# ---- design 1 ----
Fig. 1: design 1, cells by drive strength
Scale: 6 px per um.
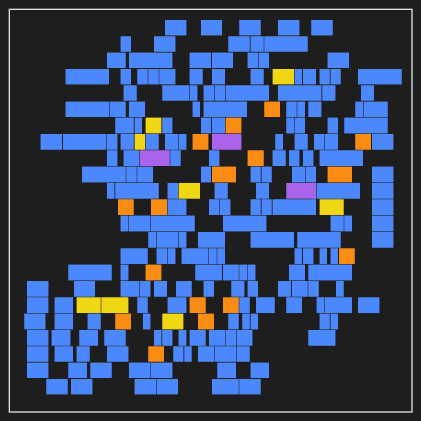

[config.mk]
export PLATFORM = sky130hd
export DESIGN_NAME = hazard_ctrl
export DESIGN_NICKNAME = d
export VERILOG_FILES = /design/src/rtl/hazard_ctrl.sv
export SDC_FILE = /design/constraint.sdc
export NUM_CORES = 1
export LEC_CHECK = 0
export CAP_MARGIN = 30
export CORE_MARGIN = 1.5
export CORE_UTILIZATION = 35
export DETAILED_ROUTE_END_ITERATION = 6
export PLACE_DENSITY = 0.61
export SYNTH_ARGS = -nofsm -noshare
export SYNTH_HDL_FRONTEND = slang
export SYNTH_SLANG_ARGS = --single-unit
[constraint.sdc]
create_clock -name clk -period 2.45 [get_ports clk]
set_input_delay 0.245 -clock clk [delete_from_list [all_inputs] [get_ports clk]]
set_output_delay 0.245 -clock clk [all_outputs]
set_load 0.02 [all_outputs]
[src/rtl/hazard_ctrl.sv]
// Pipeline hazard/sequencing controller: stall and flush controls for PC, F/D and D/X latches,
// plus a saturating count of cycles in which the PC is held.
module hazard_ctrl #(
    parameter int REG_BITS   = 3,
    parameter int BR_PENALTY = 2,   // legal 1..7
    parameter int CNT_BITS   = 16
) (
    input  logic                clk,
    input  logic                rst,
    input  logic [REG_BITS-1:0] rsD,
    input  logic [REG_BITS-1:0] rtD,
    input  logic                rsValidD,
    input  logic                rtValidD,
    input  logic                haltD,
    input  logic                memReadX,
    input  logic [REG_BITS-1:0] writeRegX,
    input  logic                branchTakenX,
    input  logic                imemStall,
    input  logic                dmemStall,
    output logic                stallF,
    output logic                stallD,
    output logic                flushD,
    output logic                stallX,
    output logic                flushX,
    output logic                halted,
    output logic [CNT_BITS-1:0] stallCnt
);

    // state  | meaning
    // RUN    | normal issue, hazards resolved by priority
    // FLUSH  | wrong-path instructions still arriving in Decode after a taken branch
    // HALT   | HALT retired; fetch frozen until reset
    typedef enum logic [1:0] {
        S_RUN   = 2'd0,
        S_FLUSH = 2'd1,
        S_HALT  = 2'd2
    } state_e;

    localparam logic [2:0] BR_RELOAD = 3'(BR_PENALTY - 1);

    state_e              state_q, state_d;
    logic [2:0]          br_cnt_q, br_cnt_d;
    logic [CNT_BITS-1:0] stall_cnt_q, stall_cnt_d;
    logic                load_use;

    assign load_use = memReadX &
                      ((rsValidD & (rsD == writeRegX)) | (rtValidD & (rtD == writeRegX)));

    // State register
    always_ff @(posedge clk) begin
        if (rst) begin
            state_q     <= S_RUN;
            br_cnt_q    <= 3'd0;
            stall_cnt_q <= '0;
        end else begin
            state_q     <= state_d;
            br_cnt_q    <= br_cnt_d;
            stall_cnt_q <= stall_cnt_d;
        end
    end

    // Next-state logic
    always_comb begin
        state_d  = state_q;
        br_cnt_d = br_cnt_q;
        case (state_q)
            S_RUN: begin
                if (dmemStall) begin
                    state_d = S_RUN;
                end else if (branchTakenX) begin
                    if (BR_PENALTY > 1) begin
                        state_d  = S_FLUSH;
                        br_cnt_d = BR_RELOAD;
                    end
                end else if (load_use) begin
                    state_d = S_RUN;
                end else if (haltD) begin
                    state_d = S_HALT;
                end
            end
            S_FLUSH: begin
                if (dmemStall) begin
                    state_d = S_FLUSH;
                end else if (branchTakenX) begin
                    br_cnt_d = BR_RELOAD;
                end else begin
                    br_cnt_d = br_cnt_q - 3'd1;
                    if (br_cnt_q <= 3'd1) begin
                        state_d = S_RUN;
                    end
                end
            end
            S_HALT: begin
                state_d = S_HALT;
            end
            default: begin
                state_d  = S_RUN;
                br_cnt_d = 3'd0;
            end
        endcase
    end

    // Output logic; everything is quiet while reset is asserted
    always_comb begin
        stallF = 1'b0;
        stallD = 1'b0;
        flushD = 1'b0;
        stallX = 1'b0;
        flushX = 1'b0;
        halted = 1'b0;
        if (!rst) begin
            case (state_q)
                S_RUN: begin
                    if (dmemStall) begin
                        stallF = 1'b1;
                        stallD = 1'b1;
                        stallX = 1'b1;
                    end else if (branchTakenX) begin
                        flushD = 1'b1;
                        flushX = 1'b1;
                    end else if (load_use) begin
                        stallF = 1'b1;
                        stallD = 1'b1;
                        flushX = 1'b1;
                    end else if (haltD) begin
                        stallF = 1'b1;
                        flushD = 1'b1;
                    end else if (imemStall) begin
                        stallF = 1'b1;
                        flushD = 1'b1;
                    end
                end
                S_FLUSH: begin
                    // Decode holds wrong-path work, so load-use and halt are not acted on
                    if (dmemStall) begin
                        stallF = 1'b1;
                        stallD = 1'b1;
                        stallX = 1'b1;
                    end else if (branchTakenX) begin
                        flushD = 1'b1;
                        flushX = 1'b1;
                    end else begin
                        flushD = 1'b1;
                        stallF = imemStall;
                    end
                end
                S_HALT: begin
                    stallF = 1'b1;
                    flushD = 1'b1;
                    halted = 1'b1;
                    stallD = dmemStall;
                    stallX = dmemStall;
                end
                default: begin
                    stallF = 1'b0;
                end
            endcase
        end
    end

    always_comb begin
        stall_cnt_d = stall_cnt_q;
        if (stallF && (stall_cnt_q != {CNT_BITS{1'b1}})) begin
            stall_cnt_d = stall_cnt_q + 1'b1;
        end
    end

    assign stallCnt = stall_cnt_q;

endmodule
# ---- design 2 ----
$ cat src/rtl/spi_pkg.sv
// Shared types and widths for the SPI command master and its slave-side peers.
package spi_pkg;

  localparam int unsigned CMD_W     = 10;
  localparam int unsigned DATA_W    = 8;
  localparam int unsigned OP_W      = 2;
  localparam int unsigned PAYLOAD_W = CMD_W - OP_W;
  localparam int unsigned CNT_W     = 4;

  typedef enum logic [1:0] {
    OP_WR_ADDR = 2'b00,
    OP_WR_DATA = 2'b01,
    OP_RD_ADDR = 2'b10,
    OP_RD_DATA = 2'b11
  } op_e;

  typedef enum logic [2:0] {
    IDLE,
    START,
    SHIFT,
    WAIT,
    RECV,
    END
  } mst_state_e;

  // Command frame as sent on the wire, MSB first.
  typedef struct packed {
    op_e                  op;
    logic [PAYLOAD_W-1:0] payload;
  } cmd_t;

endpackage

$ cat src/rtl/spi_cmd_master.sv
// SPI command master: serialises host commands onto ss_n/mosi at one bit per clk
// and returns the miso reply of read-data frames.
module spi_cmd_master
  import spi_pkg::*;
#(
  parameter int unsigned RD_WAIT = 2,
  parameter int unsigned GAP     = 1
) (
  input  logic              clk,
  input  logic              rst,
  input  logic              cmd_valid,
  output logic              cmd_ready,
  input  logic [CMD_W-1:0]  cmd_data,
  output logic [DATA_W-1:0] rd_data,
  output logic              rd_valid,
  output logic              busy,
  output logic              ss_n,
  output logic              mosi,
  input  logic              miso
);

  localparam logic [CNT_W-1:0] SHIFT_FIRST = CNT_W'(CMD_W - 1);
  localparam logic [CNT_W-1:0] WAIT_LAST   = CNT_W'(RD_WAIT - 1);
  localparam logic [CNT_W-1:0] RECV_LAST   = CNT_W'(DATA_W - 1);
  localparam logic [CNT_W-1:0] GAP_LAST    = CNT_W'(GAP - 1);

  mst_state_e        state_q, state_d;
  logic [CNT_W-1:0]  cnt_q, cnt_d;
  cmd_t              shreg_q, shreg_d;
  logic [DATA_W-2:0] rx_q, rx_d;
  logic [DATA_W-1:0] rd_data_d;
  logic              rd_valid_d;
  logic              busy_d;
  logic              cmd_ready_d;
  logic              ss_n_d;
  logic              mosi_d;

  // State, datapath and registered outputs.
  always_ff @(posedge clk) begin
    if (rst) begin
      state_q   <= IDLE;
      cnt_q     <= '0;
      shreg_q   <= '0;
      rx_q      <= '0;
      rd_data   <= '0;
      rd_valid  <= 1'b0;
      busy      <= 1'b0;
      cmd_ready <= 1'b0;
      ss_n      <= 1'b1;
      mosi      <= 1'b0;
    end else begin
      state_q   <= state_d;
      cnt_q     <= cnt_d;
      shreg_q   <= shreg_d;
      rx_q      <= rx_d;
      rd_data   <= rd_data_d;
      rd_valid  <= rd_valid_d;
      busy      <= busy_d;
      cmd_ready <= cmd_ready_d;
      ss_n      <= ss_n_d;
      mosi      <= mosi_d;
    end
  end

  // Next state plus the values the output registers take on entering it.
  always_comb begin
    state_d    = state_q;
    cnt_d      = cnt_q;
    shreg_d    = shreg_q;
    rx_d       = rx_q;
    rd_data_d  = rd_data;
    rd_valid_d = 1'b0;
    ss_n_d     = ss_n;
    mosi_d     = 1'b0;

    case (state_q)
      IDLE: begin
        if (cmd_valid && cmd_ready) begin
          shreg_d = cmd_t'(cmd_data);
          ss_n_d  = 1'b0;
          mosi_d  = cmd_data[CMD_W-1];
          state_d = START;
        end
      end

      START: begin
        cnt_d   = SHIFT_FIRST;
        mosi_d  = shreg_q[CMD_W-1];
        state_d = SHIFT;
      end

      SHIFT: begin
        if (cnt_q == '0) begin
          if (shreg_q.op == OP_RD_DATA) begin
            cnt_d   = WAIT_LAST;
            state_d = WAIT;
          end else begin
            cnt_d   = GAP_LAST;
            ss_n_d  = 1'b1;
            state_d = END;
          end
        end else begin
          cnt_d  = cnt_q - CNT_W'(1);
          mosi_d = shreg_q[cnt_d];
        end
      end

      WAIT: begin
        if (cnt_q == '0) begin
          cnt_d   = RECV_LAST;
          state_d = RECV;
        end else begin
          cnt_d = cnt_q - CNT_W'(1);
        end
      end

      // miso is only ever looked at here, so X elsewhere cannot leak in.
      RECV: begin
        rx_d = {rx_q[DATA_W-3:0], miso};
        if (cnt_q == '0) begin
          rd_data_d  = {rx_q, miso};
          rd_valid_d = 1'b1;
          ss_n_d     = 1'b1;
          cnt_d      = GAP_LAST;
          state_d    = END;
        end else begin
          cnt_d = cnt_q - CNT_W'(1);
        end
      end

      END: begin
        if (cnt_q == '0) begin
          state_d = IDLE;
        end else begin
          cnt_d = cnt_q - CNT_W'(1);
        end
      end

      default: begin
        ss_n_d  = 1'b1;
        state_d = IDLE;
      end
    endcase

    cmd_ready_d = (state_d == IDLE);
    busy_d      = (state_d != IDLE);
  end

endmodule

$ cat config.mk
export PLATFORM = sky130hd
export DESIGN_NAME = spi_cmd_master
export DESIGN_NICKNAME = d
export VERILOG_FILES = /design/src/rtl/spi_pkg.sv /design/src/rtl/spi_cmd_master.sv
export SDC_FILE = /design/constraint.sdc
export NUM_CORES = 1
export LEC_CHECK = 0
export CAP_MARGIN = 25
export CORE_ASPECT_RATIO = 0.6
export CORE_MARGIN = 3
export CORE_UTILIZATION = 61
export CTS_CLUSTER_SIZE = 24
export DETAILED_ROUTE_END_ITERATION = 12
export DONT_BUFFER_PORTS = 1
export GPL_TIMING_DRIVEN = 0
export HOLD_SLACK_MARGIN = 0.12
export PLACE_DENSITY_LB_ADDON = 0.1
export SLEW_MARGIN = 0
export SYNTH_ARGS = -nofsm -noshare
export SYNTH_HDL_FRONTEND = slang
export SYNTH_SLANG_ARGS = --single-unit
$ cat constraint.sdc
create_clock -name clk -period 2.05 [get_ports clk]
set_input_delay 0.41 -clock clk [delete_from_list [all_inputs] [get_ports clk]]
set_output_delay 0.41 -clock clk [all_outputs]
set_load 0.005 [all_outputs]
# ---- design 3 ----
**config.mk**
```make
export PLATFORM = sky130hd
export DESIGN_NAME = chacha_poly_lane_packer_flat
export DESIGN_NICKNAME = d
export VERILOG_FILES = /design/src/rtl/chacha_poly_lane_packer_if.sv /design/src/rtl/chacha_poly_lane_packer.sv /design/src/flat_wrapper.sv
export SDC_FILE = /design/constraint.sdc
export NUM_CORES = 1
export LEC_CHECK = 0
export ABC_AREA = 0
export CAP_MARGIN = 10
export CORE_ASPECT_RATIO = 0.5
export CORE_MARGIN = 2
export CORE_UTILIZATION = 50
export CTS_CLUSTER_SIZE = 40
export DETAILED_ROUTE_END_ITERATION = 10
export GPL_TIMING_DRIVEN = 0
export HOLD_SLACK_MARGIN = 0.06
export PLACE_DENSITY = 0.81
export RECOVER_POWER = 25
export SYNTH_ARGS = -nofsm -noshare
export SYNTH_HDL_FRONTEND = slang
export SYNTH_SLANG_ARGS = --single-unit
```
**constraint.sdc**
```tcl
create_clock -name clk -period 5.2 [get_ports clk]
set_input_delay 1.04 -clock clk [delete_from_list [all_inputs] [get_ports clk]]
set_output_delay 1.04 -clock clk [all_outputs]
set_load 0.005 [all_outputs]
```
**src/rtl/chacha_poly_lane_packer_if.sv**
```systemverilog
// Word-in / lane-out bundle between the upstream word source, the lane packer
// and the ChaCha20-Poly1305 tag adapter.
//   master : upstream source plus adapter side (drives start, in_*, *_ready)
//   slave  : the lane packer (drives in_ready, lanes, length block, strobes)
interface chacha_poly_lane_packer_if;
    logic         start;
    logic         in_valid;
    logic [31:0]  in_data;
    logic [3:0]   in_keep;
    logic         in_last;
    logic         in_ready;
    logic         aad_valid;
    logic [127:0] aad_data;
    logic [15:0]  aad_keep;
    logic         aad_ready;
    logic         pld_valid;
    logic [127:0] pld_data;
    logic [15:0]  pld_keep;
    logic         pld_ready;
    logic         len_valid;
    logic [127:0] len_block;
    logic         len_ready;
    logic         aad_done;
    logic         pld_done;
    logic         lens_done;
    logic         busy;
    logic         err;

    modport master (
        output start, in_valid, in_data, in_keep, in_last,
        output aad_ready, pld_ready, len_ready,
        input  in_ready, aad_valid, aad_data, aad_keep,
        input  pld_valid, pld_data, pld_keep, len_valid, len_block,
        input  aad_done, pld_done, lens_done, busy, err
    );

    modport slave (
        input  start, in_valid, in_data, in_keep, in_last,
        input  aad_ready, pld_ready, len_ready,
        output in_ready, aad_valid, aad_data, aad_keep,
        output pld_valid, pld_data, pld_keep, len_valid, len_block,
        output aad_done, pld_done, lens_done, busy, err
    );
endinterface

```
**src/rtl/chacha_poly_lane_packer.sv**
```systemverilog
// Packs a 32-bit AAD+ciphertext word stream into 128-bit little-endian lanes
// for the ChaCha20-Poly1305 tag adapter, counts bytes per segment, emits the
// {ct_bytes, aad_bytes} length block and the aad/pld/lens phase strobes.
// Ports:
//   clk, rst_n : clock, synchronous active-low reset
//   bus        : chacha_poly_lane_packer_if.slave (word input, AAD lane,
//                payload lane, length block, done strobes, busy, err)
// Parameter LEN_W : byte counter width (1..64), zero-extended in len_block.
// Optional: define POLY_PACK_ERRCHK_EN to enable the sticky protocol checker
// behind err; otherwise err is tied low.
module chacha_poly_lane_packer #(
    parameter int unsigned LEN_W = 64
) (
    input  logic                          clk,
    input  logic                          rst_n,
    chacha_poly_lane_packer_if.slave      bus
);
    localparam int unsigned WORD_W = 32;
    localparam int unsigned LANE_W = 128;
    localparam int unsigned KEEP_W = 16;
    localparam int unsigned WKEEP_W = 4;

    typedef enum logic [2:0] {
        S_IDLE,
        S_AAD,
        S_PLD,
        S_LEN,
        S_DONE
    } state_t;

    state_t              state_q, state_d;
    logic [LANE_W-1:0]   pk_data_q, pk_data_d;
    logic [KEEP_W-1:0]   pk_keep_q, pk_keep_d;
    logic [1:0]          pk_idx_q, pk_idx_d;
    logic [LANE_W-1:0]   out_data_q, out_data_d;
    logic [KEEP_W-1:0]   out_keep_q, out_keep_d;
    logic                aad_vld_q, aad_vld_d;
    logic                pld_vld_q, pld_vld_d;
    logic                len_vld_q, len_vld_d;
    logic                seg_end_q, seg_end_d;
    logic [LEN_W-1:0]    aad_cnt_q, aad_cnt_d;
    logic [LEN_W-1:0]    pld_cnt_q, pld_cnt_d;
    logic                aad_done_q, aad_done_d;
    logic                pld_done_q, pld_done_d;
    logic                lens_done_q, lens_done_d;

    logic                in_ready_c;
    logic                accept_c;
    logic                hs_c;
    logic                out_empty_c;
    logic                close_c;
    logic                emit_c;
    logic [WORD_W-1:0]   word_c;
    logic [2:0]          pop_c;
    logic [LANE_W-1:0]   merged_data_c;
    logic [KEEP_W-1:0]   merged_keep_c;

    // Handshake qualifiers; a pending segment end blocks new words
    assign out_empty_c = !aad_vld_q && !pld_vld_q;
    assign in_ready_c  = ((state_q == S_AAD) || (state_q == S_PLD)) && out_empty_c && !seg_end_q;
    assign accept_c    = bus.in_valid && in_ready_c;
    assign hs_c        = (aad_vld_q && bus.aad_ready) || (pld_vld_q && bus.pld_ready);
    assign close_c     = (pk_idx_q == 2'd3) || bus.in_last;
    // An empty last word on a fresh lane carries no bytes: nothing to emit
    assign emit_c      = !(bus.in_last && (bus.in_keep == 4'h0) && (pk_idx_q == 2'd0));

    // Byte masking, popcount and merge of the incoming word into the lane
    always_comb begin
        word_c = '0;
        pop_c  = '0;
        for (int b = 0; b < 4; b++) begin
            if (bus.in_keep[b]) begin
                word_c[8*b +: 8] = bus.in_data[8*b +: 8];
                pop_c = pop_c + 3'd1;
            end
        end
        merged_data_c = pk_data_q;
        merged_keep_c = pk_keep_q;
        merged_data_c[WORD_W*pk_idx_q +: WORD_W]   = word_c;
        merged_keep_c[WKEEP_W*pk_idx_q +: WKEEP_W] = bus.in_keep;
    end

    // Next-state and datapath updates
    always_comb begin
        state_d     = state_q;
        pk_data_d   = pk_data_q;
        pk_keep_d   = pk_keep_q;
        pk_idx_d    = pk_idx_q;
        out_data_d  = out_data_q;
        out_keep_d  = out_keep_q;
        aad_vld_d   = aad_vld_q;
        pld_vld_d   = pld_vld_q;
        len_vld_d   = len_vld_q;
        seg_end_d   = seg_end_q;
        aad_cnt_d   = aad_cnt_q;
        pld_cnt_d   = pld_cnt_q;
        aad_done_d  = 1'b0;
        pld_done_d  = 1'b0;
        lens_done_d = 1'b0;

        if (bus.start) begin
            // Abort: pending valids are dropped without a handshake
            state_d    = S_AAD;
            pk_data_d  = '0;
            pk_keep_d  = '0;
            pk_idx_d   = '0;
            out_data_d = '0;
            out_keep_d = '0;
            aad_vld_d  = 1'b0;
            pld_vld_d  = 1'b0;
            len_vld_d  = 1'b0;
            seg_end_d  = 1'b0;
            aad_cnt_d  = '0;
            pld_cnt_d  = '0;
        end else begin
            case (state_q)
                S_AAD, S_PLD: begin
                    if (hs_c) begin
                        aad_vld_d = 1'b0;
                        pld_vld_d = 1'b0;
                    end
                    if (accept_c) begin
                        if (state_q == S_AAD) aad_cnt_d = aad_cnt_q + LEN_W'(pop_c);
                        else                  pld_cnt_d = pld_cnt_q + LEN_W'(pop_c);
                        if (close_c) begin
                            pk_data_d = '0;
                            pk_keep_d = '0;
                            pk_idx_d  = '0;
                            if (emit_c) begin
                                out_data_d = merged_data_c;
                                out_keep_d = merged_keep_c;
                                aad_vld_d  = (state_q == S_AAD);
                                pld_vld_d  = (state_q == S_PLD);
                            end
                        end else begin
                            pk_data_d = merged_data_c;
                            pk_keep_d = merged_keep_c;
                            pk_idx_d  = pk_idx_q + 2'd1;
                        end
                        if (bus.in_last) seg_end_d = 1'b1;
                    end
                    // Segment finishes once its final lane (if any) is taken
                    if (seg_end_q && (out_empty_c || hs_c)) begin
                        seg_end_d = 1'b0;
                        if (state_q == S_AAD) begin
                            aad_done_d = 1'b1;
                            state_d    = S_PLD;
                        end else begin
                            pld_done_d = 1'b1;
                            len_vld_d  = 1'b1;
                            state_d    = S_LEN;
                        end
                    end
                end
                S_LEN: begin
                    if (len_vld_q && bus.len_ready) begin
                        len_vld_d   = 1'b0;
                        lens_done_d = 1'b1;
                        state_d     = S_DONE;
                    end
                end
                S_DONE:  state_d = S_IDLE;
                default: state_d = state_q;
            endcase
        end
    end

    // State and datapath registers
    always_ff @(posedge clk) begin
        if (!rst_n) begin
            state_q     <= S_IDLE;
            pk_data_q   <= '0;
            pk_keep_q   <= '0;
            pk_idx_q    <= '0;
            out_data_q  <= '0;
            out_keep_q  <= '0;
            aad_vld_q   <= 1'b0;
            pld_vld_q   <= 1'b0;
            len_vld_q   <= 1'b0;
            seg_end_q   <= 1'b0;
            aad_cnt_q   <= '0;
            pld_cnt_q   <= '0;
            aad_done_q  <= 1'b0;
            pld_done_q  <= 1'b0;
            lens_done_q <= 1'b0;
        end else begin
            state_q     <= state_d;
            pk_data_q   <= pk_data_d;
            pk_keep_q   <= pk_keep_d;
            pk_idx_q    <= pk_idx_d;
            out_data_q  <= out_data_d;
            out_keep_q  <= out_keep_d;
            aad_vld_q   <= aad_vld_d;
            pld_vld_q   <= pld_vld_d;
            len_vld_q   <= len_vld_d;
            seg_end_q   <= seg_end_d;
            aad_cnt_q   <= aad_cnt_d;
            pld_cnt_q   <= pld_cnt_d;
            aad_done_q  <= aad_done_d;
            pld_done_q  <= pld_done_d;
            lens_done_q <= lens_done_d;
        end
    end

`ifdef POLY_PACK_ERRCHK_EN
    logic err_q;
    logic err_hit_c;

    // Protocol violations; data handling is unaffected
    always_comb begin
        err_hit_c = 1'b0;
        if (accept_c) begin
            if (!((bus.in_keep == 4'h0) || (bus.in_keep == 4'h1) || (bus.in_keep == 4'h3) ||
                  (bus.in_keep == 4'h7) || (bus.in_keep == 4'hF)))
                err_hit_c = 1'b1;
            if (!bus.in_last && (bus.in_keep != 4'hF))
                err_hit_c = 1'b1;
        end
        if (bus.in_valid && ((state_q == S_LEN) || (state_q == S_DONE) || (state_q == S_IDLE)))
            err_hit_c = 1'b1;
    end

    // Sticky until the next start
    always_ff @(posedge clk) begin
        if (!rst_n)         err_q <= 1'b0;
        else if (bus.start) err_q <= 1'b0;
        else if (err_hit_c) err_q <= 1'b1;
    end

    assign bus.err = err_q;
`else
    assign bus.err = 1'b0;
`endif

    // Lane outputs share the single output register
    assign bus.in_ready  = in_ready_c;
    assign bus.aad_valid = aad_vld_q;
    assign bus.aad_data  = out_data_q;
    assign bus.aad_keep  = out_keep_q;
    assign bus.pld_valid = pld_vld_q;
    assign bus.pld_data  = out_data_q;
    assign bus.pld_keep  = out_keep_q;
    assign bus.len_valid = len_vld_q;
    assign bus.len_block = {64'(pld_cnt_q), 64'(aad_cnt_q)};
    assign bus.aad_done  = aad_done_q;
    assign bus.pld_done  = pld_done_q;
    assign bus.lens_done = lens_done_q;
    assign bus.busy      = (state_q != S_IDLE);
endmodule
```
**src/flat_wrapper.sv**
```systemverilog
// flat-port wrapper written by rule: the top's interface ports become plain ports
module chacha_poly_lane_packer_flat 
#(
    parameter int unsigned LEN_W = 64
)
  (clk, rst_n, bus_start, bus_in_valid, bus_in_data, bus_in_keep, bus_in_last, bus_aad_ready, bus_pld_ready, bus_len_ready, bus_in_ready, bus_aad_valid, bus_aad_data, bus_aad_keep, bus_pld_valid, bus_pld_data, bus_pld_keep, bus_len_valid, bus_len_block, bus_aad_done, bus_pld_done, bus_lens_done, bus_busy, bus_err);
  chacha_poly_lane_packer_if bus_i ();
  input  logic clk;
  input  logic rst_n;
  input wire logic [$bits(bus_i.start)-1:0] bus_start;
  input wire logic [$bits(bus_i.in_valid)-1:0] bus_in_valid;
  input wire logic [$bits(bus_i.in_data)-1:0] bus_in_data;
  input wire logic [$bits(bus_i.in_keep)-1:0] bus_in_keep;
  input wire logic [$bits(bus_i.in_last)-1:0] bus_in_last;
  input wire logic [$bits(bus_i.aad_ready)-1:0] bus_aad_ready;
  input wire logic [$bits(bus_i.pld_ready)-1:0] bus_pld_ready;
  input wire logic [$bits(bus_i.len_ready)-1:0] bus_len_ready;
  output wire logic [$bits(bus_i.in_ready)-1:0] bus_in_ready;
  output wire logic [$bits(bus_i.aad_valid)-1:0] bus_aad_valid;
  output wire logic [$bits(bus_i.aad_data)-1:0] bus_aad_data;
  output wire logic [$bits(bus_i.aad_keep)-1:0] bus_aad_keep;
  output wire logic [$bits(bus_i.pld_valid)-1:0] bus_pld_valid;
  output wire logic [$bits(bus_i.pld_data)-1:0] bus_pld_data;
  output wire logic [$bits(bus_i.pld_keep)-1:0] bus_pld_keep;
  output wire logic [$bits(bus_i.len_valid)-1:0] bus_len_valid;
  output wire logic [$bits(bus_i.len_block)-1:0] bus_len_block;
  output wire logic [$bits(bus_i.aad_done)-1:0] bus_aad_done;
  output wire logic [$bits(bus_i.pld_done)-1:0] bus_pld_done;
  output wire logic [$bits(bus_i.lens_done)-1:0] bus_lens_done;
  output wire logic [$bits(bus_i.busy)-1:0] bus_busy;
  output wire logic [$bits(bus_i.err)-1:0] bus_err;
  assign bus_i.start = bus_start;
  assign bus_i.in_valid = bus_in_valid;
  assign bus_i.in_data = bus_in_data;
  assign bus_i.in_keep = bus_in_keep;
  assign bus_i.in_last = bus_in_last;
  assign bus_i.aad_ready = bus_aad_ready;
  assign bus_i.pld_ready = bus_pld_ready;
  assign bus_i.len_ready = bus_len_ready;
  assign bus_in_ready = bus_i.in_ready;
  assign bus_aad_valid = bus_i.aad_valid;
  assign bus_aad_data = bus_i.aad_data;
  assign bus_aad_keep = bus_i.aad_keep;
  assign bus_pld_valid = bus_i.pld_valid;
  assign bus_pld_data = bus_i.pld_data;
  assign bus_pld_keep = bus_i.pld_keep;
  assign bus_len_valid = bus_i.len_valid;
  assign bus_len_block = bus_i.len_block;
  assign bus_aad_done = bus_i.aad_done;
  assign bus_pld_done = bus_i.pld_done;
  assign bus_lens_done = bus_i.lens_done;
  assign bus_busy = bus_i.busy;
  assign bus_err = bus_i.err;
  chacha_poly_lane_packer #(.LEN_W(LEN_W)) u_core (.clk(clk), .rst_n(rst_n), .bus(bus_i));
endmodule
```
Fig. 2: design 2, cells coloured by class
Scale: 4 px per um.
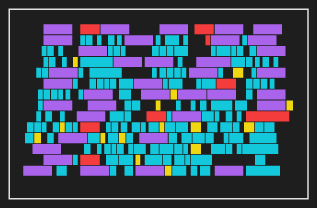
remaining logic cells -> cyan  # cells 147, share of their area 50%
remaining buffers and delay cells -> yellow  # cells 15, share of their area 4.2%
clock drivers and dummy loads -> red  # cells 8, share of their area 6.3%
registers -> purple  # cells 37, share of their area 40%

Fig. 3: design 2, routing congestion
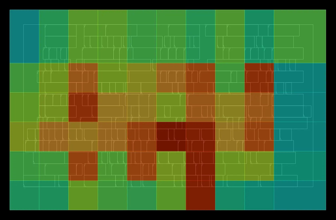
met2 Track Usage GR: 32.92%
WL per Instance: 15.96 um
GRT Overall Usage: 24.06%
Final Core Density: 73.31%

==> reports/results.ini, design 2 <==
[cts]
hold_buffers=0
cts_buffers=5

[yosys]
synth_flops=37
yosysWarnings=0
synthCells=197

[final_layout]
clock_area_share_pct=6.122
drive_gt1_share_pct=12.08
seq_share_pct=39.17
comb_area_share_pct=47.33
fillers=202
largest_class=logic gates

[placement]
gp_congestion=0.8841

[run_status]
status=complete, no violations

[global_route]
grt_pass1_vias=1249
grt-ovfl-total=0

[power_and_ir_drop]
pg_comb_uw=871
vdd.ir_drop.worst_mv=0.8347

[floorplanning]
fp_util_pct=65.88
rows=14

[worst_setup_path]
crit_fanout=7

[timing]
min_period_ps=1857

[design 2: worst max-delay path, delay by kind of cell (launching register included)]
family	cells	cell delay [ps]
fa+ha+maj	1	260
flops	1	370
compound gates	3	640
buf+inv	1	100
simple gates	1	380
[design 2: routing by layer]
metal  wire, um  share of wire (%)  up-vias  GRT usage [%]
met1       1842                 48      653          34.11
met3        335                8.8        8          7.906
li1           -                  -      710              -
met5          0                  0        -              0
met2       1556                 41       58          32.92
met4         79                2.1        0          11.70
[design 2: path summary, 6_finish.rpt]
| kind | end | from | cells past startpoint |
|---|---|---|---|
| hold reg to reg | shreg_q[3]$_SDFFE_PP0P_ | shreg_q[3]$_SDFFE_PP0P_ | 2 |
| hold / removal | shreg_q[3]$_SDFFE_PP0P_ | cmd_data[3] | 2 |
| setup / recovery | cnt_q[0]$_SDFFE_PP0P_ | cnt_q[0]$_SDFFE_PP0P_ | 6 |
| setup reg to reg | cnt_q[0]$_SDFFE_PP0P_ | cnt_q[0]$_SDFFE_PP0P_ | 6 |
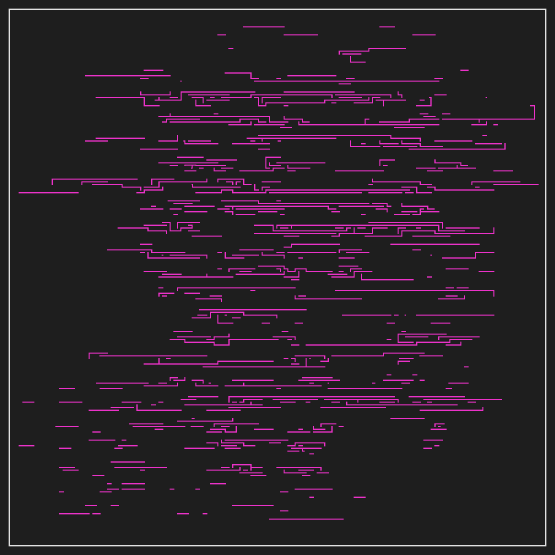
Fig. 4. M1 wires (design 1).
Scale: 8 px per um.
share of all routed wire = 50%
main direction = horizontal
nets with wire on the layer = 222
longest straight run = 23.0 um

Fig. 5: design 1, routing congestion
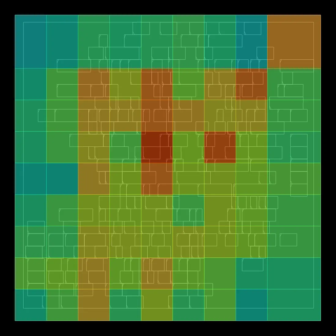
WL per Instance: 11.74 um
met3 Track Usage GR: 3.041%

Notes on Fig. 1 above:
x1 and smaller -> blue  # cells 199, share 88%
x2 -> yellow  # cells 8, share 3.5%
x6 and larger -> purple  # cells 3, share 1.3%
x3 and x4 -> orange  # cells 16, share 7.1%

==> reports/results.ini, design 1 <==
[run_status]
status=complete, no violations

[worst_setup_path]
crit_buf_inv=3
reg2reg_from=state_q[1]$_SDFFE_PP0P_
max_stage_delay_ps=500
startpoint_type=primary input
crit_start=writeRegX[0]
crit_fanout=4

[cts]
cts_tree=done
cts_resized=3
cts.clk_slew.worst_paths_ps=80
htree_levels=1
post_cts.repair.setup_buffers=0

[power_and_ir_drop]
pwr_density_cell_mw_per_mm2=418.6

[timing]
min_period_ps=2269
finalHoldViolCount=0

[routing]
wl_met1_mm=1.624
top_layer=met3
drt_iter0_drc=75
dr_wl_met3_um=79
wl_met2_mm=1.536

[job]
warning_count=30

[final_layout]
clock_area_share_pct=2.366
largest_class=logic gates
seq_share_pct=21.48
regArea_um2=420.4
signal_buffers=53

[yosys]
synth_seq_share_pct=29.45
ff_type=dfxtp_1
synth-simple-area-share_pct=31.46
yosysTopAreaCell=dfxtp_1
ys_cells=180

[hold_path]
hold_start=br_cnt_q[1]$_SDFFE_PP0P_

[floorplanning]
io_pins=40
coreArea_mm2=0.003971

[global_route]
grt_pass1_vias=1337
grtUsageMet1_pct=22.15

-- design 1: placed cells by master, fill, tap and decap left out, drive strengths merged, types with 3 or more instances in the layout --
cell	count
a21oi	17
and3	3
buf	14
clkbuf	3
clkdlybuf4s50	35
dfxtp	21
dlygate4sd2	3
ha	7
inv	5
nand2	10
nand3	7
nand4	6
nor2	17
nor2b	4
nor3	7
nor3b	4
o21ai	15
or3	12
xnor2	6
-- design 1: stage by stage --
| stage | total power [uW] | hold slack [ps] | instance area (um2) | setup TNS (ps) |
|---|---|---|---|---|
| floorplan | 512.9 | 446.8 | 1428 | 0 |
| global placement | 601.5 | 490.1 | 1897 | -27.61 |
| detailed placement | 602.8 | 506.1 | 1897 | -99.84 |
| CTS | 829.7 | 522.3 | 1939 | 0 |
| global route | 868.1 | 554.7 | 1957 | 0 |
| finish | 819.2 | 511.9 | 1957 | 0 |
-- design 1: power breakdown --
group | total [uW] | internal (uW) | switching (uW)
sequential | 367 | 353 | 14.3
combinational | 224 | 112 | 113
clock | 227 | 113 | 114
total | 819 | 578 | 241
-- design 1: state kept, by name, summed over array words and instances, names as in the netlist --
register	count
stallCnt	16
state_q	2
br_cnt_q	3
Fig. 6: design 3, cells coloured by class
Scale: 2 px per um.
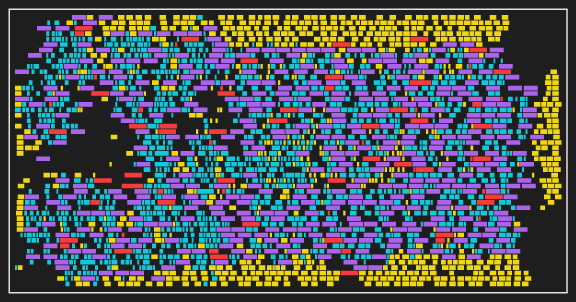
registers -> purple  # cells 428, share of their area 35%
clock drivers and dummy loads -> red  # cells 67, share of their area 5.1%
remaining logic cells -> cyan  # cells 1288, share of their area 34%
remaining buffers and delay cells -> yellow  # cells 780, share of their area 26%

==> reports/results.ini, design 3 <==
[power_and_ir_drop]
pg_clk_uw=2870
power.total_uw=6643

[worst_setup_path]
crit_end=u_core.pld_cnt_q[36]$_SDFFE_PP0P_
crit_start=bus_in_keep[1]
startpoint_type=primary input
max_stage_delay_ps=620

[timing]
fin_setup_tns_ps=0
setup_viol=0

[routing]
vias=18090
wl_per_cell_um=20.45

[run_status]
status=complete, no violations

[floorplanning]
io_pins=469

[final_layout]
final_util_pct=67.13
clock_area_share_pct=4.927

[cts]
clockRootBuffer=clkbuf_16

[yosys]
synth-simple-area-share_pct=15.86
yosysWarnings=0
ys_chip_area_mm2=0.01878
adder_share_pct=1.279
ff_type=dfxtp_1

[hold_path]
hold_class=register to register

[job]
warning_count=33
cap_violations=0

## design 3: per-stage QoR
stage | hold slack, ps | cells | area (um2) | setup slack [ps]
after floorplan | 442.3 | 2060 | 18780 | 1093
after global placement | 446.4 | 2987 | 23730 | -103.6
after detailed placement | 453.9 | 2989 | 23750 | -223.6
after CTS | 468.9 | 3056 | 24980 | 285.3
after global routing | 479.9 | 3057 | 24990 | 15.53
final | 467.6 | 3057 | 24990 | 217.6
## design 3: placed cells by master, fill, tap and decap left out, types with 3 or more instances in the layout
cell type and n:
clkbuf_16 39, a211oi_1 147, buf_4 147, inv_1 24
a32o_1 128, or3_1 38, or4_1 15, nor4_2 3
buf_2 19, nand4_1 55, clkdlybuf4s50_1 220, xnor2_1 25
dfxtp_1 428, clkinv_2 7, nor2_1 244, o31ai_1 16
nor4_1 20, buf_1 33, a22oi_1 130, nand2_1 64
dlygate4sd3_1 213, nand3b_1 5, ha_1 16, a22o_1 17
and2_1 17, clkbuf_1 155, a21oi_1 90, o21a_1 3
and4_1 14, o21ai_0 45, clkbuf_8 8, nand3_1 44
nor3_1 17, mux2i_1 4, xor2_1 39, and3_1 34
nor2b_1 4

# ---- design 4 ----
==> src/rtl/sys_defs.sv <==
// Shared definitions for the issue stage.
//   - fu_class_t  : functional-unit class carried by each reservation-station entry
//   - fu_select_t : concrete unit a grant is routed to
//   - RS_LOG      : log2 of the default reservation-station depth
//   - MULT_LAT_DEF: default number of cycles a multiplier stays occupied
package sys_defs;

    localparam int RS_LOG       = 4;
    localparam int MULT_LAT_DEF = 4;

    typedef enum logic [1:0] {
        CLS_ALU    = 2'd0,
        CLS_LS     = 2'd1,
        CLS_MULT   = 2'd2,
        CLS_BRANCH = 2'd3
    } fu_class_t;

    typedef enum logic [2:0] {
        ALU_1  = 3'd0,
        ALU_2  = 3'd1,
        ALU_3  = 3'd2,
        LS_1   = 3'd3,
        LS_2   = 3'd4,
        MULT_1 = 3'd5,
        MULT_2 = 3'd6,
        BRANCH = 3'd7
    } fu_select_t;

endpackage

==> src/rtl/rr_pick3.sv <==
// Round-robin picker: scans the reservation station starting at rr_ptr
// (wrapping modulo RS_SIZE) and selects the first three entries whose class
// still has capacity left after the entries picked before them.
// Ports:
//   enable     : when low nothing is picked
//   req_valid  : per-entry ready-to-issue
//   req_class  : per-entry class, 2 bits each
//   rr_ptr     : scan start position
//   cap        : per-class capacity this cycle, 2 bits each, indexed by class code
//   pick_valid : slot s holds a pick
//   pick_idx   : entry index per slot
//   pick_cls   : class per slot
//   pick_nth   : how many earlier slots already took this class (0-based)
module rr_pick3 #(
    parameter int RS_SIZE = 16,
    parameter int IDX_W   = $clog2(RS_SIZE)
) (
    input  logic                 enable,
    input  logic [RS_SIZE-1:0]   req_valid,
    input  logic [2*RS_SIZE-1:0] req_class,
    input  logic [IDX_W-1:0]     rr_ptr,
    input  logic [7:0]           cap,
    output logic [2:0]           pick_valid,
    output logic [3*IDX_W-1:0]   pick_idx,
    output logic [5:0]           pick_cls,
    output logic [5:0]           pick_nth
);

    logic [1:0]       used [4];
    logic [1:0]       count;
    logic [IDX_W-1:0] idx;
    logic [1:0]       cls;
    int               pos;

    // Walking the entries in rotated order and writing picks back with their
    // real index is the rotate / pick / un-rotate in one pass. Skipping an
    // entry whose class is exhausted lets later entries of other classes through.
    always_comb begin
        pick_valid = '0;
        pick_idx   = '0;
        pick_cls   = '0;
        pick_nth   = '0;
        for (int c = 0; c < 4; c++) used[c] = '0;
        count = '0;
        idx   = '0;
        cls   = '0;
        pos   = 0;
        for (int k = 0; k < RS_SIZE; k++) begin
            pos = int'(rr_ptr) + k;
            if (pos >= RS_SIZE) pos = pos - RS_SIZE;
            idx = pos[IDX_W-1:0];
            cls = req_class[2*idx +: 2];
            if (enable && count != 2'd3 && req_valid[idx] && used[cls] < cap[2*cls +: 2]) begin
                pick_valid[count]              = 1'b1;
                pick_idx[IDX_W*count +: IDX_W] = idx;
                pick_cls[2*count +: 2]         = cls;
                pick_nth[2*count +: 2]         = used[cls];
                used[cls]                      = used[cls] + 2'd1;
                count                          = count + 2'd1;
            end
        end
    end

endmodule

==> src/rtl/fu_issue_arbiter.sv <==
// Functional-unit issue arbiter. Each cycle grants up to three ready
// reservation-station entries, round-robin from rr_ptr, onto free units:
// three ALUs and one branch unit (no occupancy), two load/store units (busy
// until ls_done) and two multipliers (busy for MULT_LAT cycles).
// Handshake: req_valid[i] is a request; grant[i] high in the same cycle means
// entry i was taken and the RS must drop it before the next edge.
// Ports:
//   clock, reset (async, active low)
//   req_valid[RS_SIZE], req_class[2*RS_SIZE] : requests and their classes
//   ls_done[2]  : load/store unit k completes, free from next cycle
//   squash      : flush; no grants this cycle, LS/MULT freed at the edge
//   issue_valid[3], issue_idx[3*IDX_W], issue_fu[3*3] : per-slot grant info
//   grant[RS_SIZE] : mask of entries issued this cycle
module fu_issue_arbiter
    import sys_defs::*;
#(
    parameter int RS_SIZE  = 2**RS_LOG,
    parameter int MULT_LAT = MULT_LAT_DEF,
    localparam int IDX_W   = $clog2(RS_SIZE),
    localparam int CNT_W   = $clog2(MULT_LAT + 1)
) (
    input  logic                 clock,
    input  logic                 reset,
    input  logic [RS_SIZE-1:0]   req_valid,
    input  logic [2*RS_SIZE-1:0] req_class,
    input  logic [1:0]           ls_done,
    input  logic                 squash,
    output logic [2:0]           issue_valid,
    output logic [3*IDX_W-1:0]   issue_idx,
    output logic [8:0]           issue_fu,
    output logic [RS_SIZE-1:0]   grant
);

    logic [IDX_W-1:0] rr_ptr;
    logic [1:0]       ls_busy;
    logic [CNT_W-1:0] mult_cnt [2];
    logic [1:0]       mult_busy;
    logic [1:0]       ls_free_n;
    logic [1:0]       mult_free_n;
    logic [7:0]       cap;

    logic [2:0]         pick_valid;
    logic [3*IDX_W-1:0] pick_idx;
    logic [5:0]         pick_cls;
    logic [5:0]         pick_nth;

    logic [1:0]       ls_take;
    logic [1:0]       mult_take;
    logic             any_grant;
    logic [IDX_W-1:0] last_idx;
    logic [IDX_W-1:0] next_ptr;
    logic [1:0]       s_cls;
    logic [1:0]       s_nth;
    logic [IDX_W-1:0] s_idx;
    logic             s_u;
    fu_select_t       s_fu;

    assign mult_busy   = {mult_cnt[1] != '0, mult_cnt[0] != '0};
    assign ls_free_n   = 2'(!ls_busy[0]) + 2'(!ls_busy[1]);
    assign mult_free_n = 2'(!mult_busy[0]) + 2'(!mult_busy[1]);
    // Capacity by class code: BRANCH, MULT, LS, ALU.
    assign cap         = {2'd1, mult_free_n, ls_free_n, 2'd3};

    rr_pick3 #(
        .RS_SIZE (RS_SIZE),
        .IDX_W   (IDX_W)
    ) u_pick (
        .enable     (!squash),
        .req_valid  (req_valid),
        .req_class  (req_class),
        .rr_ptr     (rr_ptr),
        .cap        (cap),
        .pick_valid (pick_valid),
        .pick_idx   (pick_idx),
        .pick_cls   (pick_cls),
        .pick_nth   (pick_nth)
    );

    // Map each pick to a concrete unit. The nth pick of a class gets the nth
    // free unit of that class, so the lowest-numbered free unit goes first.
    always_comb begin
        issue_valid = '0;
        issue_idx   = '0;
        issue_fu    = '0;
        grant       = '0;
        ls_take     = '0;
        mult_take   = '0;
        any_grant   = 1'b0;
        last_idx    = rr_ptr;
        s_cls       = '0;
        s_nth       = '0;
        s_idx       = '0;
        s_u         = 1'b0;
        s_fu        = ALU_1;
        for (int s = 0; s < 3; s++) begin
            if (pick_valid[s]) begin
                s_cls = pick_cls[2*s +: 2];
                s_nth = pick_nth[2*s +: 2];
                s_idx = pick_idx[IDX_W*s +: IDX_W];
                s_u   = 1'b0;
                case (s_cls)
                    CLS_ALU: s_fu = (s_nth == 2'd0) ? ALU_1 : ((s_nth == 2'd1) ? ALU_2 : ALU_3);
                    CLS_LS: begin
                        s_u          = (s_nth != 2'd0) || ls_busy[0];
                        s_fu         = s_u ? LS_2 : LS_1;
                        ls_take[s_u] = 1'b1;
                    end
                    CLS_MULT: begin
                        s_u            = (s_nth != 2'd0) || mult_busy[0];
                        s_fu           = s_u ? MULT_2 : MULT_1;
                        mult_take[s_u] = 1'b1;
                    end
                    default: s_fu = BRANCH;
                endcase
                issue_valid[s]                  = 1'b1;
                issue_idx[IDX_W*s +: IDX_W]     = s_idx;
                issue_fu[3*s +: 3]              = s_fu;
                grant[s_idx]                    = 1'b1;
                any_grant                       = 1'b1;
                last_idx                        = s_idx;
            end
        end
    end

    assign next_ptr = (last_idx == IDX_W'(RS_SIZE - 1)) ? '0 : last_idx + IDX_W'(1);

    always_ff @(posedge clock or negedge reset) begin
        if (!reset) begin
            rr_ptr      <= '0;
            ls_busy     <= '0;
            mult_cnt[0] <= '0;
            mult_cnt[1] <= '0;
        end else if (squash) begin
            // Squash also overrides a same-cycle ls_done; rr_ptr holds.
            ls_busy     <= '0;
            mult_cnt[0] <= '0;
            mult_cnt[1] <= '0;
        end else begin
            if (any_grant) rr_ptr <= next_ptr;
            // A busy unit cannot be granted, so done and take never collide.
            ls_busy <= (ls_busy & ~ls_done) | ls_take;
            for (int u = 0; u < 2; u++) begin
                if (mult_take[u])
                    mult_cnt[u] <= CNT_W'(MULT_LAT - 1);
                else if (mult_cnt[u] != '0)
                    mult_cnt[u] <= mult_cnt[u] - CNT_W'(1);
            end
        end
    end

endmodule

==> config.mk <==
export PLATFORM = sky130hd
export DESIGN_NAME = fu_issue_arbiter
export DESIGN_NICKNAME = d
export VERILOG_FILES = /design/src/rtl/sys_defs.sv /design/src/rtl/rr_pick3.sv /design/src/rtl/fu_issue_arbiter.sv
export SDC_FILE = /design/constraint.sdc
export NUM_CORES = 1
export LEC_CHECK = 0
export CORE_ASPECT_RATIO = 0.5
export CORE_MARGIN = 1
export CORE_UTILIZATION = 30
export DETAILED_ROUTE_END_ITERATION = 7
export GPL_ROUTABILITY_DRIVEN = 0
export HOLD_SLACK_MARGIN = 0.03
export PLACE_DENSITY_LB_ADDON = 0.2
export SLEW_MARGIN = 0
export SYNTH_ARGS = -nofsm -noshare
export SYNTH_HDL_FRONTEND = slang
export SYNTH_HIERARCHICAL = 1
export SYNTH_SLANG_ARGS = --single-unit
==> constraint.sdc <==
create_clock -name clock -period 59.1 [get_ports clock]
set_input_delay 11.82 -clock clock [delete_from_list [all_inputs] [get_ports clock]]
set_output_delay 11.82 -clock clock [all_outputs]
set_load 0.05 [all_outputs]
# ---- design 5 ----
===== src/rtl/qupls4_pkg.sv =====
// Shared Qupls4 execute-stage items: ROB tag type and the integer multiplier latency.
package qupls4_pkg;
   localparam int IMUL_LAT = 4;
   localparam int ROB_TAGW = 8;
   typedef logic [ROB_TAGW-1:0] rob_tag_t;
endpackage


===== src/rtl/qupls4_imul_wbfifo.sv =====
// Writeback buffer for multiplier results: first-word-fall-through {tag, result} FIFO
// with a synchronous clear used by pipeline flush.
module qupls4_imul_wbfifo
   import qupls4_pkg::*;
#(
   parameter int TAGW  = ROB_TAGW,
   parameter int WID   = 64,
   parameter int DEPTH = 4,
   localparam int AW = (DEPTH > 1) ? $clog2(DEPTH) : 1,
   localparam int CW = $clog2(DEPTH + 1)
) (
   input  logic            clk,
   input  logic            rst,
   input  logic            clr,
   input  logic            wr,
   input  logic [TAGW-1:0] wr_tag,
   input  logic [WID-1:0]  wr_res,
   input  logic            rd,
   output logic [TAGW-1:0] rd_tag,
   output logic [WID-1:0]  rd_res,
   output logic            full,
   output logic            empty
);

   logic [TAGW-1:0] tag_mem [DEPTH];
   logic [WID-1:0]  res_mem [DEPTH];
   logic [AW-1:0]   wptr, rptr;
   logic [CW-1:0]   cnt;
   logic            wr_en, rd_en;

   function automatic logic [AW-1:0] inc(input logic [AW-1:0] p);
      return (p == AW'(DEPTH - 1)) ? '0 : p + 1'b1;
   endfunction

   assign empty = (cnt == '0);
   assign full  = (cnt == CW'(DEPTH));
   assign wr_en = wr && !full && !clr;
   assign rd_en = rd && !empty && !clr;

   always_ff @(posedge clk or posedge rst) begin
      if (rst) begin
         wptr <= '0;
         rptr <= '0;
         cnt  <= '0;
      end else if (clr) begin
         wptr <= '0;
         rptr <= '0;
         cnt  <= '0;
      end else begin
         if (wr_en) wptr <= inc(wptr);
         if (rd_en) rptr <= inc(rptr);
         cnt <= cnt + CW'(wr_en) - CW'(rd_en);
      end
   end

   // Storage is not reset; the head is forced to zero whenever the FIFO is empty.
   always_ff @(posedge clk) begin
      if (wr_en) begin
         tag_mem[wptr] <= wr_tag;
         res_mem[wptr] <= wr_res;
      end
   end

   assign rd_tag = empty ? '0 : tag_mem[rptr];
   assign rd_res = empty ? '0 : res_mem[rptr];

endmodule


===== src/rtl/qupls4_imul_sched.sv =====
// Issue scheduler for the shared pipelined integer multiplier: round-robin grant,
// credit throttling against the writeback FIFO, and a valid/tag shadow pipeline.
module qupls4_imul_sched
   import qupls4_pkg::*;
#(
   parameter int NREQ  = 4,
   parameter int TAGW  = ROB_TAGW,
   parameter int WID   = 64,
   parameter int LAT   = IMUL_LAT,
   parameter int DEPTH = 4,
   localparam int SW = (NREQ > 1) ? $clog2(NREQ) : 1,
   localparam int OW = $clog2(DEPTH + 1)
) (
   input  logic                      clk,
   input  logic                      rst,
   input  logic [NREQ-1:0]           req_i,
   input  logic [NREQ-1:0][TAGW-1:0] req_tag_i,
   output logic [NREQ-1:0]           gnt_o,
   output logic                      mul_issue_o,
   output logic [SW-1:0]             mul_sel_o,
   input  logic [WID-1:0]            mul_res_i,
   input  logic                      flush_i,
   output logic                      wb_valid_o,
   output logic [TAGW-1:0]           wb_tag_o,
   output logic [WID-1:0]            wb_res_o,
   input  logic                      wb_ready_i,
   output logic                      busy_o
);

   logic [SW-1:0]   ptr;
   logic [OW-1:0]   occ;
   logic            grant_en, pop;
   logic [TAGW-1:0] issue_tag;
   logic            wr_vld, fifo_wr, fifo_full, fifo_empty;
   logic [TAGW-1:0] wr_tag;

   // A pop in the same cycle does not free a credit for this cycle's grant.
   assign grant_en = !rst && !flush_i && (occ < OW'(DEPTH));

   // Scan from the farthest lane down so the nearest lane after ptr wins.
   always_comb begin
      gnt_o     = '0;
      mul_sel_o = '0;
      if (grant_en) begin
         for (int i = NREQ; i >= 1; i--) begin
            automatic int lane = (int'(ptr) + i) % NREQ;
            if (req_i[lane]) begin
               gnt_o       = '0;
               gnt_o[lane] = 1'b1;
               mul_sel_o   = SW'(lane);
            end
         end
      end
   end

   assign mul_issue_o = |gnt_o;
   assign issue_tag   = req_tag_i[mul_sel_o];
   assign pop         = wb_valid_o && wb_ready_i && !flush_i;
   assign busy_o      = (occ != '0);

   always_ff @(posedge clk or posedge rst) begin
      if (rst) begin
         ptr <= SW'(NREQ - 1);
         occ <= '0;
      end else begin
         if (mul_issue_o) ptr <= mul_sel_o;
         if (flush_i)
            occ <= '0;
         else if (mul_issue_o && !pop)
            occ <= occ + 1'b1;
         else if (!mul_issue_o && pop)
            occ <= occ - 1'b1;
      end
   end

   // Stage 0 is the issue cycle itself; stage LAT-1 coincides with the result on mul_res_i.
   generate
      if (LAT == 1) begin : g_nopipe
         assign wr_vld = mul_issue_o;
         assign wr_tag = issue_tag;
      end else begin : g_pipe
         logic [LAT-1:1]           vld_pipe;
         logic [LAT-1:1][TAGW-1:0] tag_pipe;

         always_ff @(posedge clk or posedge rst) begin
            if (rst) begin
               vld_pipe <= '0;
               tag_pipe <= '0;
            end else begin
               vld_pipe[1] <= mul_issue_o && !flush_i;
               tag_pipe[1] <= issue_tag;
               for (int k = 2; k < LAT; k++) begin
                  vld_pipe[k] <= vld_pipe[k-1] && !flush_i;
                  tag_pipe[k] <= tag_pipe[k-1];
               end
            end
         end

         assign wr_vld = vld_pipe[LAT-1];
         assign wr_tag = tag_pipe[LAT-1];
      end
   endgenerate

   assign fifo_wr    = wr_vld && !flush_i;
   assign wb_valid_o = !fifo_empty;

   qupls4_imul_wbfifo #(
      .TAGW  (TAGW),
      .WID   (WID),
      .DEPTH (DEPTH)
   ) u_wbfifo (
      .clk    (clk),
      .rst    (rst),
      .clr    (flush_i),
      .wr     (fifo_wr),
      .wr_tag (wr_tag),
      .wr_res (mul_res_i),
      .rd     (pop),
      .rd_tag (wb_tag_o),
      .rd_res (wb_res_o),
      .full   (fifo_full),
      .empty  (fifo_empty)
   );

   // Credits bound in-flight plus buffered ops to DEPTH, so a write never meets a full FIFO.
   always @(posedge clk) begin
      if (!rst && fifo_wr) assert (!fifo_full);
   end

endmodule


===== config.mk =====
export PLATFORM = sky130hd
export DESIGN_NAME = qupls4_imul_sched
export DESIGN_NICKNAME = d
export VERILOG_FILES = /design/src/rtl/qupls4_pkg.sv /design/src/rtl/qupls4_imul_wbfifo.sv /design/src/rtl/qupls4_imul_sched.sv
export SDC_FILE = /design/constraint.sdc
export NUM_CORES = 1
export LEC_CHECK = 0
export CORE_UTILIZATION = 45
export CTS_CLUSTER_DIAMETER = 200
export DETAILED_ROUTE_END_ITERATION = 7
export GPL_TIMING_DRIVEN = 0
export PLACE_DENSITY = 0.66
export RECOVER_POWER = 25
export SETUP_SLACK_MARGIN = 0.02
export SYNTH_ARGS = -nofsm -noshare
export SYNTH_HDL_FRONTEND = slang
export SYNTH_SLANG_ARGS = --single-unit

===== constraint.sdc =====
create_clock -name clk -period 5 [get_ports clk]
set_input_delay 0.75 -clock clk [delete_from_list [all_inputs] [get_ports clk]]
set_output_delay 0.75 -clock clk [all_outputs]
set_load 0.01 [all_outputs]

# ---- design 6 ----
[src/rtl/if_fetch_stage_pkg.sv]
// Shared constants for the instruction-fetch stage: datapath width, PC step,
// NOP encoding and the 2-bit fetch FSM state encodings.
package if_fetch_stage_pkg;

  localparam int unsigned IF_WIDTH     = 64;
  localparam int unsigned IF_PC_INC    = 4;
  localparam int unsigned IF_NOP_INSTR = 0;

  typedef logic [1:0] if_state_t;

  localparam if_state_t IF_S_REQ  = 2'd0;
  localparam if_state_t IF_S_WAIT = 2'd1;
  localparam if_state_t IF_S_HOLD = 2'd2;

endpackage

[src/rtl/if_fetch_stage_if.sv]
// Instruction-memory handshake: req/ack for the address phase, rsp_valid for data.
// master = fetch stage, slave = instruction memory.
interface if_fetch_stage_if
  import if_fetch_stage_pkg::*;
#(
  parameter int unsigned WIDTH = IF_WIDTH
) ();

  logic             p_IMEM_Req;
  logic [WIDTH-1:0] p_IMEM_Addr;
  logic             p_IMEM_Ack;
  logic             p_IMEM_Rsp_Valid;
  logic [WIDTH-1:0] p_IMEM_Rsp_Data;

  modport master (
    output p_IMEM_Req,
    output p_IMEM_Addr,
    input  p_IMEM_Ack,
    input  p_IMEM_Rsp_Valid,
    input  p_IMEM_Rsp_Data
  );

  modport slave (
    input  p_IMEM_Req,
    input  p_IMEM_Addr,
    output p_IMEM_Ack,
    output p_IMEM_Rsp_Valid,
    output p_IMEM_Rsp_Data
  );

endinterface

[src/rtl/if_fetch_stage_pc_reg.sv]
// Program counter: synchronous reset, redirect load (priority) and sequential step.
// Arithmetic wraps modulo 2^WIDTH.
module if_fetch_stage_pc_reg
  import if_fetch_stage_pkg::*;
#(
  parameter int unsigned      WIDTH    = IF_WIDTH,
  parameter logic [WIDTH-1:0] RESET_PC = '0,
  parameter int unsigned      PC_INC   = IF_PC_INC
) (
  input  logic             p_clk,
  input  logic             p_reset,
  input  logic             load,
  input  logic [WIDTH-1:0] load_pc,
  input  logic             inc,
  output logic [WIDTH-1:0] pc
);

  logic [WIDTH-1:0] pc_q;
  logic [WIDTH-1:0] pc_d;

  always_comb begin
    pc_d = pc_q;
    if (load) begin
      pc_d = load_pc;
    end else if (inc) begin
      pc_d = pc_q + WIDTH'(PC_INC);
    end
  end

  always_ff @(posedge p_clk) begin
    if (p_reset) begin
      pc_q <= RESET_PC;
    end else begin
      pc_q <= pc_d;
    end
  end

  assign pc = pc_q;

endmodule

[src/rtl/if_fetch_stage.sv]
// Instruction-fetch stage: owns the PC, issues one outstanding fetch at a time,
// buffers the returned instruction for IF/ID and drops responses made stale by redirects.
module if_fetch_stage
  import if_fetch_stage_pkg::*;
#(
  parameter int unsigned      WIDTH    = IF_WIDTH,
  parameter logic [WIDTH-1:0] RESET_PC = '0,
  parameter int unsigned      PC_INC   = IF_PC_INC
) (
  input  logic                p_clk,
  input  logic                p_reset,
  input  logic                p_IF_Stall,
  input  logic                p_IF_Redirect,
  input  logic [WIDTH-1:0]    p_IF_Redirect_PC,
  if_fetch_stage_if.master    imem,
  output logic [WIDTH-1:0]    p_IF_Instruction,
  output logic [WIDTH-1:0]    p_IF_PC_Counter,
  output logic                p_IF_Valid,
  output logic                p_IF_Flush_Out
);

  localparam logic [WIDTH-1:0] NopInstr = WIDTH'(IF_NOP_INSTR);

  if_state_t        state_q, state_d;
  logic             discard_q, discard_d;
  logic             buf_valid_q, buf_valid_d;
  logic [WIDTH-1:0] buf_instr_q, buf_instr_d;
  logic [WIDTH-1:0] buf_pc_q, buf_pc_d;

  logic [WIDTH-1:0] pc;
  logic [WIDTH-1:0] redirect_pc_aligned;
  logic             pc_inc;
  logic             consume;
  logic             req_ok;
  logic             ack;
  logic             rsp;
  logic             unused_redirect_lsb;

  assign redirect_pc_aligned = {p_IF_Redirect_PC[WIDTH-1:2], 2'b00};
  assign unused_redirect_lsb = ^p_IF_Redirect_PC[1:0];

  assign consume = buf_valid_q & ~p_IF_Stall;
  // Never request while a stalled instruction still occupies the buffer, so a
  // response can always be written without overwriting undelivered data.
  assign req_ok  = (state_q == IF_S_REQ) & (~buf_valid_q | ~p_IF_Stall);
  assign ack     = imem.p_IMEM_Ack & req_ok;
  assign rsp     = imem.p_IMEM_Rsp_Valid & (state_q == IF_S_WAIT);

  if_fetch_stage_pc_reg #(
    .WIDTH    (WIDTH),
    .RESET_PC (RESET_PC),
    .PC_INC   (PC_INC)
  ) u_pc_reg (
    .p_clk   (p_clk),
    .p_reset (p_reset),
    .load    (p_IF_Redirect),
    .load_pc (redirect_pc_aligned),
    .inc     (pc_inc),
    .pc      (pc)
  );

  always_comb begin
    state_d     = state_q;
    discard_d   = discard_q;
    buf_valid_d = buf_valid_q;
    buf_instr_d = buf_instr_q;
    buf_pc_d    = buf_pc_q;
    pc_inc      = 1'b0;

    if (consume) begin
      buf_valid_d = 1'b0;
      buf_instr_d = NopInstr;
    end

    if (p_IF_Redirect) begin
      buf_valid_d = 1'b0;
      buf_instr_d = NopInstr;
      case (state_q)
        IF_S_REQ: begin
          if (ack) begin
            state_d   = IF_S_WAIT;
            discard_d = 1'b1;
          end
        end
        IF_S_WAIT: begin
          // A response arriving now is the stale one; nothing else is in flight.
          if (rsp) begin
            state_d   = IF_S_REQ;
            discard_d = 1'b0;
          end else begin
            discard_d = 1'b1;
          end
        end
        default: begin
          state_d   = IF_S_REQ;
          discard_d = 1'b0;
        end
      endcase
    end else begin
      case (state_q)
        IF_S_REQ: begin
          if (ack) begin
            state_d = IF_S_WAIT;
          end
        end
        IF_S_WAIT: begin
          if (rsp) begin
            if (discard_q) begin
              discard_d = 1'b0;
              state_d   = IF_S_REQ;
            end else begin
              buf_valid_d = 1'b1;
              buf_instr_d = imem.p_IMEM_Rsp_Data;
              buf_pc_d    = pc;
              pc_inc      = 1'b1;
              state_d     = p_IF_Stall ? IF_S_HOLD : IF_S_REQ;
            end
          end
        end
        IF_S_HOLD: begin
          if (consume) begin
            state_d = IF_S_REQ;
          end
        end
        default: begin
          state_d = IF_S_REQ;
        end
      endcase
    end
  end

  always_ff @(posedge p_clk) begin
    if (p_reset) begin
      state_q     <= IF_S_REQ;
      discard_q   <= 1'b0;
      buf_valid_q <= 1'b0;
      buf_instr_q <= NopInstr;
      buf_pc_q    <= '0;
    end else begin
      state_q     <= state_d;
      discard_q   <= discard_d;
      buf_valid_q <= buf_valid_d;
      buf_instr_q <= buf_instr_d;
      buf_pc_q    <= buf_pc_d;
    end
  end

  // Reset forces every output low combinationally, independent of register contents.
  assign imem.p_IMEM_Req  = req_ok & ~p_reset;
  assign imem.p_IMEM_Addr = p_reset ? '0 : pc;
  assign p_IF_Instruction = p_reset ? '0 : buf_instr_q;
  assign p_IF_PC_Counter  = p_reset ? '0 : buf_pc_q;
  assign p_IF_Valid       = buf_valid_q & ~p_reset;
  assign p_IF_Flush_Out   = p_IF_Redirect & ~p_reset;

endmodule

[src/flat_wrapper.sv]
// flat-port wrapper written by rule: the top's interface ports become plain ports
module if_fetch_stage_flat import if_fetch_stage_pkg::*;
#(
  parameter int unsigned      WIDTH    = IF_WIDTH,
  parameter logic [WIDTH-1:0] RESET_PC = '0,
  parameter int unsigned      PC_INC   = IF_PC_INC
)
  (p_clk, p_reset, p_IF_Stall, p_IF_Redirect, p_IF_Redirect_PC, p_IF_Instruction, p_IF_PC_Counter, p_IF_Valid, p_IF_Flush_Out, imem_p_IMEM_Req, imem_p_IMEM_Addr, imem_p_IMEM_Ack, imem_p_IMEM_Rsp_Valid, imem_p_IMEM_Rsp_Data);
  if_fetch_stage_if #(.WIDTH(WIDTH)) imem_i ();
  input  logic p_clk;
  input  logic p_reset;
  input  logic p_IF_Stall;
  input  logic p_IF_Redirect;
  input  logic [WIDTH-1:0] p_IF_Redirect_PC;
  output logic [WIDTH-1:0] p_IF_Instruction;
  output logic [WIDTH-1:0] p_IF_PC_Counter;
  output logic p_IF_Valid;
  output logic p_IF_Flush_Out;
  output wire logic [$bits(imem_i.p_IMEM_Req)-1:0] imem_p_IMEM_Req;
  output wire logic [$bits(imem_i.p_IMEM_Addr)-1:0] imem_p_IMEM_Addr;
  input wire logic [$bits(imem_i.p_IMEM_Ack)-1:0] imem_p_IMEM_Ack;
  input wire logic [$bits(imem_i.p_IMEM_Rsp_Valid)-1:0] imem_p_IMEM_Rsp_Valid;
  input wire logic [$bits(imem_i.p_IMEM_Rsp_Data)-1:0] imem_p_IMEM_Rsp_Data;
  assign imem_p_IMEM_Req = imem_i.p_IMEM_Req;
  assign imem_p_IMEM_Addr = imem_i.p_IMEM_Addr;
  assign imem_i.p_IMEM_Ack = imem_p_IMEM_Ack;
  assign imem_i.p_IMEM_Rsp_Valid = imem_p_IMEM_Rsp_Valid;
  assign imem_i.p_IMEM_Rsp_Data = imem_p_IMEM_Rsp_Data;
  if_fetch_stage #(.WIDTH(WIDTH), .RESET_PC(RESET_PC), .PC_INC(PC_INC)) u_core (.p_clk(p_clk), .p_reset(p_reset), .p_IF_Stall(p_IF_Stall), .p_IF_Redirect(p_IF_Redirect), .p_IF_Redirect_PC(p_IF_Redirect_PC), .imem(imem_i), .p_IF_Instruction(p_IF_Instruction), .p_IF_PC_Counter(p_IF_PC_Counter), .p_IF_Valid(p_IF_Valid), .p_IF_Flush_Out(p_IF_Flush_Out));
endmodule
[config.mk]
export PLATFORM = sky130hd
export DESIGN_NAME = if_fetch_stage_flat
export DESIGN_NICKNAME = d
export VERILOG_FILES = /design/src/rtl/if_fetch_stage_pkg.sv /design/src/rtl/if_fetch_stage_if.sv /design/src/rtl/if_fetch_stage_pc_reg.sv /design/src/rtl/if_fetch_stage.sv /design/src/flat_wrapper.sv
export SDC_FILE = /design/constraint.sdc
export NUM_CORES = 1
export LEC_CHECK = 0
export CAP_MARGIN = 30
export CORE_MARGIN = 2
export CORE_UTILIZATION = 30
export DETAILED_ROUTE_END_ITERATION = 7
export PLACE_DENSITY = 0.61
export SYNTH_ARGS = -nofsm -noshare
export SYNTH_HDL_FRONTEND = slang
export SYNTH_HIERARCHICAL = 1
export SYNTH_SLANG_ARGS = --single-unit
[constraint.sdc]
create_clock -name p_clk -period 3.3 [get_ports p_clk]
set_input_delay 0.495 -clock p_clk [delete_from_list [all_inputs] [get_ports p_clk]]
set_output_delay 0.495 -clock p_clk [all_outputs]
set_load 0.1 [all_outputs]
Fig. 7: design 5, routing congestion
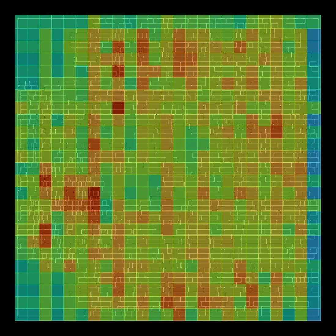
Final Core Density: 58.51%
met1 GRT Util: 24.20%
met2 Track Usage GR: 28.25%
WL per Instance: 19.31 um

==> reports/results.ini, design 5 <==
[run_status]
status=complete, no violations

[worst_setup_path]
crit_chain=buf_6 -> inv_1 -> ha_1 -> buf_2 -> mux2i_1 -> mux2i_1 -> a21o_1 -> o311ai_4 -> o311ai_4 -> nor2_4 -> inv_1 -> clkdlybuf4s50_1
max_stage_delay_ps=560
worstRegToRegCells=15
critical_path_arrival_ps=3980
path_delay_family=buffers and inverters
crit_fanout=9
crit_buf_inv=5

[hold_path]
hold_class=register to register

[routing]
top_layer=met5
wl_met2_mm=12.28
wl_mm=25.49
drc=0
wl_met1_mm=11.39

[cts]
cts_buffers=35
cts_tree=done
hold_buffers=0
post_cts.repair.setup_buffers=0
htree_levels=2

[floorplanning]
die_w_um=173.4

[yosys]
synth_area_mm2=0.01322
yosysTopAreaCell=edfxtp_1
synth-simple-area-share_pct=6.067
synth_flops=327
netlist_top_cells_count=288 x edfxtp_1, 78 x and2_1, 72 x mux4_2
synthesis.nets=804
aoi_share_pct=2.092

[job]
warning_count=34
cap_violations=0

[global_route]
grt_pass1_wl_mm=40.37
grt_most_used_layer=met2
grt_pass1_vias=7222
antenna_found_initial=2

[timing]
timing.hold.ws_ps=345.7
skew_ps=19.08
max_freq_ghz=0.2116

[final_layout]
seq_cell_count=327
diodes=0
inv_count=17
comb_area_share_pct=20.21

[placement]
place_hpwl_mm=16.03
io_buffer_count=184

==> design 5: through the flow <==
step	instances	utilization, %	worst slack (ps)	setup TNS, ps
2_1_floorplan	685	-	1167	0
3_3_place_gp	1253	54.00	-530.8	-146400
3_5_place_dp	1257	54.42	555.0	0
4_1_cts	1320	58.48	198.7	0
5_1_grt	1320	58.51	67.25	0
6_report	1320	58.51	274.2	0
==> design 5: final timing paths <==
kind | slack (ps) | end
worst min-delay path | 350 | g_pipe.tag_pipe[12]$_DFF_PP0_
worst max register to register | 750 | occ[1]$_DFFE_PP0P_
worst max-delay path | 270 | mul_issue_o
worst min register to register | 350 | g_pipe.tag_pipe[12]$_DFF_PP0_
min in group asynchronous | 780 | occ[2]$_DFFE_PP0P_
max in group asynchronous | 3680 | wr_tag[6]$_DFF_PP0_
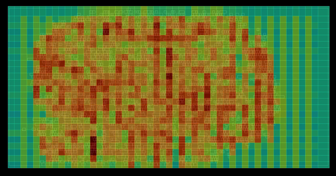
Fig. 8. Routing congestion (design 4).
Most Crowded Layer GR: met2
GRT Overall Usage: 24.69%
met3 Track Usage GR: 1.686%
met2 Track Usage GR: 40.32%
met1 GRT Util: 35.98%

==> reports/results.ini, design 4 <==
[yosys]
synth_flops=12
topCombFamilyByArea=AND-OR/OR-AND gates
synth-simple-area-share_pct=28.69
adder_share_pct=7.692
top_cells_by_area=mux4_2 9.5%, ha_1 7.7%, a21oi_1 7.3%
aoi_share_pct=34.95
ys_cells=2643
synthDominantCellAreaShare_pct=9.519

[routing]
wl_mm=79.54
drc=0
drt_iter0_drc=2747
via_per_inst=6.234
antenna_left=0

[placement]
placed_cell_area_mm2=0.01985

[final_layout]
signal_buffers=138
final_area_mm2=0.02003
logic_area_mm2=0.01696
final_util_pct=33.61
regArea_um2=306.5
bufAreaShareNonClock_pct=6.321
layout_top_cell=nand2_1

[worst_setup_path]
path_delay_family=AND-OR/OR-AND gates
crit_fanout=15
max_stage_delay_ps=740

[cts]
cts_sinks=12
cts_resized=0
cts_tree=done

[timing]
final_max_slew_viol_count=0
max_freq_ghz=0.01763
relSlewSlack_pct=21.95
setup_viol=0
skew_ps=2.334
fin_setup_tns_ps=0

[global_route]
grt_max_degree=56

[run_status]
status=complete, no violations

[floorplanning]
rows=63
fp.dieH_um=176.3
n_tap_cell=812
fp.dieArea_mm2=0.06178

[job]
warning_count=113

## design 4: final timing paths
check / start / to / depth (start not counted)
worst max-delay path: req_class[24] / grant[7] / 114
worst min-delay path: mult_cnt[4]$_DFFE_PN0P_ / mult_cnt[4]$_DFFE_PN0P_ / 2
worst max register to register: rr_ptr[0]$_DFFE_PN0P_ / rr_ptr[0]$_DFFE_PN0P_ / 114
worst min register to register: mult_cnt[4]$_DFFE_PN0P_ / mult_cnt[4]$_DFFE_PN0P_ / 2
max in group asynchronous: reset / rr_ptr[0]$_DFFE_PN0P_ / 1
min in group asynchronous: reset / ls_busy[1]$_DFF_PN0_ / 1
## design 4: layer usage
| metal | global-route usage, % | wire length, um |
|---|---|---|
| met5 | 0 | 39 |
| met3 | 1.686 | 5755 |
| met2 | 40.32 | 35410 |
| met4 | 3.766 | 1276 |
| met1 | 35.98 | 37060 |
Fig. 9: design 6, cells by drive strength
Scale: 2 px per um.
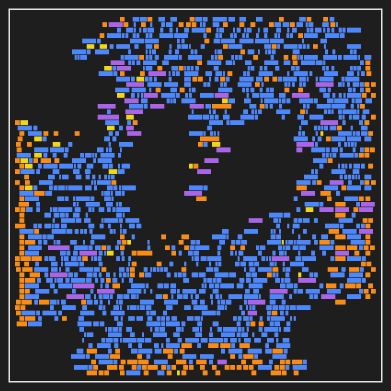
x3 and x4 -> orange  # cells 265, share 18%
x6 and larger -> purple  # cells 46, share 3.2%
x2 -> yellow  # cells 25, share 1.7%
x1 and smaller -> blue  # cells 1101, share 77%

Fig. 10: design 6, routing congestion
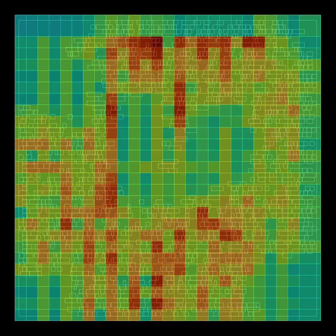
GRT Overall Usage: 17.61%
met3 Track Usage GR: 3.952%
met2 Track Usage GR: 28.34%

==> reports/results.ini, design 6 <==
[run_status]
status=complete, no violations

[yosys]
syn_area_per_cell_um2=8.731
synth-simple-area-share_pct=31.81
edf_count=0
aoi_share_pct=9.963
yosysTopAreaCell=dfxtp_1
ys_cells=1132
top_cells_by_area=dfxtp_1 40%, nor2b_1 12%, mux2_4 7.4%
ys_chip_area_mm2=0.009883

[final_layout]
signal_buffers=360
comb_cells=839
regArea_mm2=0.003924
synthToLayoutAreaGrowth_pct=40.52
lay_top_cells=207 x buf_4, 196 x dfxtp_1, 184 x nor2b_1, 129 x clkdlybuf4s50_1, 100 x nand2_1
fillers=3266

[routing]
drt_iter0_drc=508
antenna_left=0

[worst_setup_path]
crit_cells=8
crit_end=u_core/u_pc_reg/pc[44]$_SDFFE_PP0N_
crit_chain=clkdlybuf4s50_1 -> nand4bb_4 -> nor2_4 -> nand2_2 -> or3_1 -> or4_4 -> or4_1 -> a311oi_1
worstRegToRegCells=7
critical_path_arrival_ps=3120

[timing]
fin_setup_tns_ps=0
finalHoldViolCount=0
min_period_ps=2770
timing.hold.ws_ps=462.3
worst_slack_ps=530.5

[floorplanning]
rows=66

[global_route]
grt_pass1_vias=8671
antenna_found_initial=0

[cts]
cts_tree=done
cts_buffer_depth=2
hold_buffers=0
cts.clk_slew.worst_paths_ps=80
post_cts.repair.setup_buffers=0

-- design 6: synth_stat cells (2+ instances only) --
library cell and instances:
a2111oi_0 2, a211oi_1 26, a21oi_1 77, a311oi_1 18, a31oi_1 4, and2_1 3, and2b_1 13, and3_1 4
and4_1 10, buf_1 8, buf_12 5, buf_2 18, buf_4 9, clkbuf_1 44, dfxtp_1 196, inv_1 12
mux2_2 15, mux2_4 49, mux2i_1 7, nand2_1 100, nand3_1 89, nand3b_1 2, nand4_1 33, nor2_1 74
nor2b_1 184, nor3_1 15, nor4_1 10, o21ai_0 10, o31ai_1 10, or3_1 11, or4_1 13, xnor2_1 10
xor2_1 26
-- design 6: per-layer routing --
layer	wire (um)	global-route usage (%)
met5	0	0
met4	759	6.222
met3	1977	3.952
met2	14600	28.34
met1	14130	23.14

==> screenshots <==
A small window of the routed layout.
panel A
Region (34, 127) to (59, 152) um. Cells in grey, sequential cells in the stronger grey; small squares are vias.
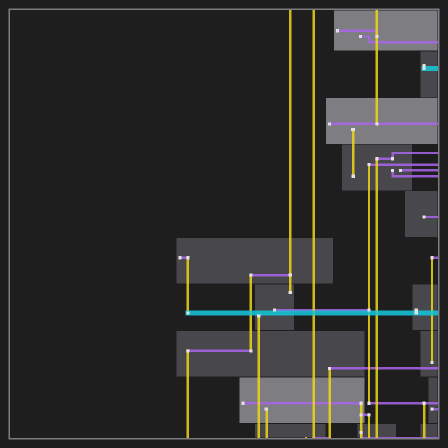
panel B
Region (75, 120) to (100, 145) um. Cells in grey, sequential cells in the stronger grey; small squares are vias.
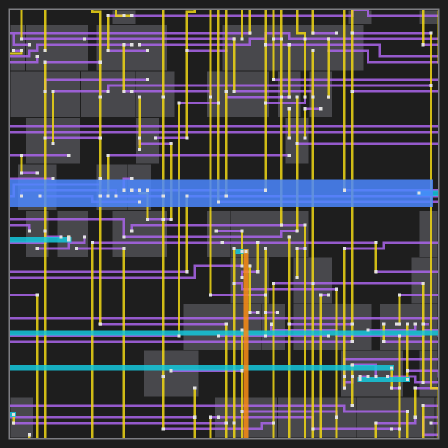
panel C
Region (31, 118) to (56, 143) um. Cells in grey, sequential cells in the stronger grey; small squares are vias.
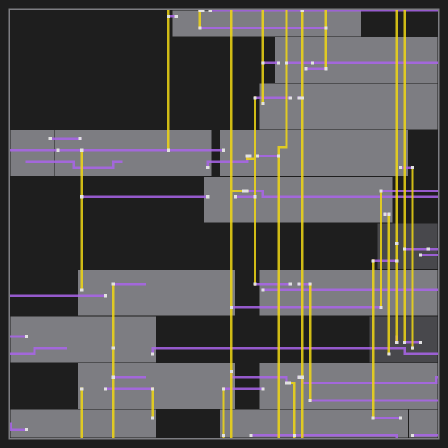
panel C: design 5
panel B: design 4
panel A: design 6

Key to panel B:
M5 -> blue
M4 -> orange
M2 -> yellow
M3 -> cyan
M1 -> purple
most frequent = nor2_1 (5), ha_1 (5)
cells with their middle in the window = 30
sequential cells in the window = 0



==> notes/layouts.md <==
Pictures saved along the way, in no particular order.

Cells coloured by class.
picture 1
Scale: 6 px per um.
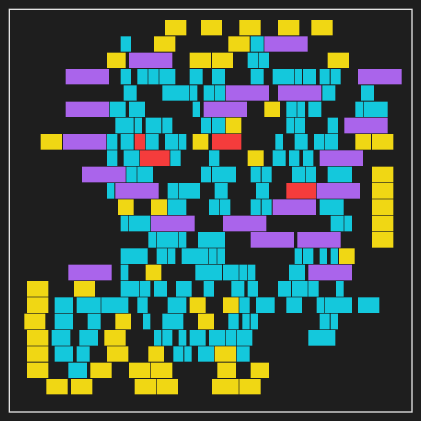
picture 2
Scale: 2 px per um.
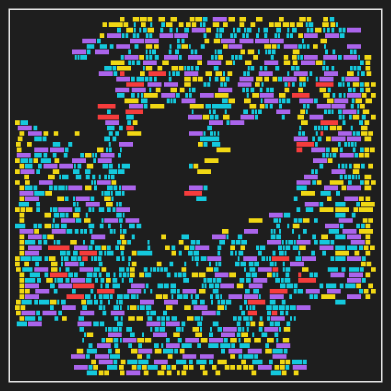
picture 3
Scale: 1.5 px per um.
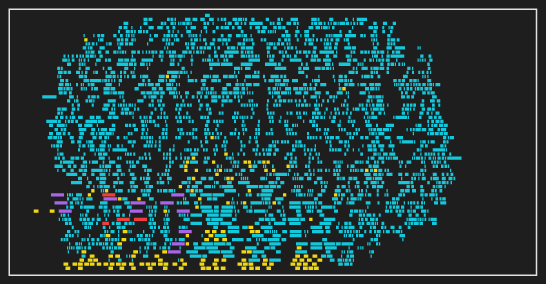
Design 1 is picture 1.
Design 4 is picture 3.
Design 6 is picture 2.
Of these, most cells: picture 3
Of these, fewest sequential cells: picture 3

Key to picture 2:
registers -> purple  # cells 196, share of their area 29%
clock drivers and dummy loads -> red  # cells 30, share of their area 4.5%
remaining buffers and delay cells -> yellow  # cells 360, share of their area 25%
remaining logic cells -> cyan  # cells 851, share of their area 41%


==> layout pictures side by side <==
A small window of the routed layout.
(a)
Region (57, 93) to (82, 118) um. Cells in grey, sequential cells in the stronger grey; small squares are vias.
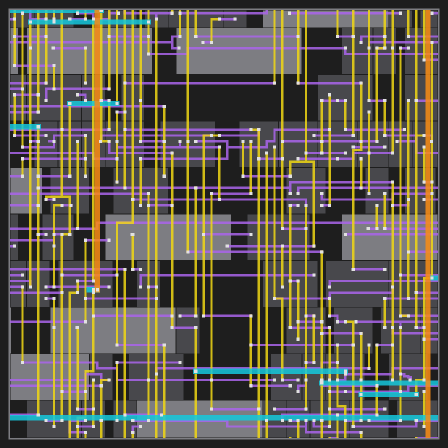
(b)
Region (6, 22) to (31, 47) um. Cells in grey, sequential cells in the stronger grey; small squares are vias.
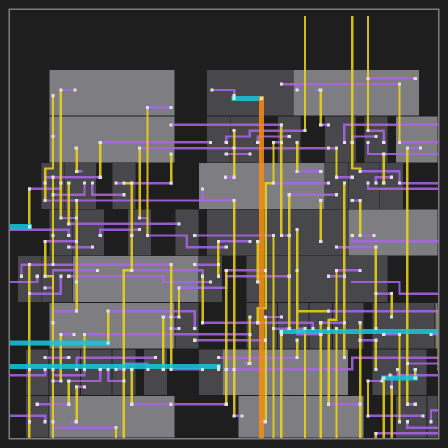
(c)
Region (4, 38) to (29, 63) um. Cells in grey, sequential cells in the stronger grey; small squares are vias.
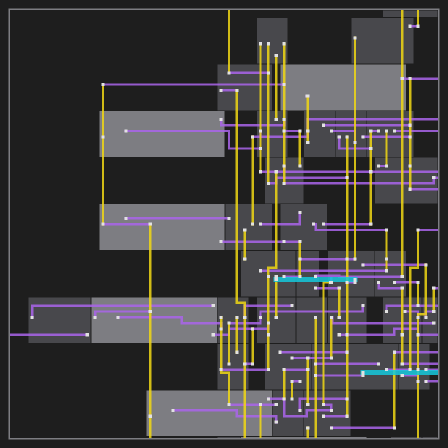
(b) comes from design 2.
(c) comes from design 1.
(a) comes from design 3.

Power is estimated from default activity; no workload was simulated.
